# ---- imem_loader_flat ----
imem_loader_flat/clock_nets.png
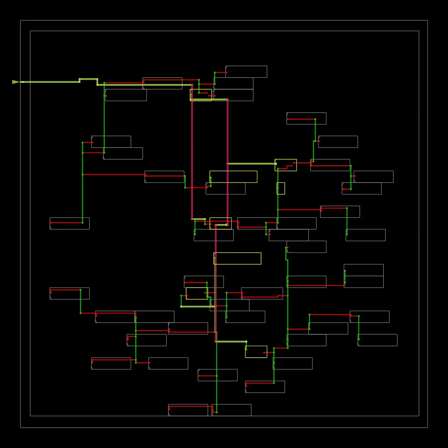

### src/rtl/imem_loader_if.sv
// Byte channel into the program loader: the source drives valid/data, the loader answers with ready.
interface imem_loader_if;
    logic       rx_valid;
    logic [7:0] rx_data;
    logic       rx_ready;

    modport master (
        output rx_valid,
        output rx_data,
        input  rx_ready
    );

    modport slave (
        input  rx_valid,
        input  rx_data,
        output rx_ready
    );
endinterface

### src/rtl/imem_loader.sv
// Framed byte-stream program loader: writes SYNC/LEN/data/CSUM frames into instruction memory,
// verifies the checksum and releases the core through cpu_run.
module imem_loader #(
    parameter int                ADDR_W    = 8,
    parameter logic [7:0]        SYNC_BYTE = 8'hA5,
    parameter logic [ADDR_W-1:0] BASE_ADDR = '0
) (
    input  logic              clock,
    input  logic              reset,
    input  logic              start,
    imem_loader_if.slave      rx,
    output logic              imem_we,
    output logic [ADDR_W-1:0] imem_addr,
    output logic [7:0]        imem_wdata,
    output logic              cpu_run,
    output logic              done,
    output logic              err
);

    typedef enum logic [2:0] {
        S_IDLE,
        S_LEN,
        S_DATA,
        S_CSUM,
        S_DONE,
        S_ERROR
    } state_t;

    state_t            state_reg, state_next;
    logic [8:0]        remaining_reg, remaining_next;
    logic [ADDR_W-1:0] index_reg, index_next;
    logic [7:0]        sum_reg, sum_next;
    logic              we_reg, we_next;
    logic [ADDR_W-1:0] addr_reg, addr_next;
    logic [7:0]        wdata_reg, wdata_next;
    logic              xfer;

    assign rx.rx_ready = (state_reg == S_IDLE) || (state_reg == S_LEN) ||
                         (state_reg == S_DATA) || (state_reg == S_CSUM);
    assign xfer        = rx.rx_valid && rx.rx_ready;

    assign imem_we    = we_reg;
    assign imem_addr  = addr_reg;
    assign imem_wdata = wdata_reg;
    // Terminal states are only left through start or reset, so the status flags follow the state.
    assign cpu_run    = (state_reg == S_DONE);
    assign done       = (state_reg == S_DONE);
    assign err        = (state_reg == S_ERROR);

    always_ff @(posedge clock or posedge reset) begin
        if (reset) begin
            state_reg     <= S_IDLE;
            remaining_reg <= '0;
            index_reg     <= '0;
            sum_reg       <= '0;
            we_reg        <= 1'b0;
            addr_reg      <= BASE_ADDR;
            wdata_reg     <= '0;
        end else begin
            state_reg     <= state_next;
            remaining_reg <= remaining_next;
            index_reg     <= index_next;
            sum_reg       <= sum_next;
            we_reg        <= we_next;
            addr_reg      <= addr_next;
            wdata_reg     <= wdata_next;
        end
    end

    always_comb begin
        state_next     = state_reg;
        remaining_next = remaining_reg;
        index_next     = index_reg;
        sum_next       = sum_reg;
        we_next        = 1'b0;
        addr_next      = addr_reg;
        wdata_next     = wdata_reg;

        // start wins over a same-cycle transfer; that byte is simply dropped.
        if (start) begin
            state_next     = S_IDLE;
            remaining_next = '0;
            index_next     = '0;
            sum_next       = '0;
        end else if (xfer) begin
            case (state_reg)
                S_IDLE: begin
                    if (rx.rx_data == SYNC_BYTE) begin
                        state_next = S_LEN;
                        sum_next   = '0;
                    end
                end
                S_LEN: begin
                    // A length byte of zero encodes a full 256-byte frame.
                    remaining_next = (rx.rx_data == 8'h00) ? 9'd256 : {1'b0, rx.rx_data};
                    index_next     = '0;
                    state_next     = S_DATA;
                end
                S_DATA: begin
                    we_next        = 1'b1;
                    addr_next      = BASE_ADDR + index_reg;
                    wdata_next     = rx.rx_data;
                    sum_next       = sum_reg + rx.rx_data;
                    index_next     = index_reg + 1'b1;
                    remaining_next = remaining_reg - 9'd1;
                    if (remaining_reg == 9'd1) begin
                        state_next = S_CSUM;
                    end
                end
                S_CSUM: begin
                    state_next = (rx.rx_data == sum_reg) ? S_DONE : S_ERROR;
                end
                default: begin
                    state_next = state_reg;
                end
            endcase
        end
    end

endmodule
### src/flat_wrapper.sv
// flat-port wrapper written by rule: the top's interface ports become plain ports
module imem_loader_flat 
#(
    parameter int                ADDR_W    = 8,
    parameter logic [7:0]        SYNC_BYTE = 8'hA5,
    parameter logic [ADDR_W-1:0] BASE_ADDR = '0
)
  (clock, reset, start, imem_we, imem_addr, imem_wdata, cpu_run, done, err, rx_rx_valid, rx_rx_data, rx_rx_ready);
  imem_loader_if rx_i ();
  input  logic clock;
  input  logic reset;
  input  logic start;
  output logic imem_we;
  output logic [ADDR_W-1:0] imem_addr;
  output logic [7:0] imem_wdata;
  output logic cpu_run;
  output logic done;
  output logic err;
  input wire logic [$bits(rx_i.rx_valid)-1:0] rx_rx_valid;
  input wire logic [$bits(rx_i.rx_data)-1:0] rx_rx_data;
  output wire logic [$bits(rx_i.rx_ready)-1:0] rx_rx_ready;
  assign rx_i.rx_valid = rx_rx_valid;
  assign rx_i.rx_data = rx_rx_data;
  assign rx_rx_ready = rx_i.rx_ready;
  imem_loader #(.ADDR_W(ADDR_W), .SYNC_BYTE(SYNC_BYTE), .BASE_ADDR(BASE_ADDR)) u_core (.clock(clock), .reset(reset), .start(start), .rx(rx_i), .imem_we(imem_we), .imem_addr(imem_addr), .imem_wdata(imem_wdata), .cpu_run(cpu_run), .done(done), .err(err));
endmodule
### config.mk
export PLATFORM = sky130hd
export DESIGN_NAME = imem_loader_flat
export DESIGN_NICKNAME = d
export VERILOG_FILES = /design/src/rtl/imem_loader_if.sv /design/src/rtl/imem_loader.sv /design/src/flat_wrapper.sv
export SDC_FILE = /design/constraint.sdc
export NUM_CORES = 1
export LEC_CHECK = 0
export CAP_MARGIN = 20
export CORE_MARGIN = 2
export CORE_UTILIZATION = 30
export DETAILED_ROUTE_END_ITERATION = 10
export GPL_TIMING_DRIVEN = 0
export SYNTH_ARGS = -nofsm -noshare
export SYNTH_HDL_FRONTEND = slang
export SYNTH_SLANG_ARGS = --single-unit
### constraint.sdc
create_clock -name clock -period 1.57 [get_ports clock]
set_input_delay 0.2355 -clock clock [delete_from_list [all_inputs] [get_ports clock]]
set_output_delay 0.2355 -clock clock [all_outputs]
set_load 0.01 [all_outputs]
# ---- child_genome_assembler ----
[src/rtl/neat_xover_pkg.sv]
// neat_xover_pkg: shared definitions for the child genome assembler.
//   - SEL_* : crossover select codes from the upstream selector stage
//   - SRC_* : which parent a pending child write is sourced from
//   - state_t : assembler FSM state encoding
package neat_xover_pkg;

  localparam logic [1:0] SEL_NOP = 2'b00;
  localparam logic [1:0] SEL_END = 2'b01;
  localparam logic [1:0] SEL_P1  = 2'b10;
  localparam logic [1:0] SEL_P2  = 2'b11;

  localparam logic SRC_P1 = 1'b0;
  localparam logic SRC_P2 = 1'b1;

  typedef enum logic [1:0] {
    ST_IDLE  = 2'b00,
    ST_RUN   = 2'b01,
    ST_FLUSH = 2'b10,
    ST_DONE  = 2'b11
  } state_t;

  // Codes 10 and 11 carry a gene; the MSB alone identifies them.
  function automatic logic sel_is_gene(input logic [1:0] code);
    return code[1];
  endfunction

endpackage

[src/rtl/xover_wr_stage.sv]
// xover_wr_stage: one-cycle pending-write register. A gene accepted in one
// cycle is written to the child RAM in the next, when the parent RAM read
// data for that gene has arrived.
// Ports:
//   clk, rst       : clock, asynchronous active-low reset (drops any pending write)
//   load           : capture a new pending write this cycle
//   load_src       : parent source of the write (SRC_P1 / SRC_P2)
//   load_addr      : child address of the write
//   pend_valid     : a write is pending this cycle
//   pend_src       : parent source of the pending write
//   pend_addr      : child address of the pending write
module xover_wr_stage
  import neat_xover_pkg::*;
#(
  parameter int ADDR_W = 8
) (
  input  logic              clk,
  input  logic              rst,
  input  logic              load,
  input  logic              load_src,
  input  logic [ADDR_W-1:0] load_addr,
  output logic              pend_valid,
  output logic              pend_src,
  output logic [ADDR_W-1:0] pend_addr
);

  logic              valid_r;
  logic              src_r;
  logic [ADDR_W-1:0] addr_r;

  // Pending-write register: valid for exactly the cycle after a load.
  always_ff @(posedge clk or negedge rst) begin
    if (!rst) begin
      valid_r <= 1'b0;
      src_r   <= SRC_P1;
      addr_r  <= '0;
    end else if (load) begin
      valid_r <= 1'b1;
      src_r   <= load_src;
      addr_r  <= load_addr;
    end else begin
      valid_r <= 1'b0;
      src_r   <= src_r;
      addr_r  <= addr_r;
    end
  end

  assign pend_valid = valid_r;
  assign pend_src   = src_r;
  assign pend_addr  = addr_r;

endmodule

[src/rtl/child_genome_assembler.sv]
// child_genome_assembler: builds a child genome by copying genes from two
// parent gene RAMs as directed by a stream of crossover select codes.
// Optional feature macro: XOVER_STATS_EN (adds p1_count / p2_count outputs).
// Ports:
//   clk, rst                 : clock, asynchronous active-low reset
//   start                    : begin a new child (sampled in IDLE only)
//   sel, sel_valid, sel_ready: crossover select handshake (ready in RUN only)
//   gene1_addr, gene2_addr   : parent RAM read addresses (= parent pointers)
//   gene1_data, gene2_data   : parent RAM read data, one cycle after address
//   child_wr_en/addr/data    : child RAM write port
//   child_size               : genes written, valid in DONE, held until next start
//   done                     : one-cycle completion pulse
//   overflow                 : sticky, a gene was dropped at capacity
//   p1_count, p2_count       : (XOVER_STATS_EN) genes written from each parent
module child_genome_assembler
  import neat_xover_pkg::*;
#(
  parameter int GENE_W    = 32,
  parameter int ADDR_W    = 8,
  parameter int MAX_GENES = 255
) (
  input  logic              clk,
  input  logic              rst,
  input  logic              start,
  input  logic [1:0]        sel,
  input  logic              sel_valid,
  output logic              sel_ready,
  output logic [ADDR_W-1:0] gene1_addr,
  output logic [ADDR_W-1:0] gene2_addr,
  input  logic [GENE_W-1:0] gene1_data,
  input  logic [GENE_W-1:0] gene2_data,
  output logic              child_wr_en,
  output logic [ADDR_W-1:0] child_addr,
  output logic [GENE_W-1:0] child_data,
  output logic [ADDR_W-1:0] child_size,
  output logic              done,
  output logic              overflow
`ifdef XOVER_STATS_EN
  ,
  output logic [ADDR_W-1:0] p1_count,
  output logic [ADDR_W-1:0] p2_count
`endif
);

  state_t            state_r, state_nxt_s;
  logic [ADDR_W-1:0] p1_ptr_r, p2_ptr_r, wr_ptr_r, child_size_r;
  logic [ADDR_W-1:0] fill_s;
  logic              overflow_r;
  logic              start_acc_s, hs_s, gene_acc_s, full_s, load_s, load_src_s;
  logic              pend_valid_s, pend_src_s;
  logic [ADDR_W-1:0] pend_addr_s;

  assign start_acc_s = (state_r == ST_IDLE) && start;
  assign hs_s        = (state_r == ST_RUN) && sel_valid;
  assign gene_acc_s  = hs_s && sel_is_gene(sel);
  // Occupancy counts the write still in flight so capacity is never exceeded.
  assign fill_s      = wr_ptr_r + {{(ADDR_W-1){1'b0}}, pend_valid_s};
  assign full_s      = (fill_s == ADDR_W'(MAX_GENES));
  assign load_s      = gene_acc_s && !full_s;
  assign load_src_s  = (sel == SEL_P2) ? SRC_P2 : SRC_P1;

  xover_wr_stage #(.ADDR_W(ADDR_W)) u_wr_stage (
    .clk        (clk),
    .rst        (rst),
    .load       (load_s),
    .load_src   (load_src_s),
    .load_addr  (fill_s),
    .pend_valid (pend_valid_s),
    .pend_src   (pend_src_s),
    .pend_addr  (pend_addr_s)
  );

  // FSM state register.
  always_ff @(posedge clk or negedge rst) begin
    if (!rst) begin
      state_r <= ST_IDLE;
    end else begin
      state_r <= state_nxt_s;
    end
  end

  // FSM next-state logic.
  always_comb begin
    state_nxt_s = state_r;
    case (state_r)
      ST_IDLE:  if (start_acc_s) state_nxt_s = ST_RUN; else state_nxt_s = ST_IDLE;
      ST_RUN:   if (hs_s && (sel == SEL_END)) state_nxt_s = ST_FLUSH; else state_nxt_s = ST_RUN;
      ST_FLUSH: state_nxt_s = ST_DONE;
      ST_DONE:  state_nxt_s = ST_IDLE;
      default:  state_nxt_s = ST_IDLE;
    endcase
  end

  // Parent/child pointers, overflow flag and latched child size.
  always_ff @(posedge clk or negedge rst) begin
    if (!rst) begin
      p1_ptr_r     <= '0;
      p2_ptr_r     <= '0;
      wr_ptr_r     <= '0;
      overflow_r   <= 1'b0;
      child_size_r <= '0;
    end else if (start_acc_s) begin
      p1_ptr_r     <= '0;
      p2_ptr_r     <= '0;
      wr_ptr_r     <= '0;
      overflow_r   <= 1'b0;
      child_size_r <= '0;
    end else begin
      // Parent pointers advance on every accepted gene, even when dropped.
      if (gene_acc_s && (sel == SEL_P1)) p1_ptr_r <= p1_ptr_r + 1'b1;
      else                               p1_ptr_r <= p1_ptr_r;
      if (gene_acc_s && (sel == SEL_P2)) p2_ptr_r <= p2_ptr_r + 1'b1;
      else                               p2_ptr_r <= p2_ptr_r;
      if (pend_valid_s) wr_ptr_r <= wr_ptr_r + 1'b1;
      else              wr_ptr_r <= wr_ptr_r;
      if (gene_acc_s && full_s) overflow_r <= 1'b1;
      else                      overflow_r <= overflow_r;
      // fill_s in FLUSH already includes the final in-flight write.
      if (state_r == ST_FLUSH) child_size_r <= fill_s;
      else                     child_size_r <= child_size_r;
    end
  end

  // Child write data comes straight from the RAM read port of the chosen parent.
  always_comb begin
    child_data = gene1_data;
    if (pend_src_s == SRC_P2) child_data = gene2_data;
    else                      child_data = gene1_data;
  end

  assign sel_ready   = (state_r == ST_RUN);
  assign done        = (state_r == ST_DONE);
  assign gene1_addr  = p1_ptr_r;
  assign gene2_addr  = p2_ptr_r;
  assign child_wr_en = pend_valid_s;
  assign child_addr  = pend_addr_s;
  assign child_size  = child_size_r;
  assign overflow    = overflow_r;

`ifdef XOVER_STATS_EN
  logic [ADDR_W-1:0] p1_cnt_r, p2_cnt_r;

  // Per-parent counts of genes actually written to the child.
  always_ff @(posedge clk or negedge rst) begin
    if (!rst) begin
      p1_cnt_r <= '0;
      p2_cnt_r <= '0;
    end else if (start_acc_s) begin
      p1_cnt_r <= '0;
      p2_cnt_r <= '0;
    end else if (pend_valid_s) begin
      if (pend_src_s == SRC_P2) begin
        p1_cnt_r <= p1_cnt_r;
        p2_cnt_r <= p2_cnt_r + 1'b1;
      end else begin
        p1_cnt_r <= p1_cnt_r + 1'b1;
        p2_cnt_r <= p2_cnt_r;
      end
    end else begin
      p1_cnt_r <= p1_cnt_r;
      p2_cnt_r <= p2_cnt_r;
    end
  end

  assign p1_count = p1_cnt_r;
  assign p2_count = p2_cnt_r;
`endif

endmodule

[config.mk]
export PLATFORM = sky130hd
export DESIGN_NAME = child_genome_assembler
export DESIGN_NICKNAME = d
export VERILOG_FILES = /design/src/rtl/neat_xover_pkg.sv /design/src/rtl/xover_wr_stage.sv /design/src/rtl/child_genome_assembler.sv
export SDC_FILE = /design/constraint.sdc
export NUM_CORES = 1
export LEC_CHECK = 0
export CORE_UTILIZATION = 41
export DETAILED_ROUTE_END_ITERATION = 10
export PLACE_DENSITY = 0.95
export SYNTH_ARGS = -nofsm -noshare
export SYNTH_HDL_FRONTEND = slang
export SYNTH_SLANG_ARGS = --single-unit
[constraint.sdc]
create_clock -name clk -period 6.2 [get_ports clk]
set_input_delay 0.93 -clock clk [delete_from_list [all_inputs] [get_ports clk]]
set_output_delay 0.93 -clock clk [all_outputs]
set_load 0.005 [all_outputs]
# ---- spi_dbg_ctrl_flat ----
### src/rtl/spi_dbg_pkg.sv
// spi_dbg_pkg: shared definitions for the SPI debug command sequencer.
//   - opcode constants (word[31:28]) OP_NOP .. OP_CLRERR
//   - FSM state encoding (2 bits, also reported in the status word)
//   - STATUS_MAGIC, the tag byte at the top of every status word
//   - clog2 helper used to size the optional timeout counter
package spi_dbg_pkg;

    localparam logic [3:0] OP_NOP    = 4'h0;
    localparam logic [3:0] OP_WIMEM  = 4'h1;
    localparam logic [3:0] OP_RREG   = 4'h2;
    localparam logic [3:0] OP_STEP   = 4'h3;
    localparam logic [3:0] OP_RUN    = 4'h4;
    localparam logic [3:0] OP_HALT   = 4'h5;
    localparam logic [3:0] OP_RPC    = 4'h6;
    localparam logic [3:0] OP_CLRERR = 4'hE;

    typedef enum logic [1:0] {
        ST_IDLE     = 2'd0,
        ST_GET_ADDR = 2'd1,
        ST_GET_DATA = 2'd2,
        ST_RD_WAIT  = 2'd3
    } state_e;

    localparam logic [7:0] STATUS_MAGIC = 8'hA5;

    function automatic int clog2(input int value);
        int result;
        result = 0;
        while ((1 << result) < value) result++;
        return result;
    endfunction

endpackage

### src/rtl/spi_dbg_ctrl_if.sv
// spi_dbg_ctrl_if: bundles the SPI-side, instruction-memory, register-read
// and core-control signals of spi_dbg_ctrl.
//   slave  modport: the sequencer (takes i_*, drives o_*)
//   master modport: the surroundings (SPI slave, imem, register file, core)
interface spi_dbg_ctrl_if #(
    parameter int NB_BITS    = 32,
    parameter int NB_ADDR    = 10,
    parameter int NB_REG_IDX = 5
) ();
    logic                  i_cs;
    logic [NB_BITS-1:0]    i_rx_data;
    logic [NB_BITS-1:0]    o_tx_data;
    logic                  o_imem_we;
    logic [NB_ADDR-1:0]    o_imem_addr;
    logic [NB_BITS-1:0]    o_imem_data;
    logic                  o_rd_req;
    logic [NB_REG_IDX:0]   o_rd_sel;
    logic                  i_rd_ack;
    logic [NB_BITS-1:0]    i_rd_data;
    logic                  o_run;
    logic                  o_step;
    logic                  o_err;

    modport slave (
        input  i_cs, i_rx_data, i_rd_ack, i_rd_data,
        output o_tx_data, o_imem_we, o_imem_addr, o_imem_data,
               o_rd_req, o_rd_sel, o_run, o_step, o_err
    );

    modport master (
        output i_cs, i_rx_data, i_rd_ack, i_rd_data,
        input  o_tx_data, o_imem_we, o_imem_addr, o_imem_data,
               o_rd_req, o_rd_sel, o_run, o_step, o_err
    );
endinterface

### src/rtl/spi_cs_sync.sv
// spi_cs_sync: brings the asynchronous SPI chip select into the i_clk domain
// and flags the end of each SPI word.
//   i_clk, i_rst : clock, asynchronous active-low reset
//   i_cs         : raw chip select (active-high)
//   o_wv         : one-cycle pulse on the 1->0 edge of the synchronised cs
module spi_cs_sync (
    input  logic i_clk,
    input  logic i_rst,
    input  logic i_cs,
    output logic o_wv
);
    logic cs_meta_q, cs_meta_d;
    logic cs_sync_q, cs_sync_d;
    logic cs_prev_q, cs_prev_d;

    always_comb begin
        cs_meta_d = i_cs;
        cs_sync_d = cs_meta_q;
        cs_prev_d = cs_sync_q;
    end

    // NOTE: flops use non-blocking assignments so every stage samples the
    // previous stage's old value; blocking here would collapse the chain.
    always_ff @(posedge i_clk or negedge i_rst) begin
        if (!i_rst) begin
            cs_meta_q <= 1'b0;
            cs_sync_q <= 1'b0;
            cs_prev_q <= 1'b0;
        end else begin
            cs_meta_q <= cs_meta_d;
            cs_sync_q <= cs_sync_d;
            cs_prev_q <= cs_prev_d;
        end
    end

    assign o_wv = cs_prev_q & ~cs_sync_q;
endmodule

### src/rtl/spi_dbg_ctrl.sv
// spi_dbg_ctrl: debug command sequencer behind the 32-bit SPI slave.
// Decodes each received word, sequences imem writes, register/PC reads and
// run/step/halt, and chooses the word the slave shifts out next
// (held read data, otherwise the live status word).
//   i_clk, i_rst : clock, asynchronous active-low reset
//   bus (slave)  : SPI cs/rx/tx, imem write port, read req/ack, run/step/err
// Optional build macro: SPI_DBG_TIMEOUT_EN adds an inter-word timeout that
// abandons a half-received WIMEM after TIMEOUT_CYCLES cycles.
module spi_dbg_ctrl
    import spi_dbg_pkg::*;
#(
    parameter int NB_BITS        = 32,
    parameter int NB_ADDR        = 10,
    parameter int NB_REG_IDX     = 5,
    parameter int TIMEOUT_CYCLES = 1024
) (
    input logic           i_clk,
    input logic           i_rst,
    spi_dbg_ctrl_if.slave bus
);
    logic               wv;
    logic [NB_BITS-1:0] word;
    logic [3:0]         op;

    state_e              state_q, state_d;
    logic                run_q, run_d;
    logic                err_q, err_d;
    logic                step_q, step_d;
    logic                we_q, we_d;
    logic [NB_ADDR-1:0]  addr_q, addr_d;
    logic [NB_BITS-1:0]  data_q, data_d;
    logic                rd_req_q, rd_req_d;
    logic [NB_REG_IDX:0] rd_sel_q, rd_sel_d;
    logic [NB_BITS-1:0]  tx_data_q, tx_data_d;
    logic                tx_hold_q, tx_hold_d;
    logic                tmo_hit;

    spi_cs_sync u_cs_sync (
        .i_clk (i_clk),
        .i_rst (i_rst),
        .i_cs  (bus.i_cs),
        .o_wv  (wv)
    );

    // The slave has already latched the word by the time wv fires, so it is
    // consumed straight from the port in the wv cycle.
    assign word = bus.i_rx_data;
    assign op   = word[31:28];

`ifdef SPI_DBG_TIMEOUT_EN
    localparam int TMO_W = clog2(TIMEOUT_CYCLES + 1);
    logic [TMO_W-1:0] tmo_q, tmo_d;
    logic             waiting;

    assign waiting = (state_q == ST_GET_ADDR) || (state_q == ST_GET_DATA);

    always_comb begin
        tmo_d = '0;
        if (waiting && !wv) tmo_d = tmo_q + 1'b1;
    end

    always_ff @(posedge i_clk or negedge i_rst) begin
        if (!i_rst) tmo_q <= '0;
        else        tmo_q <= tmo_d;
    end

    // A word arriving in the same cycle wins over the timeout.
    assign tmo_hit = waiting && !wv && (tmo_q == TMO_W'(TIMEOUT_CYCLES - 1));
`else
    assign tmo_hit = 1'b0;
`endif

    // NOTE: every signal gets its hold/default value before the case, so no
    // path leaves one unassigned and no latch is inferred.
    always_comb begin
        state_d   = state_q;
        run_d     = run_q;
        err_d     = err_q;
        step_d    = 1'b0;
        we_d      = 1'b0;
        addr_d    = addr_q;
        data_d    = data_q;
        rd_req_d  = rd_req_q;
        rd_sel_d  = rd_sel_q;
        tx_data_d = tx_data_q;
        tx_hold_d = tx_hold_q & ~wv;   // read data is shifted out once only

        unique case (state_q)
            ST_IDLE: if (wv) begin
                unique case (op)
                    OP_NOP:   ;
                    OP_WIMEM: state_d = ST_GET_ADDR;
                    OP_RREG: begin
                        state_d  = ST_RD_WAIT;
                        rd_req_d = 1'b1;
                        rd_sel_d = {1'b0, word[NB_REG_IDX-1:0]};
                    end
                    OP_RPC: begin
                        state_d  = ST_RD_WAIT;
                        rd_req_d = 1'b1;
                        rd_sel_d = {1'b1, {NB_REG_IDX{1'b0}}};
                    end
                    OP_STEP: begin
                        if (!run_q) step_d = 1'b1;
                        else        err_d  = 1'b1;
                    end
                    OP_RUN:    run_d = 1'b1;
                    OP_HALT:   run_d = 1'b0;
                    OP_CLRERR: err_d = 1'b0;
                    default:   err_d = 1'b1;
                endcase
            end
            ST_GET_ADDR: begin
                if (tmo_hit) begin
                    state_d = ST_IDLE;
                    err_d   = 1'b1;
                end else if (wv) begin
                    addr_d  = word[NB_ADDR-1:0];
                    state_d = ST_GET_DATA;
                end
            end
            ST_GET_DATA: begin
                if (tmo_hit) begin
                    state_d = ST_IDLE;
                    err_d   = 1'b1;
                end else if (wv) begin
                    data_d  = word;
                    we_d    = 1'b1;
                    state_d = ST_IDLE;
                end
            end
            ST_RD_WAIT: begin
                if (bus.i_rd_ack) begin
                    tx_data_d = bus.i_rd_data;
                    tx_hold_d = 1'b1;
                    rd_req_d  = 1'b0;
                    state_d   = ST_IDLE;
                end
                // Words cannot be queued behind a pending read.
                if (wv) err_d = 1'b1;
            end
            default: state_d = ST_IDLE;
        endcase
    end

    always_ff @(posedge i_clk or negedge i_rst) begin
        if (!i_rst) begin
            state_q   <= ST_IDLE;
            run_q     <= 1'b0;
            err_q     <= 1'b0;
            step_q    <= 1'b0;
            we_q      <= 1'b0;
            addr_q    <= '0;
            data_q    <= '0;
            rd_req_q  <= 1'b0;
            rd_sel_q  <= '0;
            tx_data_q <= '0;
            tx_hold_q <= 1'b0;
        end else begin
            state_q   <= state_d;
            run_q     <= run_d;
            err_q     <= err_d;
            step_q    <= step_d;
            we_q      <= we_d;
            addr_q    <= addr_d;
            data_q    <= data_d;
            rd_req_q  <= rd_req_d;
            rd_sel_q  <= rd_sel_d;
            tx_data_q <= tx_data_d;
            tx_hold_q <= tx_hold_d;
        end
    end

    assign bus.o_tx_data   = tx_hold_q ? tx_data_q
                           : NB_BITS'({STATUS_MAGIC, 20'h0, err_q, run_q, state_q});
    assign bus.o_imem_we   = we_q;
    assign bus.o_imem_addr = addr_q;
    assign bus.o_imem_data = data_q;
    assign bus.o_rd_req    = rd_req_q;
    assign bus.o_rd_sel    = rd_sel_q;
    assign bus.o_run       = run_q;
    assign bus.o_step      = step_q;
    assign bus.o_err       = err_q;
endmodule

### src/flat_wrapper.sv
// flat-port wrapper written by rule: the top's interface ports become plain ports
module spi_dbg_ctrl_flat import spi_dbg_pkg::*;
#(
    parameter int NB_BITS        = 32,
    parameter int NB_ADDR        = 10,
    parameter int NB_REG_IDX     = 5,
    parameter int TIMEOUT_CYCLES = 1024
)
  (i_clk, i_rst, bus_i_cs, bus_i_rx_data, bus_i_rd_ack, bus_i_rd_data, bus_o_tx_data, bus_o_imem_we, bus_o_imem_addr, bus_o_imem_data, bus_o_rd_req, bus_o_rd_sel, bus_o_run, bus_o_step, bus_o_err);
  spi_dbg_ctrl_if #(.NB_BITS(NB_BITS), .NB_ADDR(NB_ADDR), .NB_REG_IDX(NB_REG_IDX)) bus_i ();
  input logic i_clk;
  input logic i_rst;
  input wire logic [$bits(bus_i.i_cs)-1:0] bus_i_cs;
  input wire logic [$bits(bus_i.i_rx_data)-1:0] bus_i_rx_data;
  input wire logic [$bits(bus_i.i_rd_ack)-1:0] bus_i_rd_ack;
  input wire logic [$bits(bus_i.i_rd_data)-1:0] bus_i_rd_data;
  output wire logic [$bits(bus_i.o_tx_data)-1:0] bus_o_tx_data;
  output wire logic [$bits(bus_i.o_imem_we)-1:0] bus_o_imem_we;
  output wire logic [$bits(bus_i.o_imem_addr)-1:0] bus_o_imem_addr;
  output wire logic [$bits(bus_i.o_imem_data)-1:0] bus_o_imem_data;
  output wire logic [$bits(bus_i.o_rd_req)-1:0] bus_o_rd_req;
  output wire logic [$bits(bus_i.o_rd_sel)-1:0] bus_o_rd_sel;
  output wire logic [$bits(bus_i.o_run)-1:0] bus_o_run;
  output wire logic [$bits(bus_i.o_step)-1:0] bus_o_step;
  output wire logic [$bits(bus_i.o_err)-1:0] bus_o_err;
  assign bus_i.i_cs = bus_i_cs;
  assign bus_i.i_rx_data = bus_i_rx_data;
  assign bus_i.i_rd_ack = bus_i_rd_ack;
  assign bus_i.i_rd_data = bus_i_rd_data;
  assign bus_o_tx_data = bus_i.o_tx_data;
  assign bus_o_imem_we = bus_i.o_imem_we;
  assign bus_o_imem_addr = bus_i.o_imem_addr;
  assign bus_o_imem_data = bus_i.o_imem_data;
  assign bus_o_rd_req = bus_i.o_rd_req;
  assign bus_o_rd_sel = bus_i.o_rd_sel;
  assign bus_o_run = bus_i.o_run;
  assign bus_o_step = bus_i.o_step;
  assign bus_o_err = bus_i.o_err;
  spi_dbg_ctrl #(.NB_BITS(NB_BITS), .NB_ADDR(NB_ADDR), .NB_REG_IDX(NB_REG_IDX), .TIMEOUT_CYCLES(TIMEOUT_CYCLES)) u_core (.i_clk(i_clk), .i_rst(i_rst), .bus(bus_i));
endmodule
### config.mk
export PLATFORM = sky130hd
export DESIGN_NAME = spi_dbg_ctrl_flat
export DESIGN_NICKNAME = d
export VERILOG_FILES = /design/src/rtl/spi_dbg_pkg.sv /design/src/rtl/spi_dbg_ctrl_if.sv /design/src/rtl/spi_cs_sync.sv /design/src/rtl/spi_dbg_ctrl.sv /design/src/flat_wrapper.sv
export SDC_FILE = /design/constraint.sdc
export NUM_CORES = 1
export LEC_CHECK = 0
export CORE_MARGIN = 5
export CORE_UTILIZATION = 35
export DETAILED_ROUTE_END_ITERATION = 16
export PLACE_DENSITY_LB_ADDON = 0.25
export SLEW_MARGIN = 20
export SYNTH_ARGS = -nofsm -noshare
export SYNTH_HDL_FRONTEND = slang
export SYNTH_SLANG_ARGS = --single-unit
export TNS_END_PERCENT = 100
### constraint.sdc
create_clock -name i_clk -period 1.66 [get_ports i_clk]
set_input_delay 0.332 -clock i_clk [delete_from_list [all_inputs] [get_ports i_clk]]
set_output_delay 0.332 -clock i_clk [all_outputs]
set_load 0.005 [all_outputs]

## Gallery

Cell sizes after repair.
The bar under the picture is 20 um long.
shot_01.png
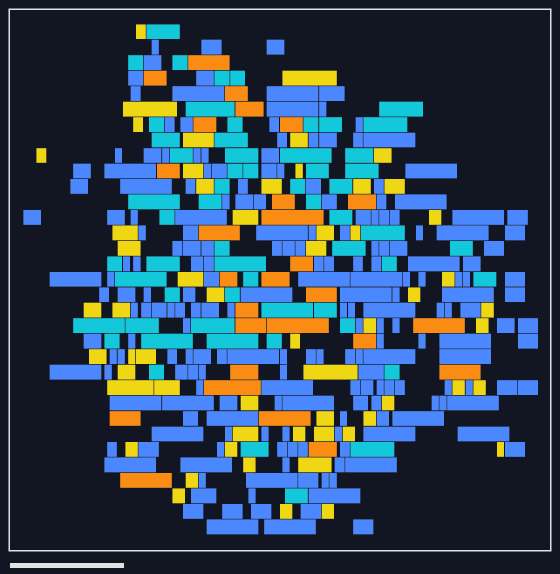
shot_02.png
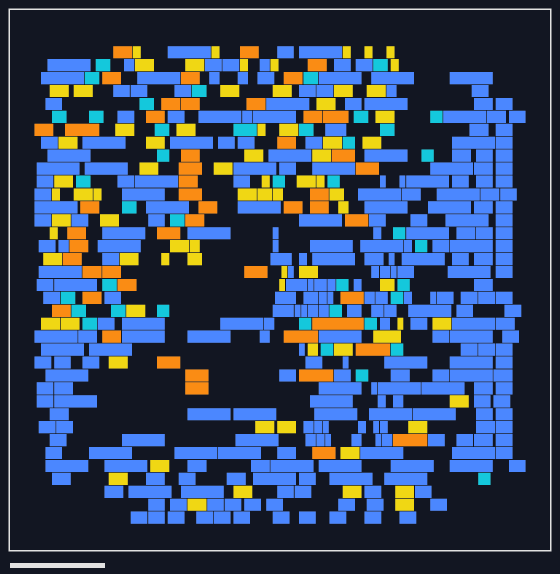
shot_03.png
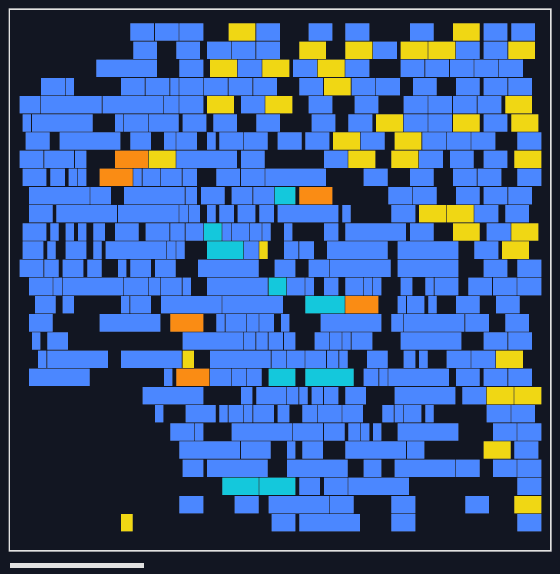
- smallest die: shot_03.png
- largest die: shot_02.png
child_genome_assembler is shot_03.png.
imem_loader_flat is shot_01.png.
spi_dbg_ctrl_flat is shot_02.png.

Key to shot_02.png:
[x3 and x4] cyan | cells: 40 | share: 8.6%
[x1 and smaller] blue | cells: 301 | share: 65%
[x6 and larger] orange | cells: 49 | share: 11%
[x2] yellow | cells: 76 | share: 16%

spi_dbg_ctrl_flat/clock_wires.png
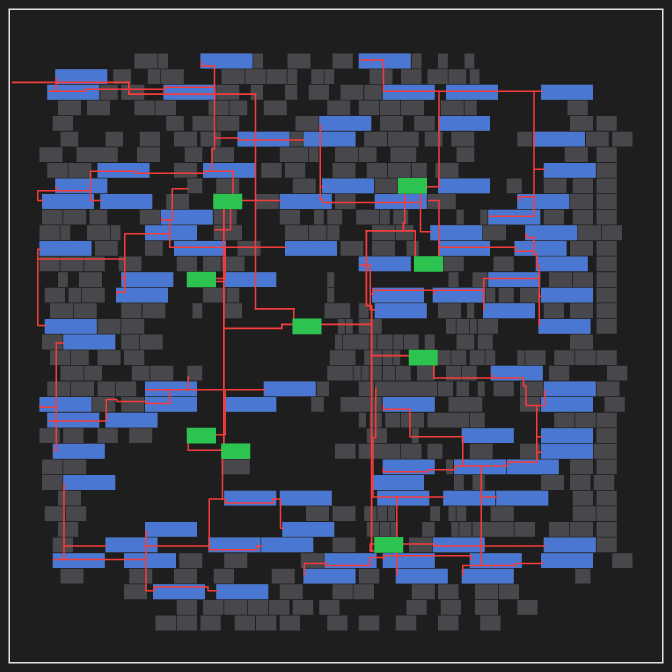
[flip-flops] blue | count: 91
[clock-net drivers] green | count: 9
[clock wires] red | length: 1170 um
flops lie: all over the die
routed clock nets: 10

==> Changelog: implementation, spi_dbg_ctrl_flat <==
## Implementation

- Ant. Diodes: 0
- Status: finished with violations
- Sw Share: 0.284
- Worst Skew: between 0.01 and 0.015 ns
- Flop share of the area: 0.378
- Post_cts resized: around 170
- Setup violations, final: 17
- Worst path required time: 1.33 ns
- Worst Hold Slack: 0.358 ns
- Height of the die: between 100 and 150 um
- Met3 WL: a little over 700 um
- Largest cell class: sequential cells
- Arrival time at the worst endpoint: between 1 and 1.5 ns
- CTS H-tree lvls: 3
- Worst-Skew Late Latency: 0.36 ns
- Non-CTS buffers: 188
- Grt met2 use: 0.245
- Total CTS buffers: 9
- Leakage: 2.69 nW
- Failing checks: negative setup slack
- Total power: about 0.0097 W
- Final worst slack: -0.0460 ns
- Fillers: around 880
- # Taps: 136
- # Cells Yosys: about 270
- Reg2Reg Launch Point: u_core.state_q[1]
[spi_dbg_ctrl_flat: kinds of logic (layout without fill, tap and decap cells)]
family | count (synthesis) | after routing | synth area share
adders and majority gates | 4 | 4 | 0.0133
DFF | 91 | 91 | 0.606
muxes | 77 | 77 | 0.230
buffers and inverters | 18 | 210 | 0.0203
and+or+nand+nor | 64 | 64 | 0.0956
AOI/OAI and AO/OA | 20 | 20 | 0.0343
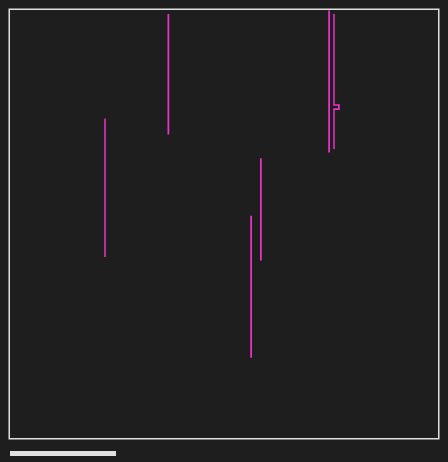
child_genome_assembler/m4.png
The bar under the picture is 20 um long.
main direction: vertical
share of all routed wire: 2.1%
wire length on this layer: 147 um
nets with wire on the layer: 6
longest straight run: 26.5 um

==> Changelog: implementation, child_genome_assembler <==
## Implementation

- Total CTS buffers: 5
- Status: finished, final reports clean
- CTS clk-pin slew, worst paths: 0.08 ns
- Relative slew slack: 0.352
- VDD IR max: around 0.00023 V
- Synthesis-to-layout area growth: 59.5%
- Non-Clock Inverter Count: 3
- Hold Path Origin: child_size[5]
- Fin. Hold Viols: 0
- Top pwr grp: combinational logic
- Main flop type: dfrtp_1
- Critical path endpoint: child_data[0]
- Post-layout period usage: 0.485
- Post-Syn Instances: ~240
- Max Freq: 333 MHz
- Met2 wire length: roughly 3.5 mm
- Sequential-to-total area share from yosys stat: 0.442
- Residual DRC: 0
- Logic power comb: 0.000581 W
- Fin Setup TNS: 0 ns
-- child_genome_assembler: kinds of logic after synthesis --
| logic type | after synthesis | share of synthesized area |
|---|---|---|
| and+or+nand+nor | 83 | 0.158 |
| DFF | 45 | 0.442 |
| muxes | 38 | 0.171 |
| AOI/OAI and AO/OA | 35 | 0.101 |
| xor gates and xnor gates | 21 | 0.0722 |
| buffers and inverters | 14 | 0.0265 |
| adders and majority gates | 6 | 0.0295 |
-- child_genome_assembler: metal layers --
layer,up-vias,global-route usage
li1,1128,-
met1,1109,0.269
met2,88,0.337
met3,12,0.0629
met4,0,0.0714
met5,-,0
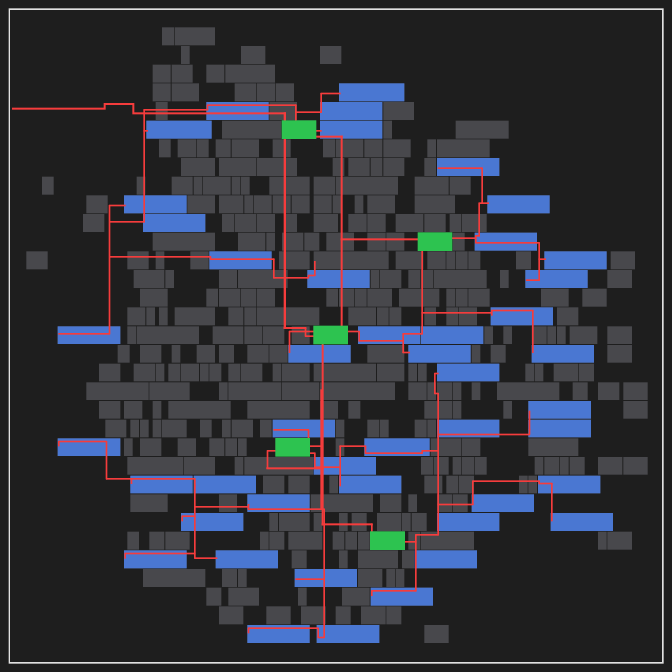
imem_loader_flat/clock_wires.png
[clock-net drivers] green | count: 5
[flip-flops] blue | count: 45
[clock wires] red | length: 665 um
routed clock nets: 6

## Picture notes: imem_loader_flat/clock_nets.png
registers: 45
total CTS buffers: 5
clock group power: 0.00107 W
CTS sink cnt: 45

==> Changelog: implementation, imem_loader_flat <==
## Implementation

- Pre-CTS setup slack: -0.698 ns
- Cell taking the most area after synthesis: dfrtp_1
- Port Buffers: 31
- Top Layout Cells: nand2_1, dfrtp_1, buf_4, clkdlybuf4s50_1, o21ai_1
- Failing checks: negative setup slack
- CP bufs+invs: 0
- Main flop type: dfrtp_1
- Fin cells: roughly 460
- Status: finished with violations
- Sw Share: 0.257
- Gate power share: 0.137
- Top Family by Delay on Critical Path: simple AND/OR/NAND/NOR gates
- Residual DRC: 0
- Synthesized cell area: between 0.002 and 0.0025 sq mm
- Final worst slack: -0.130 ns
- Worst Skew: between 0.005 and 0.006 ns
- WL met1: between 3 and 4 mm
- Max_cap viols: 0
- Remaining global-route overflow: 0
- Arrival time at the worst endpoint: 1.93 ns
- P_seq: 0.00123 W
- Tightest Pin Transition: 0.471 ns
- Ports: 33
- Setup violations, final: 8
- Fin. Hold Viols: 0
- Vias per inst: roughly 5.1
## imem_loader_flat: cell type report
type,instances,area [sq um]
Buffer,12,135
Inverter,11,46.3
Fill cell,727,4210
Sequential cell,45,1130
Clock buffer,5,68.8
Timing Repair Buffer,63,647
Clock inverter,3,65.1
Tap cell,105,131
Multi-Input combinational cell,214,1710
## imem_loader_flat: worst register-to-register path, delay by kind of cell, from the launching register on
family	cells	cell delay, ns
AOI/OAI and AO/OA	3	0.42
adders and majority gates	1	0.26
DFF	1	0.42
and+or+nand+nor	2	0.52

# ---- fetch_stage_flat ----
fetch_stage_flat/clock_wires.png
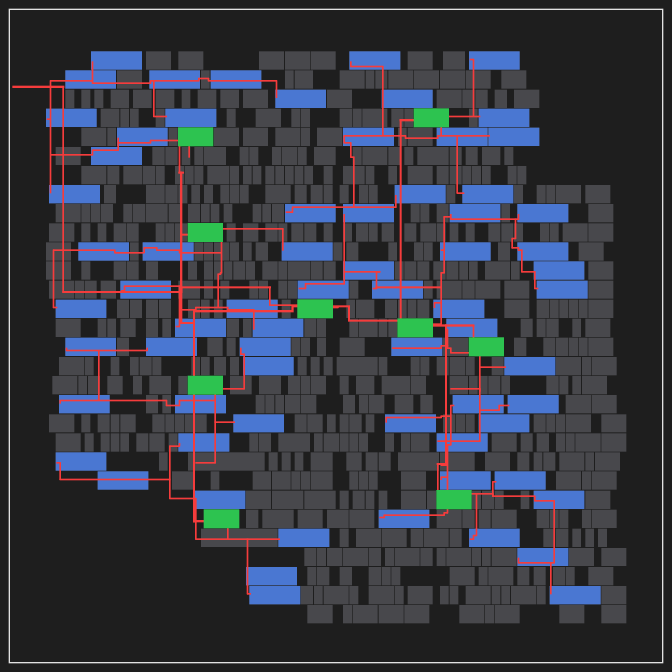

<file path="config.mk">
export PLATFORM = sky130hd
export DESIGN_NAME = fetch_stage_flat
export DESIGN_NICKNAME = d
export VERILOG_FILES = /design/src/rtl/fetch_stage_if.sv /design/src/rtl/fetch_stage.sv /design/src/flat_wrapper.sv
export SDC_FILE = /design/constraint.sdc
export NUM_CORES = 1
export LEC_CHECK = 0
export ABC_AREA = 1
export CORE_MARGIN = 5
export CORE_UTILIZATION = 51
export DETAILED_ROUTE_END_ITERATION = 16
export PLACE_DENSITY = 0.86
export SLEW_MARGIN = 20
export SYNTH_ARGS = -nofsm -noshare
export SYNTH_HDL_FRONTEND = slang
export SYNTH_SLANG_ARGS = --single-unit
</file>
<file path="constraint.sdc">
create_clock -name clk -period 4.5 [get_ports clk]
set_input_delay 1.125 -clock clk [delete_from_list [all_inputs] [get_ports clk]]
set_output_delay 1.125 -clock clk [all_outputs]
set_load 0.02 [all_outputs]
</file>
<file path="src/rtl/fetch_stage_if.sv">
// Instruction-memory request/response channel between the fetch stage and
// the instruction memory. The fetch side holds the address steady until the
// memory raises valid for it.
interface fetch_stage_if;
    logic        req;
    logic [15:0] addr;
    logic [15:0] data;
    logic        valid;

    // Fetch stage: issues requests and consumes same-cycle responses.
    modport master (
        output req,
        output addr,
        input  data,
        input  valid
    );

    // Instruction memory: answers the presented address when it is ready.
    modport slave (
        input  req,
        input  addr,
        output data,
        output valid
    );
endinterface

</file>
<file path="src/rtl/fetch_stage.sv">
// Instruction-fetch stage plus IF/ID pipeline register for the 16-bit CPU.
// Owns the PC and fetches over a variable-latency req/valid channel. Handles
// load-use stalls, squashes on branches resolved in ID, drains an outstanding
// fetch before redirecting, and stops fetching once an HLT has been fetched.
module fetch_stage #(
    parameter logic [15:0] RESET_PC   = 16'h0000,
    parameter logic [3:0]  HLT_OPCODE = 4'hF,
    parameter logic [15:0] NOP_INSTR  = 16'h0000
) (
    input  logic                 clk,
    input  logic                 rst,
    input  logic                 stall,
    input  logic                 branch_taken,
    input  logic [15:0]          branch_target,
    fetch_stage_if.master        imem,
    output logic [15:0]          instr_IF,
    output logic [15:0]          instr_ID,
    output logic [15:0]          pc_plus2_ID,
    output logic                 valid_ID,
    output logic                 fetch_halted
);

    // FETCH  : normal fetching, one instruction per accepted response.
    // DRAIN  : a branch arrived while a fetch was outstanding; wait for the
    //          stale response so the address never changes mid-request.
    // HALTED : an HLT was fetched; no further requests until redirected.
    typedef enum logic [1:0] {
        FETCH  = 2'd0,
        DRAIN  = 2'd1,
        HALTED = 2'd2
    } state_t;

    state_t      state;
    logic [15:0] pc;
    logic [15:0] redirect_pc;
    logic [15:0] pc_plus2;
    logic        fetched_hlt;

    assign pc_plus2    = pc + 16'd2;
    assign fetched_hlt = (imem.data[15:12] == HLT_OPCODE);

    // Request whenever not halted; the address is always the current PC,
    // which only moves on an accepted response or a redirect.
    assign imem.req  = (state != HALTED);
    assign imem.addr = pc;

    // IF-side instruction seen by hazard detection in the same cycle.
    always_comb begin
        // NOTE: assigning a default before any condition gives every path a
        // value, so no latch is inferred for instr_IF.
        instr_IF = NOP_INSTR;
        if (state == FETCH && imem.valid) begin
            instr_IF = imem.data;
        end
    end

    // PC, fetch FSM and IF/ID register; priority is rst > branch > stall.
    always_ff @(posedge clk) begin
        // NOTE: sequential state uses non-blocking assignments so every
        // register samples values from before this edge, whatever the order.
        if (rst) begin
            state        <= FETCH;
            pc           <= RESET_PC;
            redirect_pc  <= 16'h0000;
            instr_ID     <= NOP_INSTR;
            pc_plus2_ID  <= 16'h0000;
            valid_ID     <= 1'b0;
            fetch_halted <= 1'b0;
        end else if (branch_taken) begin
            // Squash whatever IF holds; pc_plus2_ID is meaningless under a bubble.
            instr_ID <= NOP_INSTR;
            valid_ID <= 1'b0;
            case (state)
                FETCH: begin
                    if (imem.valid) begin
                        // Fetch completed this cycle: redirect at once.
                        pc <= branch_target;
                    end else begin
                        // Fetch still outstanding: remember target, drain it.
                        redirect_pc <= branch_target;
                        state       <= DRAIN;
                    end
                end
                DRAIN: begin
                    // Newest target wins. If the stale response lands in the
                    // same cycle, the drain is over and we can go there now.
                    redirect_pc <= branch_target;
                    if (imem.valid) begin
                        pc    <= branch_target;
                        state <= FETCH;
                    end
                end
                HALTED: begin
                    // The HLT was fetched down a wrong path; resume fetching.
                    pc           <= branch_target;
                    state        <= FETCH;
                    fetch_halted <= 1'b0;
                end
                default: begin
                    state <= FETCH;
                end
            endcase
        end else begin
            case (state)
                FETCH: begin
                    if (!stall) begin
                        if (imem.valid) begin
                            instr_ID    <= imem.data;
                            pc_plus2_ID <= pc_plus2;
                            valid_ID    <= 1'b1;
                            if (fetched_hlt) begin
                                state        <= HALTED;
                                fetch_halted <= 1'b1;
                            end else begin
                                pc <= pc_plus2;
                            end
                        end else begin
                            instr_ID <= NOP_INSTR;
                            valid_ID <= 1'b0;
                        end
                    end
                    // Stalled: everything holds; a response arriving now is
                    // dropped and re-fetched because the PC did not move.
                end
                DRAIN: begin
                    // ID already holds a bubble, so stall has nothing to hold.
                    instr_ID <= NOP_INSTR;
                    valid_ID <= 1'b0;
                    if (imem.valid) begin
                        pc    <= redirect_pc;
                        state <= FETCH;
                    end
                end
                HALTED: begin
                    if (!stall) begin
                        instr_ID <= NOP_INSTR;
                        valid_ID <= 1'b0;
                    end
                end
                default: begin
                    state <= FETCH;
                end
            endcase
        end
    end

    // The fetch address must stay put while a request waits for its response.
    addr_stable_a: assert property (
        @(posedge clk) disable iff (rst)
        (imem.req && !imem.valid) |=> (imem.addr == $past(imem.addr))
    );

endmodule

</file>
<file path="src/flat_wrapper.sv">
// flat-port wrapper written by rule: the top's interface ports become plain ports
module fetch_stage_flat 
#(
    parameter logic [15:0] RESET_PC   = 16'h0000,
    parameter logic [3:0]  HLT_OPCODE = 4'hF,
    parameter logic [15:0] NOP_INSTR  = 16'h0000
)
  (clk, rst, stall, branch_taken, branch_target, instr_IF, instr_ID, pc_plus2_ID, valid_ID, fetch_halted, imem_req, imem_addr, imem_data, imem_valid);
  fetch_stage_if imem_i ();
  input  logic clk;
  input  logic rst;
  input  logic stall;
  input  logic branch_taken;
  input  logic [15:0] branch_target;
  output logic [15:0] instr_IF;
  output logic [15:0] instr_ID;
  output logic [15:0] pc_plus2_ID;
  output logic valid_ID;
  output logic fetch_halted;
  output wire logic [$bits(imem_i.req)-1:0] imem_req;
  output wire logic [$bits(imem_i.addr)-1:0] imem_addr;
  input wire logic [$bits(imem_i.data)-1:0] imem_data;
  input wire logic [$bits(imem_i.valid)-1:0] imem_valid;
  assign imem_req = imem_i.req;
  assign imem_addr = imem_i.addr;
  assign imem_i.data = imem_data;
  assign imem_i.valid = imem_valid;
  fetch_stage #(.RESET_PC(RESET_PC), .HLT_OPCODE(HLT_OPCODE), .NOP_INSTR(NOP_INSTR)) u_core (.clk(clk), .rst(rst), .stall(stall), .branch_taken(branch_taken), .branch_target(branch_target), .imem(imem_i), .instr_IF(instr_IF), .instr_ID(instr_ID), .pc_plus2_ID(pc_plus2_ID), .valid_ID(valid_ID), .fetch_halted(fetch_halted));
endmodule
</file>
# ---- flicker_channel_tx ----
--- config.mk ---
export PLATFORM = sky130hd
export DESIGN_NAME = flicker_channel_tx
export DESIGN_NICKNAME = d
export VERILOG_FILES = /design/src/rtl/flicker_channel_pkg.sv /design/src/rtl/flicker_tx_fifo.sv /design/src/rtl/flicker_channel_tx.sv
export SDC_FILE = /design/constraint.sdc
export NUM_CORES = 1
export LEC_CHECK = 0
export CAP_MARGIN = 20
export CORE_ASPECT_RATIO = 1.25
export CORE_MARGIN = 3
export CORE_UTILIZATION = 63
export DETAILED_ROUTE_END_ITERATION = 16
export PLACE_DENSITY = 0.82
export SYNTH_ARGS = -nofsm -noshare
export SYNTH_HDL_FRONTEND = slang
export SYNTH_SLANG_ARGS = --single-unit
--- constraint.sdc ---
create_clock -name clk -period 4.8 [get_ports clk]
set_input_delay 0.96 -clock clk [delete_from_list [all_inputs] [get_ports clk]]
set_output_delay 0.96 -clock clk [all_outputs]
set_load 0.02 [all_outputs]
--- src/rtl/flicker_channel_pkg.sv ---
// Shared types and default parameters for the flicker-handshake byte transmitter.
package flicker_channel_pkg;

  localparam int unsigned DEF_DEPTH       = 8;
  localparam int unsigned DEF_SYNC_STAGES = 2;
  localparam int unsigned DEF_TIMEOUT     = 1048575;

  typedef enum logic [1:0] {
    IDLE     = 2'd0,
    SETUP    = 2'd1,
    WAIT_ACK = 2'd2
  } tx_state_e;

endpackage

--- src/rtl/flicker_tx_fifo.sv ---
// Synchronous byte FIFO with registered occupancy; head is readable only after the push edge.
module flicker_tx_fifo
  import flicker_channel_pkg::*;
#(
  parameter int unsigned pDEPTH = DEF_DEPTH
) (
  input  logic                     clk,
  input  logic                     reset_i,
  input  logic                     push_i,
  input  logic [7:0]               data_i,
  input  logic                     pop_i,
  output logic [7:0]               head_o,
  output logic [$clog2(pDEPTH):0]  count_o,
  output logic                     full_o,
  output logic                     empty_o
);

  localparam int unsigned AW = $clog2(pDEPTH);

  logic [7:0]    mem_q [pDEPTH];
  logic [AW-1:0] wr_ptr_q, rd_ptr_q;
  logic [AW:0]   count_q, count_d;
  logic          do_push, do_pop;

  assign full_o  = (count_q == (AW+1)'(pDEPTH));
  assign empty_o = (count_q == '0);
  assign do_push = push_i && !full_o;
  assign do_pop  = pop_i && !empty_o;
  assign head_o  = mem_q[rd_ptr_q];
  assign count_o = count_q;

  always_comb begin
    count_d = count_q;
    if (do_push && !do_pop)      count_d = count_q + (AW+1)'(1);
    else if (do_pop && !do_push) count_d = count_q - (AW+1)'(1);
  end

  // Pointers wrap naturally because the depth is a power of two.
  always_ff @(posedge clk) begin
    if (reset_i) begin
      wr_ptr_q <= '0;
      rd_ptr_q <= '0;
      count_q  <= '0;
    end else begin
      if (do_push) wr_ptr_q <= wr_ptr_q + AW'(1);
      if (do_pop)  rd_ptr_q <= rd_ptr_q + AW'(1);
      count_q <= count_d;
    end
  end

  always_ff @(posedge clk) begin
    if (do_push) mem_q[wr_ptr_q] <= data_i;
  end

endmodule

--- src/rtl/flicker_channel_tx.sv ---
// Byte transmitter: FIFO feeds a data bus qualified by a write-flicker toggle, acked by a peer toggle.
//   state    | meaning
//   IDLE     | waiting for a queued byte and a matching (in-sync) ack
//   SETUP    | byte on data_o, one cycle of setup before the toggle
//   WAIT_ACK | toggle issued, waiting for the peer to echo it
module flicker_channel_tx
  import flicker_channel_pkg::*;
#(
  parameter int unsigned pDEPTH       = DEF_DEPTH,
  parameter int unsigned pSYNC_STAGES = DEF_SYNC_STAGES,
  parameter int unsigned pTIMEOUT     = DEF_TIMEOUT
) (
  input  logic                     clk,
  input  logic                     reset_i,
  input  logic [7:0]               in_data_i,
  input  logic                     in_valid_i,
  output logic                     in_ready_o,
  output logic [7:0]               data_o,
  output logic                     write_flicker_o,
  input  logic                     read_flicker_i,
  input  logic                     clear_i,
  output logic                     busy_o,
  output logic [$clog2(pDEPTH):0]  fifo_count_o,
  output logic                     timeout_o,
  output logic                     desync_o
);

  localparam int unsigned TW = (pTIMEOUT > 0) ? $clog2(pTIMEOUT + 1) : 1;
  localparam logic [TW-1:0] TO_MAX  = TW'(pTIMEOUT);
  localparam logic [TW-1:0] TO_LAST = TW'((pTIMEOUT > 0) ? pTIMEOUT - 1 : 0);

  tx_state_e               state_q, state_d;
  logic [pSYNC_STAGES-1:0] sync_q;
  logic                    ack_s;
  logic [7:0]              data_q, data_d;
  logic                    wf_q, wf_d;
  logic [TW-1:0]           to_cnt_q, to_cnt_d;
  logic                    timeout_q, timeout_d, timeout_set;
  logic                    pop;
  logic [7:0]              fifo_head;
  logic                    fifo_full, fifo_empty;

  flicker_tx_fifo #(.pDEPTH(pDEPTH)) u_fifo (
    .clk     (clk),
    .reset_i (reset_i),
    .push_i  (in_valid_i),
    .data_i  (in_data_i),
    .pop_i   (pop),
    .head_o  (fifo_head),
    .count_o (fifo_count_o),
    .full_o  (fifo_full),
    .empty_o (fifo_empty)
  );

  assign ack_s = sync_q[pSYNC_STAGES-1];

  always_ff @(posedge clk) begin
    if (reset_i) begin
      sync_q <= '0;
    end else begin
      sync_q[0] <= read_flicker_i;
      for (int i = 1; i < pSYNC_STAGES; i++) sync_q[i] <= sync_q[i-1];
    end
  end

  always_comb begin
    state_d     = state_q;
    data_d      = data_q;
    wf_d        = wf_q;
    to_cnt_d    = to_cnt_q;
    pop         = 1'b0;
    timeout_set = 1'b0;
    unique case (state_q)
      IDLE: begin
        if (!fifo_empty && (ack_s == wf_q)) begin
          pop     = 1'b1;
          data_d  = fifo_head;
          state_d = SETUP;
        end
      end
      SETUP: begin
        wf_d     = ~wf_q;
        to_cnt_d = '0;
        state_d  = WAIT_ACK;
      end
      WAIT_ACK: begin
        if (to_cnt_q != TO_MAX) to_cnt_d = to_cnt_q + TW'(1);
        // Fires once, on the cycle the count reaches the limit; saturation prevents re-arming.
        if ((pTIMEOUT > 0) && (to_cnt_q == TO_LAST)) timeout_set = 1'b1;
        if (ack_s == wf_q) state_d = IDLE;
      end
      default: state_d = IDLE;
    endcase
    if (timeout_set)  timeout_d = 1'b1;
    else if (clear_i) timeout_d = 1'b0;
    else              timeout_d = timeout_q;
  end

  always_ff @(posedge clk) begin
    if (reset_i) begin
      state_q   <= IDLE;
      data_q    <= '0;
      wf_q      <= 1'b0;
      to_cnt_q  <= '0;
      timeout_q <= 1'b0;
    end else begin
      state_q   <= state_d;
      data_q    <= data_d;
      wf_q      <= wf_d;
      to_cnt_q  <= to_cnt_d;
      timeout_q <= timeout_d;
    end
  end

  assign in_ready_o      = !fifo_full;
  assign data_o          = data_q;
  assign write_flicker_o = wf_q;
  assign busy_o          = (state_q != IDLE);
  assign timeout_o       = timeout_q;
  assign desync_o        = (state_q == IDLE) && (ack_s != wf_q);

endmodule


## Gallery

Cell sizes after repair.
The bar under the picture is 20 um long.
picture 1
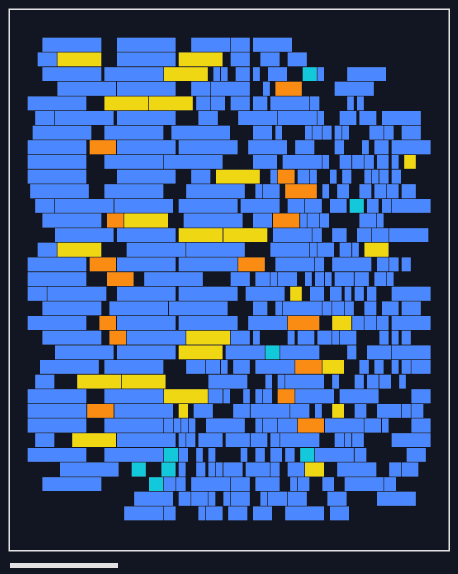
picture 2
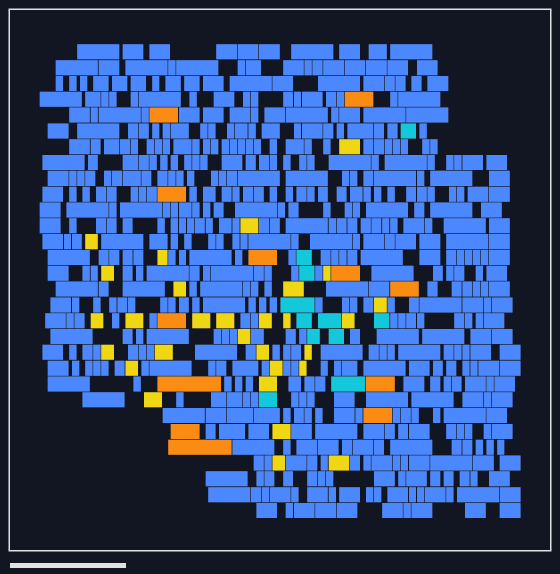
Of these, most cells: picture 2
- fetch_stage_flat = picture 2
- flicker_channel_tx = picture 1

Key to picture 1:
[x3 and x4] cyan | cells: 8 | share: 2.1%
[x1 and smaller] blue | cells: 331 | share: 87%
[x6 and larger] orange | cells: 16 | share: 4.2%
[x2] yellow | cells: 24 | share: 6.3%

fetch_stage_flat/m4.png
The bar under the picture is 20 um long.
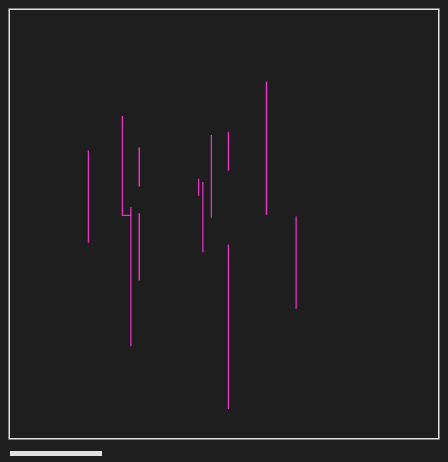
wire length on this layer: 223 um
nets with wire on the layer: 9
total wire length: 9.93 mm
routed vias: 3673

## Picture notes: fetch_stage_flat/clock_wires.png
[clock-net drivers] green | count: 9
[flip-flops] blue | count: 68
[clock wires] red | length: 861 um
routed clock nets: 10

==> Changelog: implementation, fetch_stage_flat <==
## Implementation

- Status: finished, final reports clean
- Synthesized cell area: about 0.0035 sq mm
- Iteration tally of the first detailed-router pass: 5
- Grt met2 use: 0.425
- Logic area: between 0.0015 and 0.002 sq mm
- Setup crit start kind: primary input
- Top Family by Delay on Critical Path: buffers and inverters
- Antenna violations before repair: 0
- Number of enable flip-flop cells: 0
- Post-Syn Instances: 511
- Synthesis area per yosys: approximately 0.0035 sq mm
- P_seq: between 0.0007 and 0.0008 W
- Ant. Diodes: 0
- Total CTS buffers: 9
- AO/OA Area Share: 0.163
- Worst Setup SP: imem_valid
- Final worst slack: about 0.63 ns
- Hold buffers post-CTS: 0
- Synth logic family: simple AND/OR/NAND/NOR gates
- Height of the die: 92.9 um
- Iteration-0 DRC Markers: 281
- Share of cells above drive strength 1: 0.0852
- Main flop type: dfxtp_1
- Worst Hold Slack: 0.465 ns
- Sink of the worst hold path: u_core.instr_ID[6]
- CTS clk-pin slew, worst paths: 0.07 ns
## fetch_stage_flat: layout by cell type (no fill, tap or decap), drive strengths merged, types with 3 or more instances in the layout
master         Yosys  routed
ha                 5       5
nor3               5       5
inv               50      50
nand2            104     104
clkdlybuf4s50      0     103
xnor2              3       3
clkbuf             8      12
o211ai             9       9
buf               17       5
o21ai             43      43
nand4              4       4
clkinv             2       3
nor2             101     101
a21oi             46      46
nand3             31      31
dfxtp             68      68
xor2               4       4
or2                3       3
## fetch_stage_flat: metal layers
metal	vias up	wire, um
met4	0	223
met5	-	0
met2	147	4940
met1	1673	4150
li1	1828	-
met3	25	621
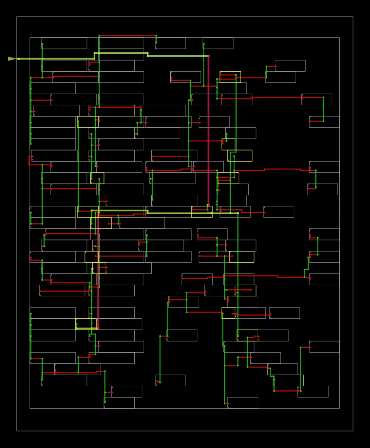
flicker_channel_tx/clock_nets.png
CTS sink cnt: 108
Worst-Skew Late Latency: 0.37 ns
total CTS buffers: 9
CLK BUF: 9

==> Changelog: implementation, flicker_channel_tx <==
## Implementation

- Status: finished, final reports clean
- Grt met2 use: 0.377
- Synthesis-to-layout area growth: 13.2%
- Async SR Flop Fraction: 0
- Sink of the worst hold path: sync_q[1]
- # Cells Yosys: 343
- Post-CTS Setup Inserts: 0
- Post-synth top cells: edfxtp_1, dfxtp_1, nor2_1, nand2_1
- Ant. Diodes: 0
- Iteration-0 DRC Markers: around 170
- Post-layout period usage: 0.599
- Worst Skew: roughly 0.013 ns
- Setup violations, final: 0
- Total wire length: just over 8 mm
- Syn_nets: around 360
- Synthesis area per yosys: 0.00448 sq mm
- First-pass GRT wire length: around 13 mm
- DP Cell Count: between 400 and 500
- Final Net Count: 395
- Logic area: roughly 0.0016 sq mm
- Design area: 0.00507 sq mm
[flicker_channel_tx: worst max path at each step]
stage / cells past startpoint / slack, ns / startpoint / to
2_1_floorplan: 12 / 2.07 / state_q[1] / u_fifo.count_o[3]
3_3_place_gp: 11 / 1.63 / in_valid_i / u_fifo.count_o[3]
3_5_place_dp: 11 / 1.56 / in_valid_i / u_fifo.count_o[3]
4_1_cts: 3 / 1.94 / write_flicker_o / desync_o
5_1_grt: 11 / 1.80 / in_valid_i / u_fifo.count_o[3]
6_report: 11 / 1.93 / in_valid_i / u_fifo.count_o[3]

# ---- seg_scan ----
## config.mk

```make
export PLATFORM = sky130hd
export DESIGN_NAME = seg_scan
export DESIGN_NICKNAME = d
export VERILOG_FILES = /design/src/rtl/seg_pkg.sv /design/src/rtl/seg_scan_prescaler.sv /design/src/rtl/seg_scan.sv
export SDC_FILE = /design/constraint.sdc
export NUM_CORES = 1
export LEC_CHECK = 0
export CAP_MARGIN = 20
export CORE_UTILIZATION = 50
export DETAILED_ROUTE_END_ITERATION = 6
export PLACE_DENSITY = 0.82
export SKIP_CTS_REPAIR_TIMING = 1
export SLEW_MARGIN = 40
export SYNTH_ARGS = -nofsm -noshare
export SYNTH_HDL_FRONTEND = slang
export SYNTH_SLANG_ARGS = --single-unit
export TNS_END_PERCENT = 10
```

## constraint.sdc

```tcl
create_clock -name clk -period 2 [get_ports clk]
set_input_delay 0.4 -clock clk [delete_from_list [all_inputs] [get_ports clk]]
set_output_delay 0.4 -clock clk [all_outputs]
set_load 0.005 [all_outputs]
```

## src/rtl/seg_pkg.sv

```systemverilog
`default_nettype none
// +--------------------------------------------------------------------------+
// | Module   : seg_pkg                                                       |
// | Desc     : Shared widths, slot types and side-select constants.          |
// | Revision : 1.0                                                           |
// +--------------------------------------------------------------------------+
package seg_pkg;

    localparam int BCD_W      = 4;
    localparam int NUM_DIGITS = 4;

    typedef logic [NUM_DIGITS-1:0]       side_t;
    typedef logic [BCD_W-1:0]            bcd_t;
    typedef logic [1:0]                  slot_t;
    typedef logic [NUM_DIGITS*BCD_W-1:0] digits_t;

    localparam side_t S0       = 4'b0001;
    localparam side_t S1       = 4'b0010;
    localparam side_t S2       = 4'b0100;
    localparam side_t S3       = 4'b1000;
    localparam side_t SIDE_OFF = 4'b0000;

    function automatic side_t side_of(input slot_t idx);
        case (idx)
            2'd0:    return S0;
            2'd1:    return S1;
            2'd2:    return S2;
            default: return S3;
        endcase
    endfunction

    function automatic bcd_t digit_at(input digits_t d, input slot_t idx);
        case (idx)
            2'd0:    return d[3:0];
            2'd1:    return d[7:4];
            2'd2:    return d[11:8];
            default: return d[15:12];
        endcase
    endfunction

endpackage
`default_nettype wire

```

## src/rtl/seg_scan_prescaler.sv

```systemverilog
`default_nettype none
// +--------------------------------------------------------------------------+
// | Module   : scan_prescaler                                                |
// | Desc     : Free-running 0..DIV-1 counter; tick marks the last count.     |
// | Revision : 1.0                                                           |
// +--------------------------------------------------------------------------+
module scan_prescaler #(
    parameter int DIV = 50000
) (
    input  logic clk,
    input  logic rst_n,
    output logic tick
);

    localparam int               c_cnt_w = (DIV > 1) ? $clog2(DIV) : 1;
    localparam logic [c_cnt_w-1:0] c_last = c_cnt_w'(DIV - 1);

    logic [c_cnt_w-1:0] r_cnt;

    // With DIV=1 the counter is pinned at zero, so tick stays high.
    assign tick = (r_cnt == c_last);

    always_ff @(posedge clk or negedge rst_n) begin
        if (!rst_n) begin
            r_cnt <= '0;
        end else if (tick) begin
            r_cnt <= '0;
        end else begin
            r_cnt <= r_cnt + 1'b1;
        end
    end

endmodule
`default_nettype wire

```

## src/rtl/seg_scan.sv

```systemverilog
`default_nettype none
// +--------------------------------------------------------------------------+
// | Module   : seg_scan                                                      |
// | Desc     : Tear-free four-digit display scanner. Optional leading-zero   |
// |            blanking of side is enabled by defining LEAD_ZERO_BLANK_EN.   |
// | Revision : 1.0                                                           |
// +--------------------------------------------------------------------------+
module seg_scan
    import seg_pkg::*;
#(
    parameter int DIV = 50000
) (
    input  logic                         clk,
    input  logic                         rst_n,
    input  logic [NUM_DIGITS*BCD_W-1:0]  digits_in,
    input  logic                         load,
    output logic [NUM_DIGITS-1:0]        side,
    output logic [BCD_W-1:0]             num_now,
    output logic                         frame
);

    logic    w_tick;
    logic    w_wrap;
    slot_t   r_idx;
    slot_t   w_idx_next;
    digits_t r_staging;
    digits_t r_shadow;
    digits_t w_shadow_next;
    logic    r_pending;
    side_t   w_side_next;
    bcd_t    w_num_next;

    scan_prescaler #(
        .DIV (DIV)
    ) u_prescaler (
        .clk   (clk),
        .rst_n (rst_n),
        .tick  (w_tick)
    );

    assign w_wrap     = w_tick && (r_idx == 2'd3);
    assign w_idx_next = r_idx + 2'd1;

    // A load landing on the wrap edge goes straight to the shadow so the
    // new frame starts with it.
    always_comb begin
        w_shadow_next = r_shadow;
        if (w_wrap) begin
            if (load) begin
                w_shadow_next = digits_in;
            end else if (r_pending) begin
                w_shadow_next = r_staging;
            end
        end
    end

    assign w_num_next = digit_at(w_shadow_next, w_idx_next);

`ifdef LEAD_ZERO_BLANK_EN
    always_comb begin
        w_side_next = side_of(w_idx_next);
        case (w_idx_next)
            2'd3: if (w_shadow_next[15:12] == 4'd0) w_side_next = SIDE_OFF;
            2'd2: if (w_shadow_next[15:8]  == 8'd0) w_side_next = SIDE_OFF;
            2'd1: if (w_shadow_next[15:4]  == 12'd0) w_side_next = SIDE_OFF;
            default: ;
        endcase
    end
`else
    assign w_side_next = side_of(w_idx_next);
`endif

    always_ff @(posedge clk or negedge rst_n) begin
        if (!rst_n) begin
            r_idx   <= 2'd0;
            side    <= S0;
            num_now <= '0;
            frame   <= 1'b0;
        end else begin
            frame <= w_wrap;
            if (w_tick) begin
                r_idx   <= w_idx_next;
                side    <= w_side_next;
                num_now <= w_num_next;
            end
        end
    end

    always_ff @(posedge clk or negedge rst_n) begin
        if (!rst_n) begin
            r_staging <= '0;
            r_shadow  <= '0;
            r_pending <= 1'b0;
        end else begin
            r_shadow <= w_shadow_next;
            if (w_wrap) begin
                r_pending <= 1'b0;
            end else if (load) begin
                r_staging <= digits_in;
                r_pending <= 1'b1;
            end
        end
    end

endmodule
`default_nettype wire

```

# ---- uart_receiver_flat ----
$ cat src/rtl/uart_receiver_if.sv
`default_nettype none
// ============================================================================
// Module   : uart_receiver_if
// Brief    : Serial line plus received-word outputs of the UART receiver.
// Revision : 1.0 - initial release
// ============================================================================
interface uart_receiver_if #(
    parameter int SIZE = 8
);
    logic            rx;
    logic            rx_done;
    logic [SIZE-1:0] data_out;

    // master drives the line and consumes words; slave is the receiver
    modport master (output rx, input rx_done, input data_out);
    modport slave  (input rx, output rx_done, output data_out);
endinterface
`default_nettype wire

$ cat src/rtl/uart_receiver.sv
`default_nettype none
// ============================================================================
// Module   : uart_receiver
// Brief    : 8N1-style UART receiver, SIZE data bits LSB first, mid-bit sampling.
// Revision : 1.0 - initial release
// ============================================================================
module uart_receiver #(
    parameter int SIZE         = 8,
    parameter int CLKS_PER_BIT = 16
) (
    input  wire logic      clk,
    input  wire logic      rst,
    uart_receiver_if.slave bus
);

    localparam int c_cnt_w = $clog2(CLKS_PER_BIT);
    localparam int c_idx_w = $clog2(SIZE);
    localparam int c_half  = CLKS_PER_BIT / 2;

    typedef enum logic [2:0] {
        ST_IDLE      = 3'd0,
        ST_START     = 3'd1,
        ST_DATA      = 3'd2,
        ST_STOP      = 3'd3,
        ST_WAIT_IDLE = 3'd4
    } state_t;

    state_t               r_state;
    state_t               w_state_nxt;
    logic                 r_sync_meta;
    logic                 r_rx_s;
    logic [c_cnt_w-1:0]   r_cnt;
    logic [c_idx_w-1:0]   r_idx;
    logic [SIZE-1:0]      r_shift;
    logic [SIZE-1:0]      r_data;
    logic                 r_rx_done;

    logic                 w_cnt_clr;
    logic                 w_idx_clr;
    logic                 w_shift_en;
    logic                 w_load;
    logic                 w_mid_start;
    logic                 w_bit_end;
    logic                 w_last_bit;

    // Two-flop synchronizer; resets to the idle line level
    always_ff @(posedge clk or posedge rst) begin
        if (rst) begin
            r_sync_meta <= 1'b1;
            r_rx_s      <= 1'b1;
        end else begin
            r_sync_meta <= bus.rx;
            r_rx_s      <= r_sync_meta;
        end
    end

    assign w_mid_start = (r_cnt == c_cnt_w'(c_half - 1));
    assign w_bit_end   = (r_cnt == c_cnt_w'(CLKS_PER_BIT - 1));
    assign w_last_bit  = (r_idx == c_idx_w'(SIZE - 1));

    always_ff @(posedge clk or posedge rst) begin
        if (rst) begin
            r_state <= ST_IDLE;
        end else begin
            r_state <= w_state_nxt;
        end
    end

    always_comb begin
        w_state_nxt = r_state;
        w_cnt_clr   = 1'b0;
        w_idx_clr   = 1'b0;
        w_shift_en  = 1'b0;
        w_load      = 1'b0;
        case (r_state)
            ST_IDLE: begin
                w_cnt_clr = 1'b1;
                if (!r_rx_s) begin
                    w_state_nxt = ST_START;
                end
            end
            ST_START: begin
                // Restart the counter at mid-start so later samples land mid-bit
                if (w_mid_start) begin
                    w_cnt_clr = 1'b1;
                    if (r_rx_s) begin
                        w_state_nxt = ST_IDLE;
                    end else begin
                        w_idx_clr   = 1'b1;
                        w_state_nxt = ST_DATA;
                    end
                end
            end
            ST_DATA: begin
                if (w_bit_end) begin
                    w_shift_en = 1'b1;
                    if (w_last_bit) begin
                        w_state_nxt = ST_STOP;
                    end
                end
            end
            ST_STOP: begin
                // Leaving at mid-stop lets a back-to-back start edge be caught
                if (w_bit_end) begin
                    if (r_rx_s) begin
                        w_load      = 1'b1;
                        w_state_nxt = ST_IDLE;
                    end else begin
                        w_state_nxt = ST_WAIT_IDLE;
                    end
                end
            end
            ST_WAIT_IDLE: begin
                w_cnt_clr = 1'b1;
                if (r_rx_s) begin
                    w_state_nxt = ST_IDLE;
                end
            end
            default: begin
                w_cnt_clr   = 1'b1;
                w_state_nxt = ST_IDLE;
            end
        endcase
    end

    always_ff @(posedge clk or posedge rst) begin
        if (rst) begin
            r_cnt <= '0;
        end else if (w_cnt_clr || w_bit_end) begin
            r_cnt <= '0;
        end else begin
            r_cnt <= r_cnt + 1'b1;
        end
    end

    always_ff @(posedge clk or posedge rst) begin
        if (rst) begin
            r_idx   <= '0;
            r_shift <= '0;
        end else if (w_idx_clr) begin
            r_idx   <= '0;
        end else if (w_shift_en) begin
            r_shift[r_idx] <= r_rx_s;
            r_idx          <= r_idx + 1'b1;
        end
    end

    always_ff @(posedge clk or posedge rst) begin
        if (rst) begin
            r_data    <= '0;
            r_rx_done <= 1'b0;
        end else begin
            r_rx_done <= w_load;
            if (w_load) begin
                r_data <= r_shift;
            end
        end
    end

    assign bus.rx_done  = r_rx_done;
    assign bus.data_out = r_data;

endmodule
`default_nettype wire

$ cat src/flat_wrapper.sv
// flat-port wrapper written by rule: the top's interface ports become plain ports
module uart_receiver_flat 
#(
    parameter int SIZE         = 8,
    parameter int CLKS_PER_BIT = 16
)
  (clk, rst, bus_rx, bus_rx_done, bus_data_out);
  uart_receiver_if #(.SIZE(SIZE)) bus_i ();
  input  wire logic clk;
  input  wire logic rst;
  input wire logic [$bits(bus_i.rx)-1:0] bus_rx;
  output wire logic [$bits(bus_i.rx_done)-1:0] bus_rx_done;
  output wire logic [$bits(bus_i.data_out)-1:0] bus_data_out;
  assign bus_i.rx = bus_rx;
  assign bus_rx_done = bus_i.rx_done;
  assign bus_data_out = bus_i.data_out;
  uart_receiver #(.SIZE(SIZE), .CLKS_PER_BIT(CLKS_PER_BIT)) u_core (.clk(clk), .rst(rst), .bus(bus_i));
endmodule
$ cat config.mk
export PLATFORM = sky130hd
export DESIGN_NAME = uart_receiver_flat
export DESIGN_NICKNAME = d
export VERILOG_FILES = /design/src/rtl/uart_receiver_if.sv /design/src/rtl/uart_receiver.sv /design/src/flat_wrapper.sv
export SDC_FILE = /design/constraint.sdc
export NUM_CORES = 1
export LEC_CHECK = 0
export CELL_PAD_IN_SITES_DETAIL_PLACEMENT = 0
export CELL_PAD_IN_SITES_GLOBAL_PLACEMENT = 1
export CORE_UTILIZATION = 35
export DETAILED_ROUTE_END_ITERATION = 16
export PLACE_DENSITY_LB_ADDON = 0.3
export SYNTH_ARGS = -nofsm -noshare
export SYNTH_HDL_FRONTEND = slang
export SYNTH_SLANG_ARGS = --single-unit
$ cat constraint.sdc
create_clock -name clk -period 2.8 [get_ports clk]
set_input_delay 0.56 -clock clk [delete_from_list [all_inputs] [get_ports clk]]
set_output_delay 0.56 -clock clk [all_outputs]
set_load 0.005 [all_outputs]
# ---- switch_conditioner ----
File: config.mk
export PLATFORM = sky130hd
export DESIGN_NAME = switch_conditioner
export DESIGN_NICKNAME = d
export VERILOG_FILES = /design/src/rtl/switch_pkg.sv /design/src/rtl/switch_conditioner_if.sv /design/src/rtl/debounce_channel.sv /design/src/rtl/switch_conditioner.sv
export SDC_FILE = /design/constraint.sdc
export NUM_CORES = 1
export LEC_CHECK = 0
export CAP_MARGIN = 10
export CORE_AREA = 2 2 48 50
export DETAILED_ROUTE_END_ITERATION = 10
export DIE_AREA = 0 0 50 52
export PLACE_DENSITY_LB_ADDON = 0.15
export SYNTH_ARGS = -nofsm -noshare
export SYNTH_HDL_FRONTEND = slang
export SYNTH_SLANG_ARGS = --single-unit
export TNS_END_PERCENT = 30
File: constraint.sdc
create_clock -name CLK -period 1.3 [get_ports CLK]
set_input_delay 0.325 -clock CLK [delete_from_list [all_inputs] [get_ports CLK]]
set_output_delay 0.325 -clock CLK [all_outputs]
set_load 0.01 [all_outputs]
File: src/rtl/switch_pkg.sv
// rtl/switch_pkg.sv - shared debounce state encoding and default settle length
package switch_pkg;

   localparam int DEBOUNCE_CYCLES_DEFAULT = 16;

   typedef enum logic [1:0] {
      STABLE_LOW   = 2'd0,
      RISE_PENDING = 2'd1,
      STABLE_HIGH  = 2'd2,
      FALL_PENDING = 2'd3
   } db_state_e;

endpackage

File: src/rtl/switch_conditioner_if.sv
// rtl/switch_conditioner_if.sv - one push-button channel: raw level in, pulse and debounced level out
interface switch_conditioner_if;

   logic raw;
   logic pulse;
   logic lvl;

   modport master (output raw, input pulse, input lvl);
   modport slave  (input raw, output pulse, output lvl);

endinterface

File: src/rtl/debounce_channel.sv
// rtl/debounce_channel.sv - synchronizer, debounce FSM, settle counter and press pulse for one button
module debounce_channel
   import switch_pkg::*;
#(
   parameter int DEBOUNCE_CYCLES = DEBOUNCE_CYCLES_DEFAULT
) (
   input  logic                 clk,
   input  logic                 rst_n,
   switch_conditioner_if.slave  btn
);

   localparam int CW = $clog2(DEBOUNCE_CYCLES + 1);
   // The change is accepted on the edge where the count would reach DEBOUNCE_CYCLES,
   // so the stored count tops out one below that and never wraps.
   localparam logic [CW-1:0] CNT_LAST = CW'(DEBOUNCE_CYCLES - 1);

   logic      sync1_q, sync1_d;
   logic      sync2_q, sync2_d;
   db_state_e state_q, state_d;
   logic [CW-1:0] cnt_q, cnt_d;
   logic      pulse_q, pulse_d;
   logic      lvl_q, lvl_d;

   // Next-state: two-flop synchronizer shift, then the debounce FSM acting on the synchronized sample.
   always_comb begin
      sync1_d = btn.raw;
      sync2_d = sync1_q;
      state_d = state_q;
      cnt_d   = cnt_q;
      pulse_d = 1'b0;
      lvl_d   = lvl_q;
      case (state_q)
         STABLE_LOW: begin
            if (sync2_q) begin
               state_d = RISE_PENDING;
               cnt_d   = CW'(1);
            end
         end
         RISE_PENDING: begin
            if (!sync2_q) begin
               state_d = STABLE_LOW;
               cnt_d   = '0;
            end else if (cnt_q == CNT_LAST) begin
               state_d = STABLE_HIGH;
               cnt_d   = '0;
               lvl_d   = 1'b1;
               pulse_d = 1'b1;
            end else begin
               cnt_d = cnt_q + CW'(1);
            end
         end
         STABLE_HIGH: begin
            if (!sync2_q) begin
               state_d = FALL_PENDING;
               cnt_d   = CW'(1);
            end
         end
         FALL_PENDING: begin
            if (sync2_q) begin
               state_d = STABLE_HIGH;
               cnt_d   = '0;
            end else if (cnt_q == CNT_LAST) begin
               state_d = STABLE_LOW;
               cnt_d   = '0;
               lvl_d   = 1'b0;
            end else begin
               cnt_d = cnt_q + CW'(1);
            end
         end
         default: begin
            state_d = STABLE_LOW;
            cnt_d   = '0;
         end
      endcase
   end

   // State register; reset aborts any pending debounce and clears the synchronizer.
   always_ff @(posedge clk) begin
      if (!rst_n) begin
         sync1_q <= 1'b0;
         sync2_q <= 1'b0;
         state_q <= STABLE_LOW;
         cnt_q   <= '0;
         pulse_q <= 1'b0;
         lvl_q   <= 1'b0;
      end else begin
         sync1_q <= sync1_d;
         sync2_q <= sync2_d;
         state_q <= state_d;
         cnt_q   <= cnt_d;
         pulse_q <= pulse_d;
         lvl_q   <= lvl_d;
      end
   end

   assign btn.pulse = pulse_q;
   assign btn.lvl   = lvl_q;

endmodule

File: src/rtl/switch_conditioner.sv
// rtl/switch_conditioner.sv - independent debounce of the on and off push-buttons
module switch_conditioner
   import switch_pkg::*;
#(
   parameter int DEBOUNCE_CYCLES = DEBOUNCE_CYCLES_DEFAULT
) (
   input  logic CLK,
   input  logic RST_N,
   input  logic BTN_ON_RAW,
   input  logic BTN_OFF_RAW,
   output logic SW_ON,
   output logic SW_OFF,
   output logic BTN_ON_LVL,
   output logic BTN_OFF_LVL
);

   switch_conditioner_if on_if ();
   switch_conditioner_if off_if ();

   assign on_if.raw  = BTN_ON_RAW;
   assign off_if.raw = BTN_OFF_RAW;

   debounce_channel #(.DEBOUNCE_CYCLES(DEBOUNCE_CYCLES)) u_on (
      .clk   (CLK),
      .rst_n (RST_N),
      .btn   (on_if)
   );

   debounce_channel #(.DEBOUNCE_CYCLES(DEBOUNCE_CYCLES)) u_off (
      .clk   (CLK),
      .rst_n (RST_N),
      .btn   (off_if)
   );

   assign SW_ON       = on_if.pulse;
   assign SW_OFF      = off_if.pulse;
   assign BTN_ON_LVL  = on_if.lvl;
   assign BTN_OFF_LVL = off_if.lvl;

endmodule

# ---- seq_divider ----
[src/rtl/seq_divider.sv]
// -----------------------------------------------------------------------------
// seq_divider
//   Multicycle signed restoring divider for the DIV instruction. The control
//   unit pulses start. The quotient goes to Lo and the remainder goes to Hi.
//   A zero divisor raises div_zero, which the control unit turns into an
//   exception.
//
//   Ports:
//     clk       in   system clock, rising-edge
//     reset     in   synchronous active-high reset, overrides everything
//     start     in   one-cycle request, only looked at while idle
//     dividend  in   WIDTH  signed dividend (A-side operand mux)
//     divisor   in   WIDTH  signed divisor  (B-side operand mux)
//     busy      out  high while CALC/FIX
//     done      out  one-cycle pulse, hi/lo/div_zero final
//     div_zero  out  sticky: last accepted start had a zero divisor
//     hi        out  WIDTH  remainder (takes the sign of the dividend)
//     lo        out  WIDTH  quotient (truncated toward zero)
// -----------------------------------------------------------------------------
module seq_divider #(
    parameter int WIDTH = 32
) (
    input  logic             clk,
    input  logic             reset,
    input  logic             start,
    input  logic [WIDTH-1:0] dividend,
    input  logic [WIDTH-1:0] divisor,
    output logic             busy,
    output logic             done,
    output logic             div_zero,
    output logic [WIDTH-1:0] hi,
    output logic [WIDTH-1:0] lo
);

    localparam int CW = (WIDTH > 2) ? $clog2(WIDTH) : 1;

    typedef enum logic [1:0] {
        ST_IDLE = 2'd0,
        ST_CALC = 2'd1,
        ST_FIX  = 2'd2
    } state_t;

    state_t           state_q;
    logic             busy_q;
    logic             done_q;
    logic             div_zero_q;
    logic [WIDTH-1:0] hi_q;
    logic [WIDTH-1:0] lo_q;
    logic [WIDTH-1:0] rem_q;
    logic [WIDTH-1:0] quot_q;
    logic [WIDTH-1:0] dvs_q;
    logic             sign_q_q;
    logic             sign_r_q;
    logic [CW-1:0]    cnt_q;

    logic [WIDTH-1:0] dividend_mag;
    logic [WIDTH-1:0] divisor_mag;
    logic [WIDTH:0]   rem_sh;
    logic [WIDTH:0]   trial;
    logic [WIDTH-1:0] rem_d;
    logic [WIDTH-1:0] quot_d;

    // Operand magnitudes. The most negative value maps to 2^(WIDTH-1) as unsigned.
    always_comb begin
        dividend_mag = dividend[WIDTH-1] ? ({WIDTH{1'b0}} - dividend) : dividend;
        divisor_mag  = divisor[WIDTH-1]  ? ({WIDTH{1'b0}} - divisor)  : divisor;
    end

    // One restoring step. The shifted remainder needs WIDTH+1 bits for the
    // trial subtraction. After the step, the kept value is always below the
    // divisor, so WIDTH bits are enough to store it.
    always_comb begin
        rem_sh = {rem_q, quot_q[WIDTH-1]};
        trial  = rem_sh - {1'b0, dvs_q};
        if (trial[WIDTH] == 1'b0) begin
            rem_d  = trial[WIDTH-1:0];
            quot_d = {quot_q[WIDTH-2:0], 1'b1};
        end else begin
            rem_d  = rem_sh[WIDTH-1:0];
            quot_d = {quot_q[WIDTH-2:0], 1'b0};
        end
    end

    // Control FSM, datapath registers and registered outputs.
    always_ff @(posedge clk) begin
        if (reset) begin
            state_q    <= ST_IDLE;
            busy_q     <= 1'b0;
            done_q     <= 1'b0;
            div_zero_q <= 1'b0;
            hi_q       <= {WIDTH{1'b0}};
            lo_q       <= {WIDTH{1'b0}};
            rem_q      <= {WIDTH{1'b0}};
            quot_q     <= {WIDTH{1'b0}};
            dvs_q      <= {WIDTH{1'b0}};
            sign_q_q   <= 1'b0;
            sign_r_q   <= 1'b0;
            cnt_q      <= {CW{1'b0}};
        end else begin
            case (state_q)
                ST_IDLE: begin
                    busy_q <= 1'b0;
                    if (start) begin
                        if (divisor == {WIDTH{1'b0}}) begin
                            // Report immediately. The previous hi/lo results are kept.
                            div_zero_q <= 1'b1;
                            done_q     <= 1'b1;
                        end else begin
                            div_zero_q <= 1'b0;
                            done_q     <= 1'b0;
                            quot_q     <= dividend_mag;
                            dvs_q      <= divisor_mag;
                            sign_q_q   <= dividend[WIDTH-1] ^ divisor[WIDTH-1];
                            sign_r_q   <= dividend[WIDTH-1];
                            rem_q      <= {WIDTH{1'b0}};
                            cnt_q      <= {CW{1'b0}};
                            busy_q     <= 1'b1;
                            state_q    <= ST_CALC;
                        end
                    end else begin
                        done_q <= 1'b0;
                    end
                end
                ST_CALC: begin
                    done_q <= 1'b0;
                    rem_q  <= rem_d;
                    quot_q <= quot_d;
                    cnt_q  <= cnt_q + CW'(1);
                    if (cnt_q == CW'(WIDTH - 1)) begin
                        state_q <= ST_FIX;
                    end else begin
                        state_q <= ST_CALC;
                    end
                end
                ST_FIX: begin
                    // Apply the signs with two's-complement wrap. This makes
                    // -2^(W-1) / -1 give -2^(W-1).
                    lo_q    <= sign_q_q ? ({WIDTH{1'b0}} - quot_q) : quot_q;
                    hi_q    <= sign_r_q ? ({WIDTH{1'b0}} - rem_q)  : rem_q;
                    done_q  <= 1'b1;
                    busy_q  <= 1'b0;
                    state_q <= ST_IDLE;
                end
                default: begin
                    state_q <= ST_IDLE;
                    busy_q  <= 1'b0;
                    done_q  <= 1'b0;
                end
            endcase
        end
    end

    assign busy     = busy_q;
    assign done     = done_q;
    assign div_zero = div_zero_q;
    assign hi       = hi_q;
    assign lo       = lo_q;

endmodule

[config.mk]
export PLATFORM = sky130hd
export DESIGN_NAME = seq_divider
export DESIGN_NICKNAME = d
export VERILOG_FILES = /design/src/rtl/seq_divider.sv
export SDC_FILE = /design/constraint.sdc
export NUM_CORES = 1
export LEC_CHECK = 0
export CAP_MARGIN = 30
export CORE_MARGIN = 2
export CORE_UTILIZATION = 35
export DETAILED_ROUTE_END_ITERATION = 16
export PLACE_DENSITY = 0.6
export SLEW_MARGIN = 30
export SYNTH_ARGS = -nofsm -noshare
export SYNTH_HDL_FRONTEND = slang
export SYNTH_SLANG_ARGS = --single-unit
export TNS_END_PERCENT = 5
[constraint.sdc]
create_clock -name clk -period 4.03 [get_ports clk]
set_input_delay 0.403 -clock clk [delete_from_list [all_inputs] [get_ports clk]]
set_output_delay 0.403 -clock clk [all_outputs]
set_load 0.01 [all_outputs]
seg_scan/clock_nets.png
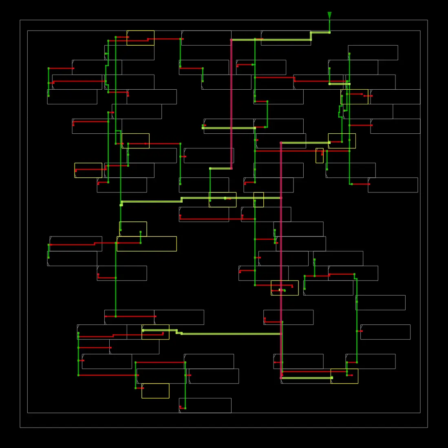
total CTS buffers: 9
clock group power: 0.00107 W
CLK BUF: 12
Worst-Skew Late Latency: 0.34 ns
Worst Skew: 0.0104 ns

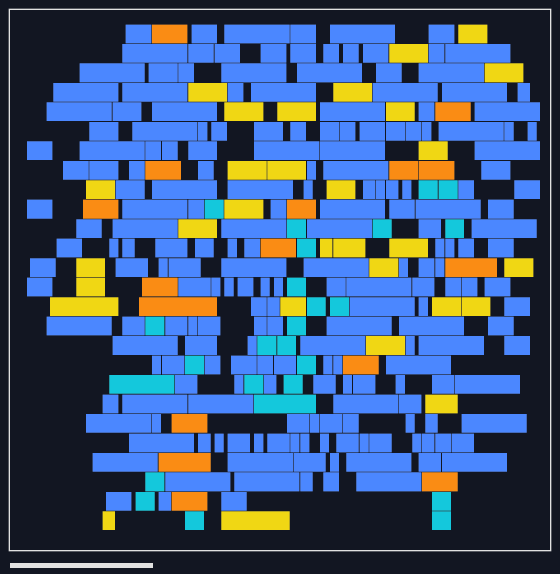
seg_scan/sizing.png
The bar under the picture is 20 um long.
[x6 and larger] orange | cells: 16 | share: 5.7%
[x2] yellow | cells: 30 | share: 11%
[x1 and smaller] blue | cells: 208 | share: 75%
[x3 and x4] cyan | cells: 25 | share: 9.0%

==> Changelog: implementation, seg_scan <==
## Implementation

- Status: finished, final reports clean
- Sequential-to-total area share from yosys stat: 0.558
- Routability-driven placement congestion ratio: ~0.80
- Pwr/cell area: between 700 and 800 mW/mm^2
- Port Buffers: 27
- Synth Register Bits: 60
- Final Net Count: 301
- Vias per inst: around 5.6
- Setup crit start kind: register
- Fin cells: around 350
- Top Family by Delay on Critical Path: simple AND/OR/NAND/NOR gates
- Cell taking the most area after synthesis: dfrtp_1
- Setup violations, final: 0
- Iteration-0 DRC Markers: 153
- Biggest regs: r_shadow (16), r_staging (16), u_prescaler.r_cnt (16)
- Synthesis area per yosys: approximately 0.0027 sq mm
- Post-Syn Instances: about 220
- Yosys warns: 0
- Fin. Hold Viols: 0
- AO/OA Area Share: 0.148
- Relative slew slack: 0.734
## seg_scan: power groups by stage
stage,sequential (W),clock [W],combinational (W)
finish,0.00127,0.00107,0.000165
global route,0.00127,0.00114,0.000181
CTS,0.00127,0.00108,0.000163
detailed placement,0.00129,0,0.000163
global placement,0.00129,0,0.000156
floorplan,0.00128,0,0.0000691
## seg_scan: layout make-up
type                    instances  area [sq um]
multi-input cells             143          1150
flip-flops and latches         60          1500
repair buffers                 55           510
inverters                       7          26.3
clock inverters                 2          35.0
clock buffers                  12           155
well taps                      70          87.6
fillers                       388          1670
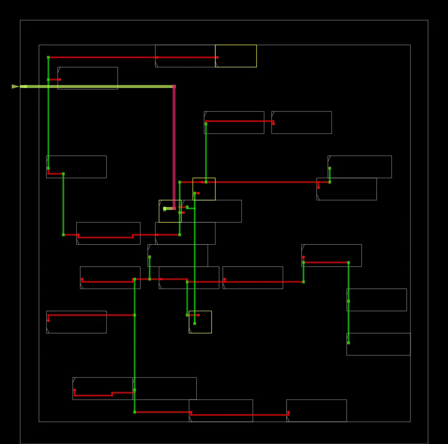
switch_conditioner/clock_nets.png
CLK BUF: 4
clock group power: 0.000373 W
CTS sink cnt: 22

==> Changelog: implementation, switch_conditioner <==
## Implementation

- Setup crit start kind: register
- Crit end category: output port
- Hold Path Stages: 1
- Main flop type: dfxtp_1
- RSZ-0062 raised after global routing: yes
- Final core occ: 0.561
- Async SR Flop Fraction: 0
- Fin Setup TNS: 0 ns
- WS Path Type: register to output port
- Worst path required time: slightly below 1 ns
- Grt met2 use: 0.241
- # Taps: 28
- Final worst path period need: 1.24 ns
- Routing usage on met3: 0.0287
- Arrival time at the worst endpoint: approximately 0.92 ns
- # rows: 17
- Yosys warns: 0
- Cell taking the most area after synthesis: dfxtp_1
- Synth logic family: simple AND/OR/NAND/NOR gates
- Status: finished, final reports clean
- Remaining global-route overflow: 0
- Vias per inst: ~5.4
- Synth Register Bits: 22
- DP Cell Count: roughly 140
- Clk root buf: clkbuf_4
- Registers: 22
- Top Family by Delay on Critical Path: flip-flops
- Worst R2R End: u_on.cnt_q[2]
- Port Buffers: 7
- Total wire length: 1.75 mm
switch_conditioner: placed cells by master (no fill, tap or decap), types with 3 or more instances in the layout:
master	instances
clkdlybuf4s50_1	3
buf_4	8
a21oi_1	8
dfxtp_2	5
nand2_1	8
nand3_1	10
and2_1	4
xor2_1	3
inv_1	3
o21ai_0	5
dlygate4sd2_1	4
clkbuf_4	3
dfxtp_1	17
switch_conditioner: report_power, final:
group          internal, W  leakage [nW]  switching, W
clock network     0.000171        0.0210      0.000203
logic            0.0000416         0.284     0.0000407
registers         0.000692         0.181     0.0000105
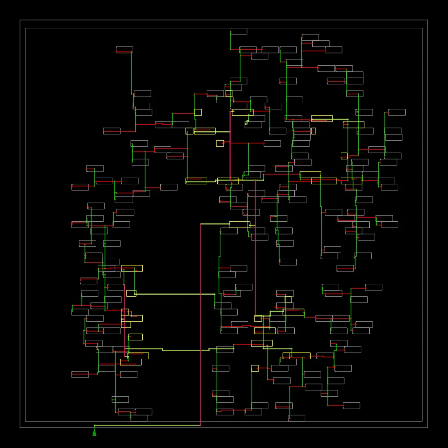
seq_divider/clock_nets.png
CTS sink cnt: 172
Worst-Skew Late Latency: 0.44 ns
CLK BUF: 17
Worst Skew: 0.00986 ns

==> Changelog: implementation, seq_divider <==
## Implementation

- Met1 usage: 0.285
- Arrival time at the worst endpoint: 3.77 ns
- Design area: 0.0129 sq mm
- Global-route layer with the greatest usage: met1
- Synthesis area per yosys: between 0.01 and 0.015 sq mm
- CTS H-tree lvls: 4
- Core box area: 0.0296 sq mm
- Pint: around 0.0030 W
- Critical path peak fanout: 42
- Chip area: between 0.03 and 0.04 sq mm
- Top Family by Delay on Critical Path: AND-OR/OR-AND gates
- Top pwr grp: registers
- Biggest cell delay along the critical path: 0.53 ns
- Status: finished, final reports clean
- Remaining global-route overflow: 0
- Clock power frac: 0.381
- Tightest Pin Transition: between 0.8 and 0.9 ns
- Levels on crit path: 13
==> seq_divider: worst min-delay path by stage <==
| stage | endpoint | slack, ns | cells past startpoint |
|---|---|---|---|
| detailed placement | busy | 0.45 | 2 |
| CTS | lo[0] | 0.38 | 2 |
| finish | lo[0] | 0.39 | 2 |
| global placement | lo[31] | 0.44 | 2 |
| global route | lo[0] | 0.41 | 2 |
| floorplan | dvs_q[0] | 0.44 | 2 |
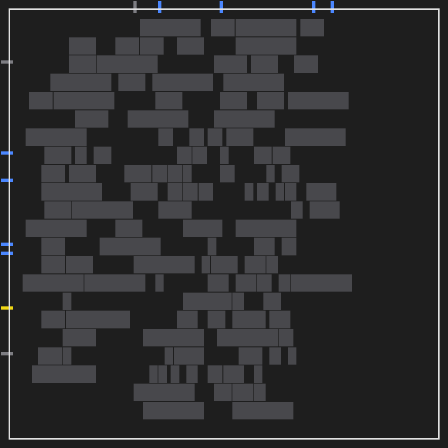
uart_receiver_flat/pinout.png
Pins as bars across the die edge, other pins in grey.
[`bus_rx`] yellow | pins: 1 | direction: input | edge: left
[`bus_data_out`] blue | pins: 8 | direction: output | edge: 4 top, 4 left

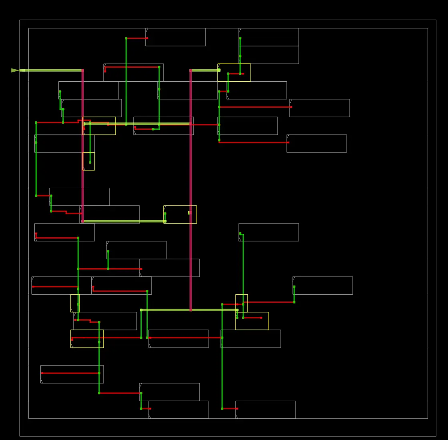
uart_receiver_flat/clock_nets.png
Worst-Skew Late Latency: 0.28 ns
registers: 29
Worst Skew: 0.00496 ns

==> Changelog: implementation, uart_receiver_flat <==
## Implementation

- Sequential-to-total area share from yosys stat: 0.544
- Fin Setup TNS: 0 ns
- Vias in the first global route: a little over 900
- OpenROAD warnings: 26
- Clock power frac: 0.288
- Top Family by Delay on Critical Path: simple AND/OR/NAND/NOR gates
- Worst path required time: just under 3 ns
- Slowest CP cell: ha_1
- ClkCell Share: 0.0526
- Hold Path Stages: 0
- Status: finished, final reports clean
- Final core occ: 0.429
- Routing usage on met3: 0.0482
- CTS sink cnt: 29
- Total CTS buffers: 5
- Post-Synth XOR/XNOR Area: 0.0131
- CTS tree: yes
-- uart_receiver_flat: how the worst max path moves through the flow --
stage / end / slack [ns] / depth (start not counted)
2_1_floorplan: u_core.bus.data_out[0] / 1.22 / 5
3_3_place_gp: u_core.r_shift[1] / 0.96 / 4
3_5_place_dp: u_core.bus.data_out[4] / 0.91 / 4
4_1_cts: u_core.bus.data_out[4] / 0.90 / 4
5_1_grt: u_core.r_shift[1] / 0.84 / 4
6_report: u_core.r_shift[1] / 0.92 / 4

==> gallery <==
Clock network drawn from the DEF.
(a)
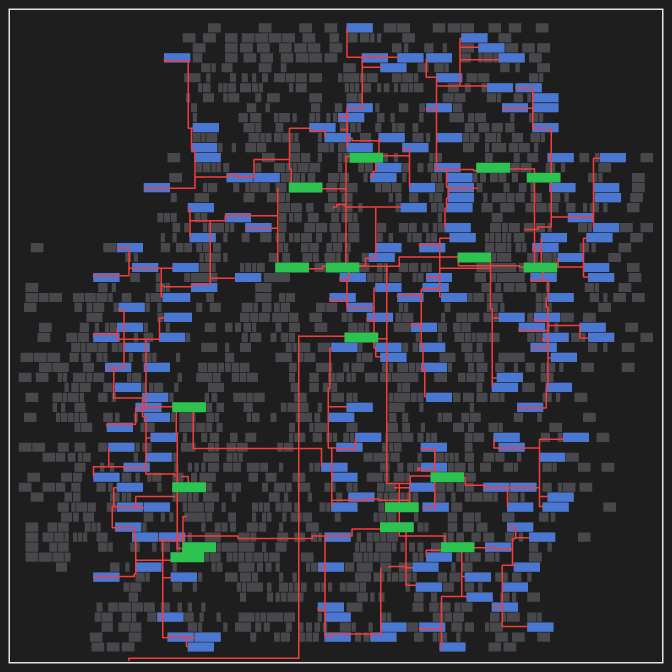
(b)
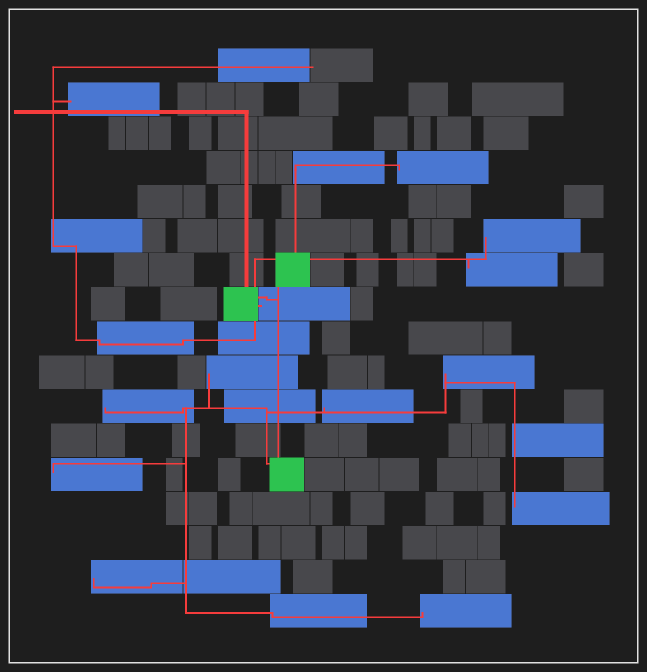
(c)
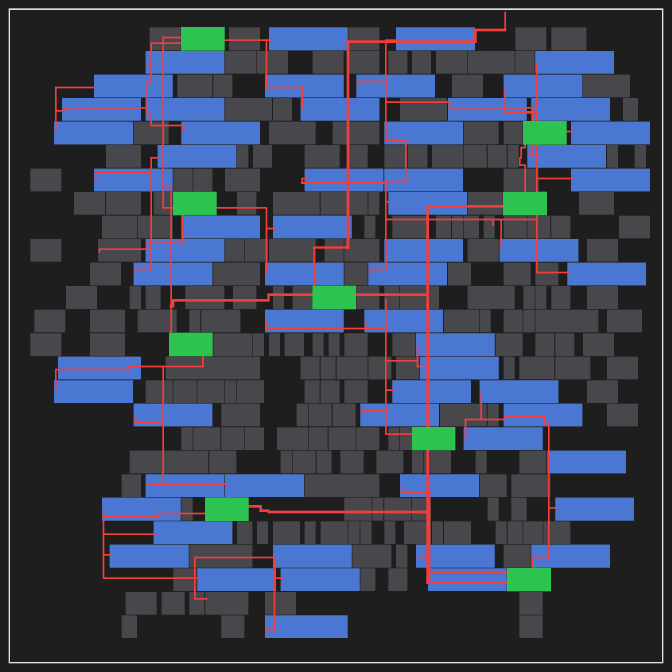
(d)
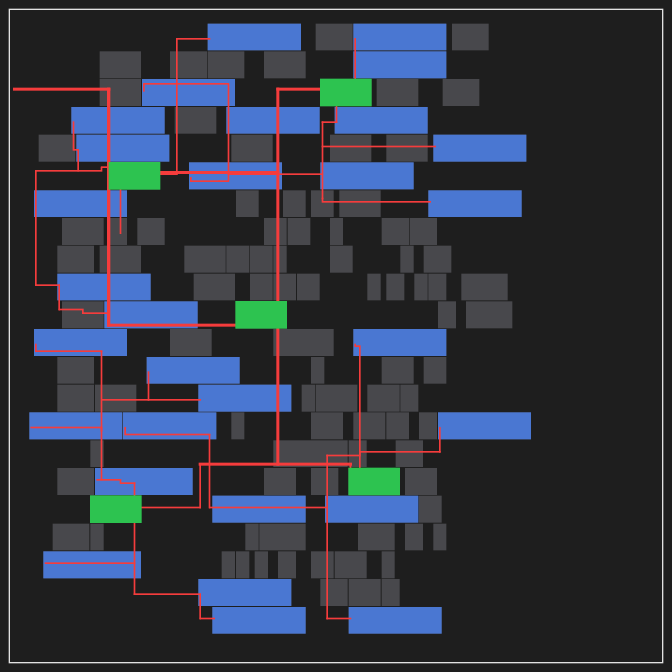
switch_conditioner is (b).
uart_receiver_flat is (d).
seg_scan is (c).
seq_divider is (a).
Of these, fewest sequential cells: (b)
Of these, most sequential cells: (a)

Key to (b):
[clock-net drivers] green | count: 3
[clock wires] red | length: 269 um
[flip-flops] blue | count: 22
routed clock nets: 4


# ---- key_expansion_ctrl ----
key_expansion_ctrl/pinout.png
Pins as bars across the die edge, other pins in grey.
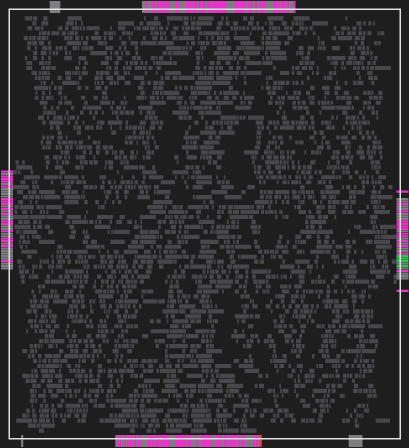

==> src/rtl/key_expansion_ctrl_pkg.sv <==
// Shared types, constants and helper functions for the AES-128 key-schedule controller.
package key_expansion_ctrl_pkg;

  typedef logic [7:0]   byte_t;
  typedef logic [31:0]  word_t;
  typedef logic [127:0] round_key_t;

  localparam int    NUM_ROUNDS_AES128 = 10;
  localparam byte_t RCON_INIT         = 8'h01;

  typedef enum logic [1:0] {
    IDLE  = 2'd0,
    VALID = 2'd1,
    DONE  = 2'd2
  } key_exp_state_t;

  // Multiply by x in GF(2^8) modulo the AES polynomial.
  function automatic byte_t xtime(input byte_t b);
    return {b[6:0], 1'b0} ^ (b[7] ? 8'h1b : 8'h00);
  endfunction

  // [a0,a1,a2,a3] -> [a1,a2,a3,a0], a0 being the most significant byte.
  function automatic word_t rot_word(input word_t w);
    return {w[23:0], w[31:24]};
  endfunction

endpackage

==> src/rtl/key_expansion_ctrl_subword.sv <==
// subWord: four parallel AES S-box lookups, one per byte lane of the word.
module key_expansion_ctrl_subword
  import key_expansion_ctrl_pkg::*;
(
  input  word_t i_word,
  output word_t o_word
);

  // Forward S-box flattened row-major; entry 0 sits in the top byte.
  localparam logic [2047:0] SBOX_TABLE = {
    128'h637c777bf26b6fc53001672bfed7ab76,
    128'hca82c97dfa5947f0add4a2af9ca472c0,
    128'hb7fd9326363ff7cc34a5e5f171d83115,
    128'h04c723c31896059a071280e2eb27b275,
    128'h09832c1a1b6e5aa0523bd6b329e32f84,
    128'h53d100ed20fcb15b6acbbe394a4c58cf,
    128'hd0efaafb434d338545f9027f503c9fa8,
    128'h51a3408f929d38f5bcb6da2110fff3d2,
    128'hcd0c13ec5f974417c4a77e3d645d1973,
    128'h60814fdc222a908846eeb814de5e0bdb,
    128'he0323a0a4906245cc2d3ac629195e479,
    128'he7c8376d8dd54ea96c56f4ea657aae08,
    128'hba78252e1ca6b4c6e8dd741f4bbd8b8a,
    128'h703eb5664803f60e613557b986c11d9e,
    128'he1f8981169d98e949b1e87e9ce5528df,
    128'h8ca1890dbfe6426841992d0fb054bb16
  };

  generate
    for (genvar gi = 0; gi < 4; gi++) begin : g_sbox
      logic [10:0] w_bit_hi;
      assign w_bit_hi = 11'd2047 - {i_word[8*gi +: 8], 3'b000};
      assign o_word[8*gi +: 8] = SBOX_TABLE[w_bit_hi -: 8];
    end
  endgenerate

endmodule

==> src/rtl/key_expansion_ctrl.sv <==
// Iterative AES-128 key-schedule controller: emits round keys 0..10 over a valid/ready handshake.
module key_expansion_ctrl
  import key_expansion_ctrl_pkg::*;
#(
  parameter int NUM_ROUNDS = NUM_ROUNDS_AES128
) (
  input  logic         Clk_CI,
  input  logic         Rst_RBI,
  input  logic         Start_SI,
  input  logic [127:0] Key_DI,
  input  logic         Clear_SI,
  output logic [127:0] RoundKey_DO,
  output logic [3:0]   Round_DO,
  output logic         Valid_SO,
  input  logic         Ready_SI,
  output logic         Busy_SO,
  output logic         Done_SO
);

  generate
    if (NUM_ROUNDS != NUM_ROUNDS_AES128) begin : g_bad_rounds
      $error("key_expansion_ctrl: NUM_ROUNDS must be 10 (AES-128)");
    end
  endgenerate

  localparam logic [3:0] LAST_ROUND = 4'(NUM_ROUNDS);

  key_exp_state_t r_state, w_state_next;
  round_key_t     r_round_key, w_round_key_next;
  logic [3:0]     r_round, w_round_next;
  byte_t          r_rcon, w_rcon_next;

  word_t      w_w0, w_w1, w_w2, w_w3;
  word_t      w_rot, w_sub, w_t;
  word_t      w_n0, w_n1, w_n2, w_n3;
  round_key_t w_next_key;

  assign w_w0  = r_round_key[127:96];
  assign w_w1  = r_round_key[95:64];
  assign w_w2  = r_round_key[63:32];
  assign w_w3  = r_round_key[31:0];
  assign w_rot = rot_word(w_w3);

  key_expansion_ctrl_subword u_subword (
    .i_word (w_rot),
    .o_word (w_sub)
  );

  assign w_t        = w_sub ^ {r_rcon, 24'h000000};
  assign w_n0       = w_w0 ^ w_t;
  assign w_n1       = w_w1 ^ w_n0;
  assign w_n2       = w_w2 ^ w_n1;
  assign w_n3       = w_w3 ^ w_n2;
  assign w_next_key = {w_n0, w_n1, w_n2, w_n3};

  always_comb begin
    w_state_next     = r_state;
    w_round_key_next = r_round_key;
    w_round_next     = r_round;
    w_rcon_next      = r_rcon;

    case (r_state)
      IDLE: begin
        if (Start_SI) begin
          w_round_key_next = Key_DI;
          w_round_next     = 4'd0;
          w_rcon_next      = RCON_INIT;
          w_state_next     = VALID;
        end
      end
      VALID: begin
        // Start is deliberately not looked at here; only the handshake advances.
        if (Ready_SI) begin
          if (r_round == LAST_ROUND) begin
            w_state_next = DONE;
          end else begin
            w_round_key_next = w_next_key;
            w_round_next     = r_round + 4'd1;
            w_rcon_next      = xtime(r_rcon);
          end
        end
      end
      DONE:    w_state_next = IDLE;
      default: w_state_next = IDLE;
    endcase

    if (Clear_SI) begin
      w_state_next     = IDLE;
      w_round_key_next = '0;
      w_round_next     = 4'd0;
      w_rcon_next      = RCON_INIT;
    end
  end

  always_ff @(posedge Clk_CI or negedge Rst_RBI) begin
    if (!Rst_RBI) begin
      r_state     <= IDLE;
      r_round_key <= '0;
      r_round     <= 4'd0;
      r_rcon      <= RCON_INIT;
    end else begin
      r_state     <= w_state_next;
      r_round_key <= w_round_key_next;
      r_round     <= w_round_next;
      r_rcon      <= w_rcon_next;
    end
  end

  assign RoundKey_DO = r_round_key;
  assign Round_DO    = r_round;
  assign Valid_SO    = (r_state == VALID);
  assign Busy_SO     = (r_state != IDLE);
  assign Done_SO     = (r_state == DONE);

endmodule
==> config.mk <==
export PLATFORM = sky130hd
export DESIGN_NAME = key_expansion_ctrl
export DESIGN_NICKNAME = d
export VERILOG_FILES = /design/src/rtl/key_expansion_ctrl_pkg.sv /design/src/rtl/key_expansion_ctrl_subword.sv /design/src/rtl/key_expansion_ctrl.sv
export SDC_FILE = /design/constraint.sdc
export NUM_CORES = 1
export LEC_CHECK = 0
export CAP_MARGIN = 25
export CORE_ASPECT_RATIO = 1.1
export CORE_MARGIN = 1
export CORE_UTILIZATION = 45
export CTS_CLUSTER_SIZE = 10
export DETAILED_ROUTE_END_ITERATION = 10
export DONT_BUFFER_PORTS = 1
export PLACE_DENSITY_LB_ADDON = 0.25
export REMOVE_ABC_BUFFERS = 1
export SLEW_MARGIN = 20
export SYNTH_ARGS = -nofsm -noshare
export SYNTH_HDL_FRONTEND = slang
export SYNTH_SLANG_ARGS = --single-unit
==> constraint.sdc <==
create_clock -name Clk_CI -period 4.85 [get_ports Clk_CI]
set_input_delay 0.97 -clock Clk_CI [delete_from_list [all_inputs] [get_ports Clk_CI]]
set_output_delay 0.97 -clock Clk_CI [all_outputs]
set_load 0.005 [all_outputs]
# ---- uart_tx_feeder ----
--- src/rtl/uart_pkg.sv ---
// uart_pkg: definitions shared by the UART transmit path.
//   tx_state_e         - transmit feeder FSM states (fixed encoding, visible on debug taps)
//   TxWidthDefault     - default byte width, shared with uart_core tx_data
//   BusyTimeoutDefault - default cycles to wait for tx_busy after a request
package uart_pkg;

  localparam int unsigned TxWidthDefault     = 8;
  localparam int unsigned BusyTimeoutDefault = 4;

  typedef enum logic [1:0] {
    StIdle     = 2'd0,
    StReq      = 2'd1,
    StWaitBusy = 2'd2,
    StWaitDone = 2'd3
  } tx_state_e;

endpackage

--- src/rtl/uart_sync_fifo.sv ---
// uart_sync_fifo: single-clock FIFO with occupancy count and synchronous clear.
//   clk, rst_n        - clock, asynchronous active-low reset
//   clear             - synchronous flush; wins over a same-cycle push
//   wr_data/wr_valid  - producer side; wr_ready = !full (no look-ahead on pop)
//   pop / rd_data     - consumer side; rd_data is the current head entry
//   count/empty/full  - occupancy, flags decoded from the registered count
module uart_sync_fifo
  import uart_pkg::*;
#(
  parameter int unsigned WIDTH = TxWidthDefault,
  parameter int unsigned DEPTH = 8
) (
  input  logic                   clk,
  input  logic                   rst_n,
  input  logic                   clear,
  input  logic [WIDTH-1:0]       wr_data,
  input  logic                   wr_valid,
  output logic                   wr_ready,
  input  logic                   pop,
  output logic [WIDTH-1:0]       rd_data,
  output logic [$clog2(DEPTH):0] count,
  output logic                   empty,
  output logic                   full
);

  localparam int unsigned PtrW = $clog2(DEPTH);
  localparam int unsigned CntW = PtrW + 1;

  logic [WIDTH-1:0] mem_q [DEPTH];
  logic [PtrW-1:0]  wr_ptr_q, rd_ptr_q;
  logic [CntW-1:0]  count_q;
  logic             push, pop_ok;

  assign full     = (count_q == CntW'(DEPTH));
  assign empty    = (count_q == '0);
  assign wr_ready = !full;
  assign push     = wr_valid && !full;
  assign pop_ok   = pop && !empty;
  assign rd_data  = mem_q[rd_ptr_q];
  assign count    = count_q;

  // DEPTH is a power of two, so pointers wrap naturally at their width.
  always_ff @(posedge clk or negedge rst_n) begin
    if (!rst_n) begin
      wr_ptr_q <= '0;
      rd_ptr_q <= '0;
      count_q  <= '0;
    end else if (clear) begin
      wr_ptr_q <= '0;
      rd_ptr_q <= '0;
      count_q  <= '0;
    end else begin
      if (push)   wr_ptr_q <= wr_ptr_q + 1'b1;
      if (pop_ok) rd_ptr_q <= rd_ptr_q + 1'b1;
      case ({push, pop_ok})
        2'b10:   count_q <= count_q + 1'b1;
        2'b01:   count_q <= count_q - 1'b1;
        default: count_q <= count_q;
      endcase
    end
  end

  // Storage needs no reset; only entries covered by count are ever read out.
  always_ff @(posedge clk) begin
    if (push && !clear) mem_q[wr_ptr_q] <= wr_data;
  end

endmodule

--- src/rtl/uart_tx_feeder.sv ---
// uart_tx_feeder: buffered front end that paces bytes into uart_core.
//   clk, rst_n        - clock, asynchronous active-low reset
//   clear             - flush FIFO and overflow flag; an in-flight frame completes
//   wr_data/wr_valid/wr_ready - producer byte stream
//   tx_data/tx_req    - byte and one-cycle request towards uart_core
//   tx_busy           - core is transmitting
//   count/empty/full  - FIFO occupancy
//   overflow          - sticky: a write was attempted while full
module uart_tx_feeder
  import uart_pkg::*;
#(
  parameter int unsigned WIDTH        = TxWidthDefault,
  parameter int unsigned DEPTH        = 8,
  parameter int unsigned BUSY_TIMEOUT = BusyTimeoutDefault
) (
  input  logic                   clk,
  input  logic                   rst_n,
  input  logic                   clear,
  input  logic [WIDTH-1:0]       wr_data,
  input  logic                   wr_valid,
  output logic                   wr_ready,
  output logic [WIDTH-1:0]       tx_data,
  output logic                   tx_req,
  input  logic                   tx_busy,
  output logic [$clog2(DEPTH):0] count,
  output logic                   empty,
  output logic                   full,
  output logic                   overflow
);

  localparam int unsigned TmoW = $clog2(BUSY_TIMEOUT + 1);

  tx_state_e        state_q, state_d;
  logic [TmoW-1:0]  tmo_q, tmo_d;
  logic [WIDTH-1:0] tx_data_q, head;
  logic             overflow_q;
  logic             pop;

  uart_sync_fifo #(
    .WIDTH (WIDTH),
    .DEPTH (DEPTH)
  ) u_fifo (
    .clk      (clk),
    .rst_n    (rst_n),
    .clear    (clear),
    .wr_data  (wr_data),
    .wr_valid (wr_valid),
    .wr_ready (wr_ready),
    .pop      (pop),
    .rd_data  (head),
    .count    (count),
    .empty    (empty),
    .full     (full)
  );

  always_comb begin
    state_d = state_q;
    tmo_d   = tmo_q;
    pop     = 1'b0;
    unique case (state_q)
      // A busy core in IDLE means a frame was started elsewhere; do not pop.
      StIdle: begin
        if (!empty && !tx_busy) begin
          state_d = StReq;
          pop     = 1'b1;
        end
      end
      StReq: begin
        state_d = StWaitBusy;
        tmo_d   = '0;
      end
      // No busy within BUSY_TIMEOUT cycles: treat the request as dropped.
      StWaitBusy: begin
        if (tx_busy) begin
          state_d = StWaitDone;
        end else begin
          tmo_d = tmo_q + 1'b1;
          if (tmo_d == TmoW'(BUSY_TIMEOUT)) state_d = StIdle;
        end
      end
      StWaitDone: begin
        if (!tx_busy) state_d = StIdle;
      end
      default: state_d = StIdle;
    endcase
  end

  always_ff @(posedge clk or negedge rst_n) begin
    if (!rst_n) begin
      state_q    <= StIdle;
      tmo_q      <= '0;
      tx_data_q  <= '0;
      overflow_q <= 1'b0;
    end else begin
      state_q <= state_d;
      tmo_q   <= tmo_d;
      if (pop) tx_data_q <= head;
      if (clear)                 overflow_q <= 1'b0;
      else if (wr_valid && full) overflow_q <= 1'b1;
    end
  end

  assign tx_req   = (state_q == StReq);
  assign tx_data  = tx_data_q;
  assign overflow = overflow_q;

endmodule

--- config.mk ---
export PLATFORM = sky130hd
export DESIGN_NAME = uart_tx_feeder
export DESIGN_NICKNAME = d
export VERILOG_FILES = /design/src/rtl/uart_pkg.sv /design/src/rtl/uart_sync_fifo.sv /design/src/rtl/uart_tx_feeder.sv
export SDC_FILE = /design/constraint.sdc
export NUM_CORES = 1
export LEC_CHECK = 0
export ABC_CLOCK_PERIOD_IN_PS = 2800
export CORE_UTILIZATION = 45
export DETAILED_ROUTE_END_ITERATION = 8
export PLACE_DENSITY = 0.67
export SLEW_MARGIN = 10
export SYNTH_ARGS = -nofsm -noshare
export SYNTH_HDL_FRONTEND = slang
export SYNTH_HIERARCHICAL = 1
export SYNTH_SLANG_ARGS = --single-unit
--- constraint.sdc ---
create_clock -name clk -period 2.8 [get_ports clk]
set_input_delay 0.56 -clock clk [delete_from_list [all_inputs] [get_ports clk]]
set_output_delay 0.56 -clock clk [all_outputs]
set_load 0.02 [all_outputs]

==> notes/layouts.md <==
Pictures saved along the way, in no particular order.

The clock network.
Plate I
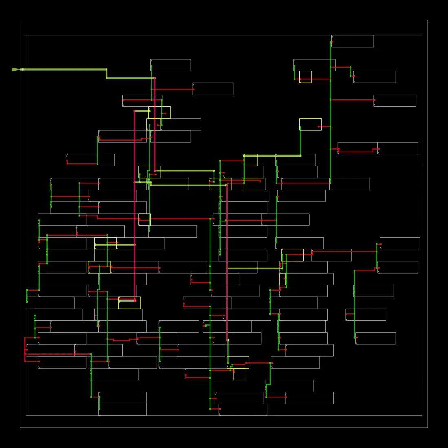
Plate II
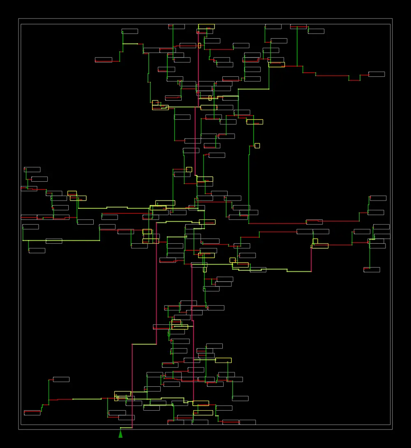
Plate II -> key_expansion_ctrl
Plate I -> uart_tx_feeder
- most sequential cells: Plate II
- most clock buffers: Plate II

uart_tx_feeder/pinout.png
Pins as bars across the die edge, other pins in grey.
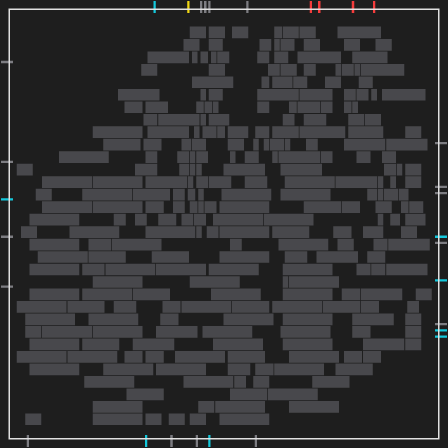
[`overflow`] yellow | pins: 1 | direction: output | edge: top
[`count`] red | pins: 4 | direction: output | edge: top
[`tx_data`] cyan | pins: 8 | direction: output | edge: 4 right, 2 bottom, 1 left, 1 top
all pins by edge: 10 top, 9 right, 6 bottom, 5 left
height of the die: 93.3 um
Die X: 93.3 um
Port Buffers: 29

==> Changelog: implementation, uart_tx_feeder <==
## Implementation

- RSZ-0062 raised after global routing: no
- Final worst slack: between 0.15 and 0.2 ns
- Average wire per standard cell: between 15 and 20 um
- Register with the most flip-flops: u_fifo/mem_q
- Syn_nets: around 240
- Sw Pwr: 0.000890 W
- Flop share of the area: 0.563
- CTS sink cnt: between 80 and 90
- Met2 wire length: 3.17 mm
- Max_cap viols: 0
- Arrival time at the worst endpoint: between 2 and 2.5 ns
- Main flop type: edfxtp_1
- Synthesized cell area: between 0.003 and 0.004 sq mm
- Ports: 30
- Fin Setup TNS: 0 ns
- Crit end category: output port
- Worst-Skew Late Latency: 0.35 ns
- Sink of the worst hold path: overflow
- Vias in the first global route: 2003
- Status: finished, final reports clean
- CTS clk-pin slew, worst paths: approximately 0.09 ns
- WL met1: 3.02 mm
- Synth logic family: multiplexers
- Design area: between 0.004 and 0.005 sq mm
- R2r setup slk: between 0.2 and 0.25 ns
-- uart_tx_feeder: synthesized netlist by cell type, types with 2 or more instances --
cell type,number
buf_6,3
a21oi_1,5
nand2_1,5
nor2b_1,2
a211oi_1,3
nand2b_1,3
xnor2_1,3
xor2_1,4
dfrtp_1,24
ha_1,6
nor2_1,20
nand3_1,4
buf_2,3
nor3_1,3
mux2_2,17
a22o_1,4
edfxtp_1,64
inv_1,3
clkbuf_1,4
mux4_2,16
mux2i_1,4
-- uart_tx_feeder: worst min-delay path: cells and delay by family (launching register included) --
family          cells  cell delay, ns
flops               1            0.35
simple gates        1            0.08
compound gates      1            0.04
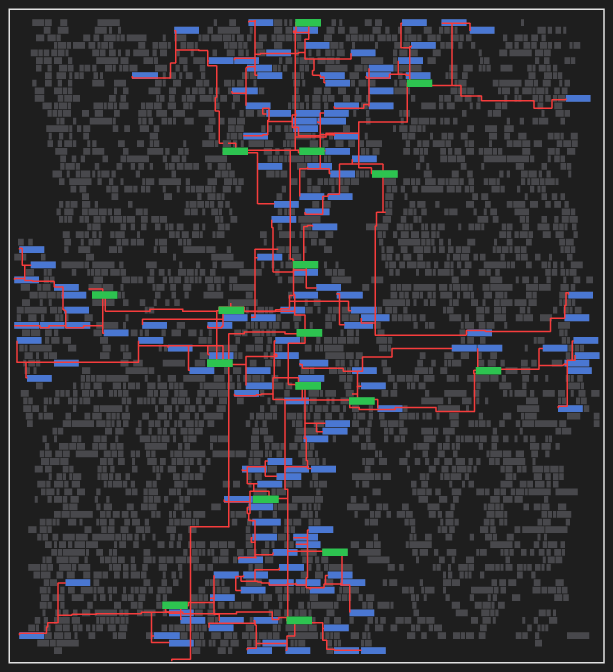
key_expansion_ctrl/clock_wires.png
[clock-net drivers] green | count: 17
[clock wires] red | length: 2730 um
[flip-flops] blue | count: 142
routed clock nets: 18

About key_expansion_ctrl/pinout.png:
[`Key_DI`] magenta | pins: 128 | direction: input | edge: 49 top, 48 bottom, 17 left, 14 right
[`Clear_SI`] red | pins: 1 | direction: input | edge: bottom
[`Round_DO`] green | pins: 4 | direction: output | edge: right
all pins by edge: 97 top, 96 bottom, 40 left, 35 right

==> Changelog: implementation, key_expansion_ctrl <==
## Implementation

- Status: finished, final reports clean
- CTS H-tree lvls: 4
- Crit end category: register
- Vias in the first global route: around 24k
- Flop pwr share: 0.120
- Initial Util: 0.459
- Cell taking the most area after synthesis: dfrtp_1
- VDD IR max: 0.000490 V
- Total power: around 0.019 W
- Global-route layer with the greatest usage: met2
- Worst Hold Slack: 0.193 ns
- Slew Viols, Final: 0
- Largest net degree at the start of global routing: between 100 and 150
- Core box area: between 0.04 and 0.05 sq mm
- Worst Setup SP: RoundKey_DO[10]
- Non-Clock Inverter Count: between 60 and 70
-- key_expansion_ctrl: per-layer routing --
metal	up-vias	wire length, um
met2	2151	47800
met3	513	12300
li1	10726	-
met4	6	8050
met5	-	17
met1	12369	41700
-- key_expansion_ctrl: flip-flops by register name, summed over array words and instances, names as in the netlist --
register / count
RoundKey_DO: 128
Round_DO: 4
r_rcon: 8
r_state: 2


## Gallery

Clock network drawn from the DEF.
panel A
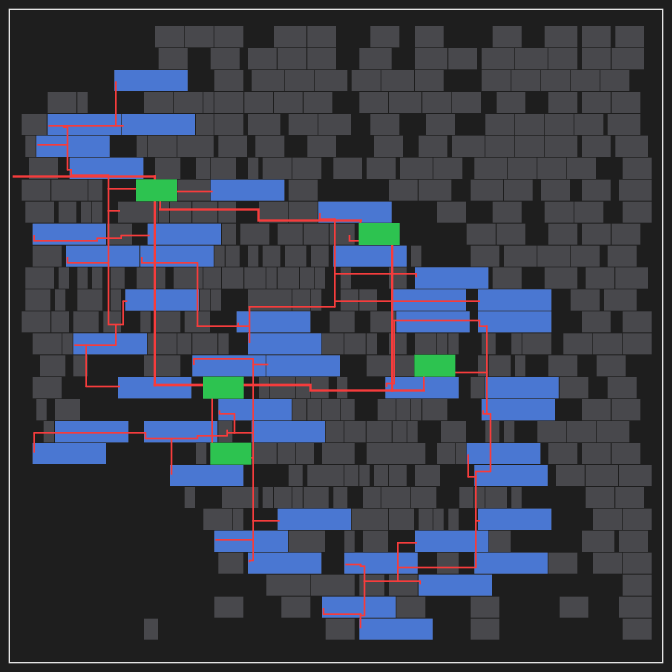
panel B
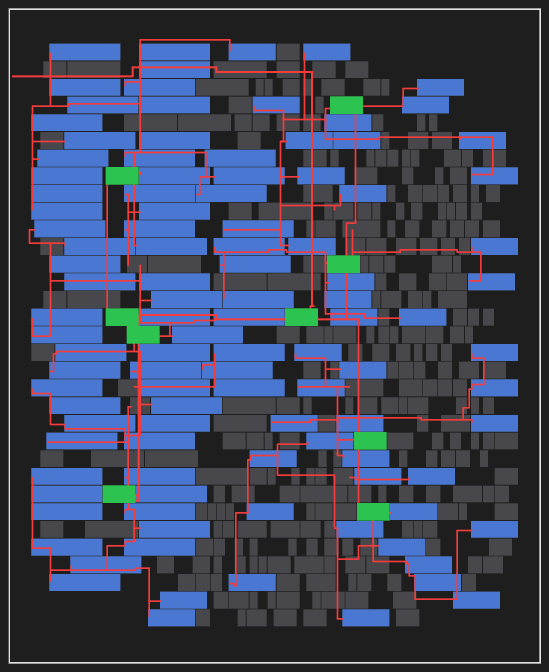
panel C
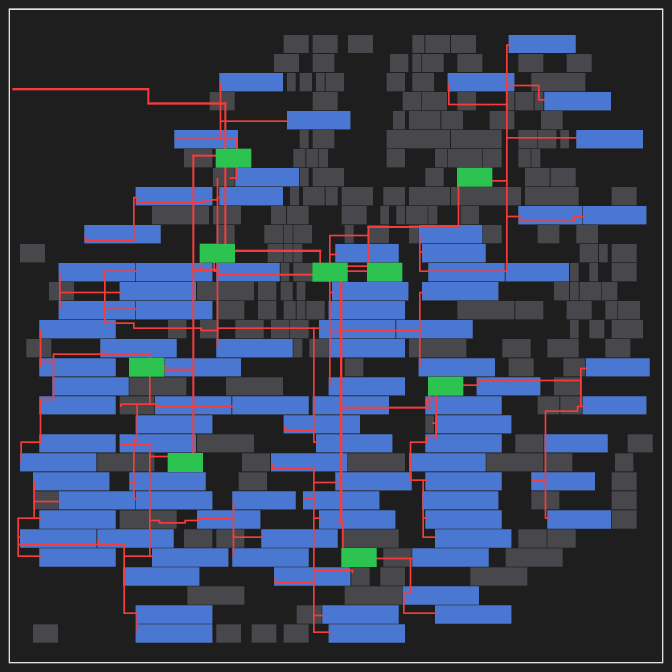
Of these, fewest sequential cells: panel A
| picture | from |
|---|---|
| panel A | child_genome_assembler |
| panel B | flicker_channel_tx |
| panel C | uart_tx_feeder |


==> notes/layouts.md <==
Pictures saved along the way, in no particular order.

The clock network.
image #1
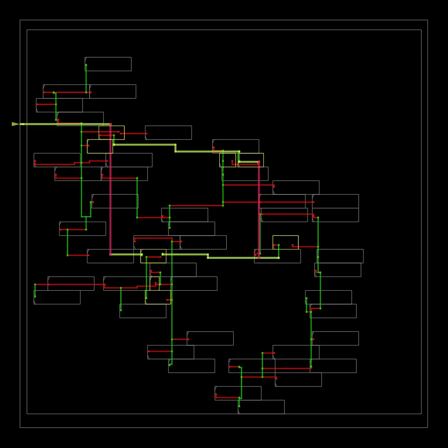
image #2
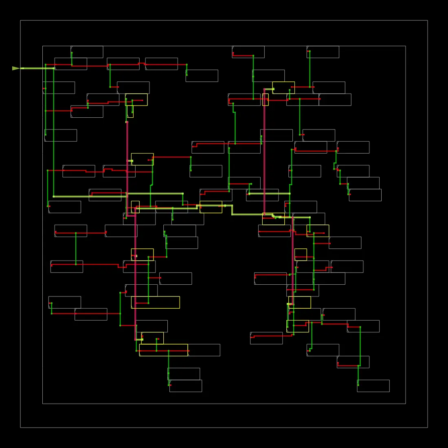
image #3
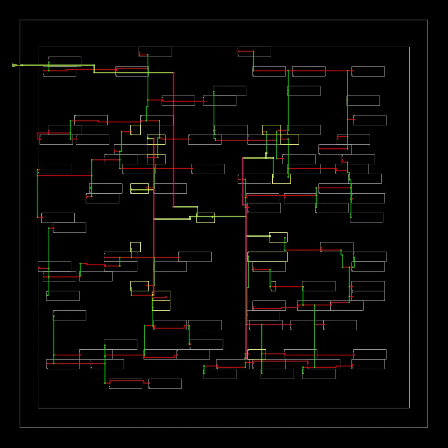
image #3 -> spi_dbg_ctrl_flat
image #2 -> fetch_stage_flat
image #1 -> child_genome_assembler

Power is estimated from default activity; no workload was simulated.
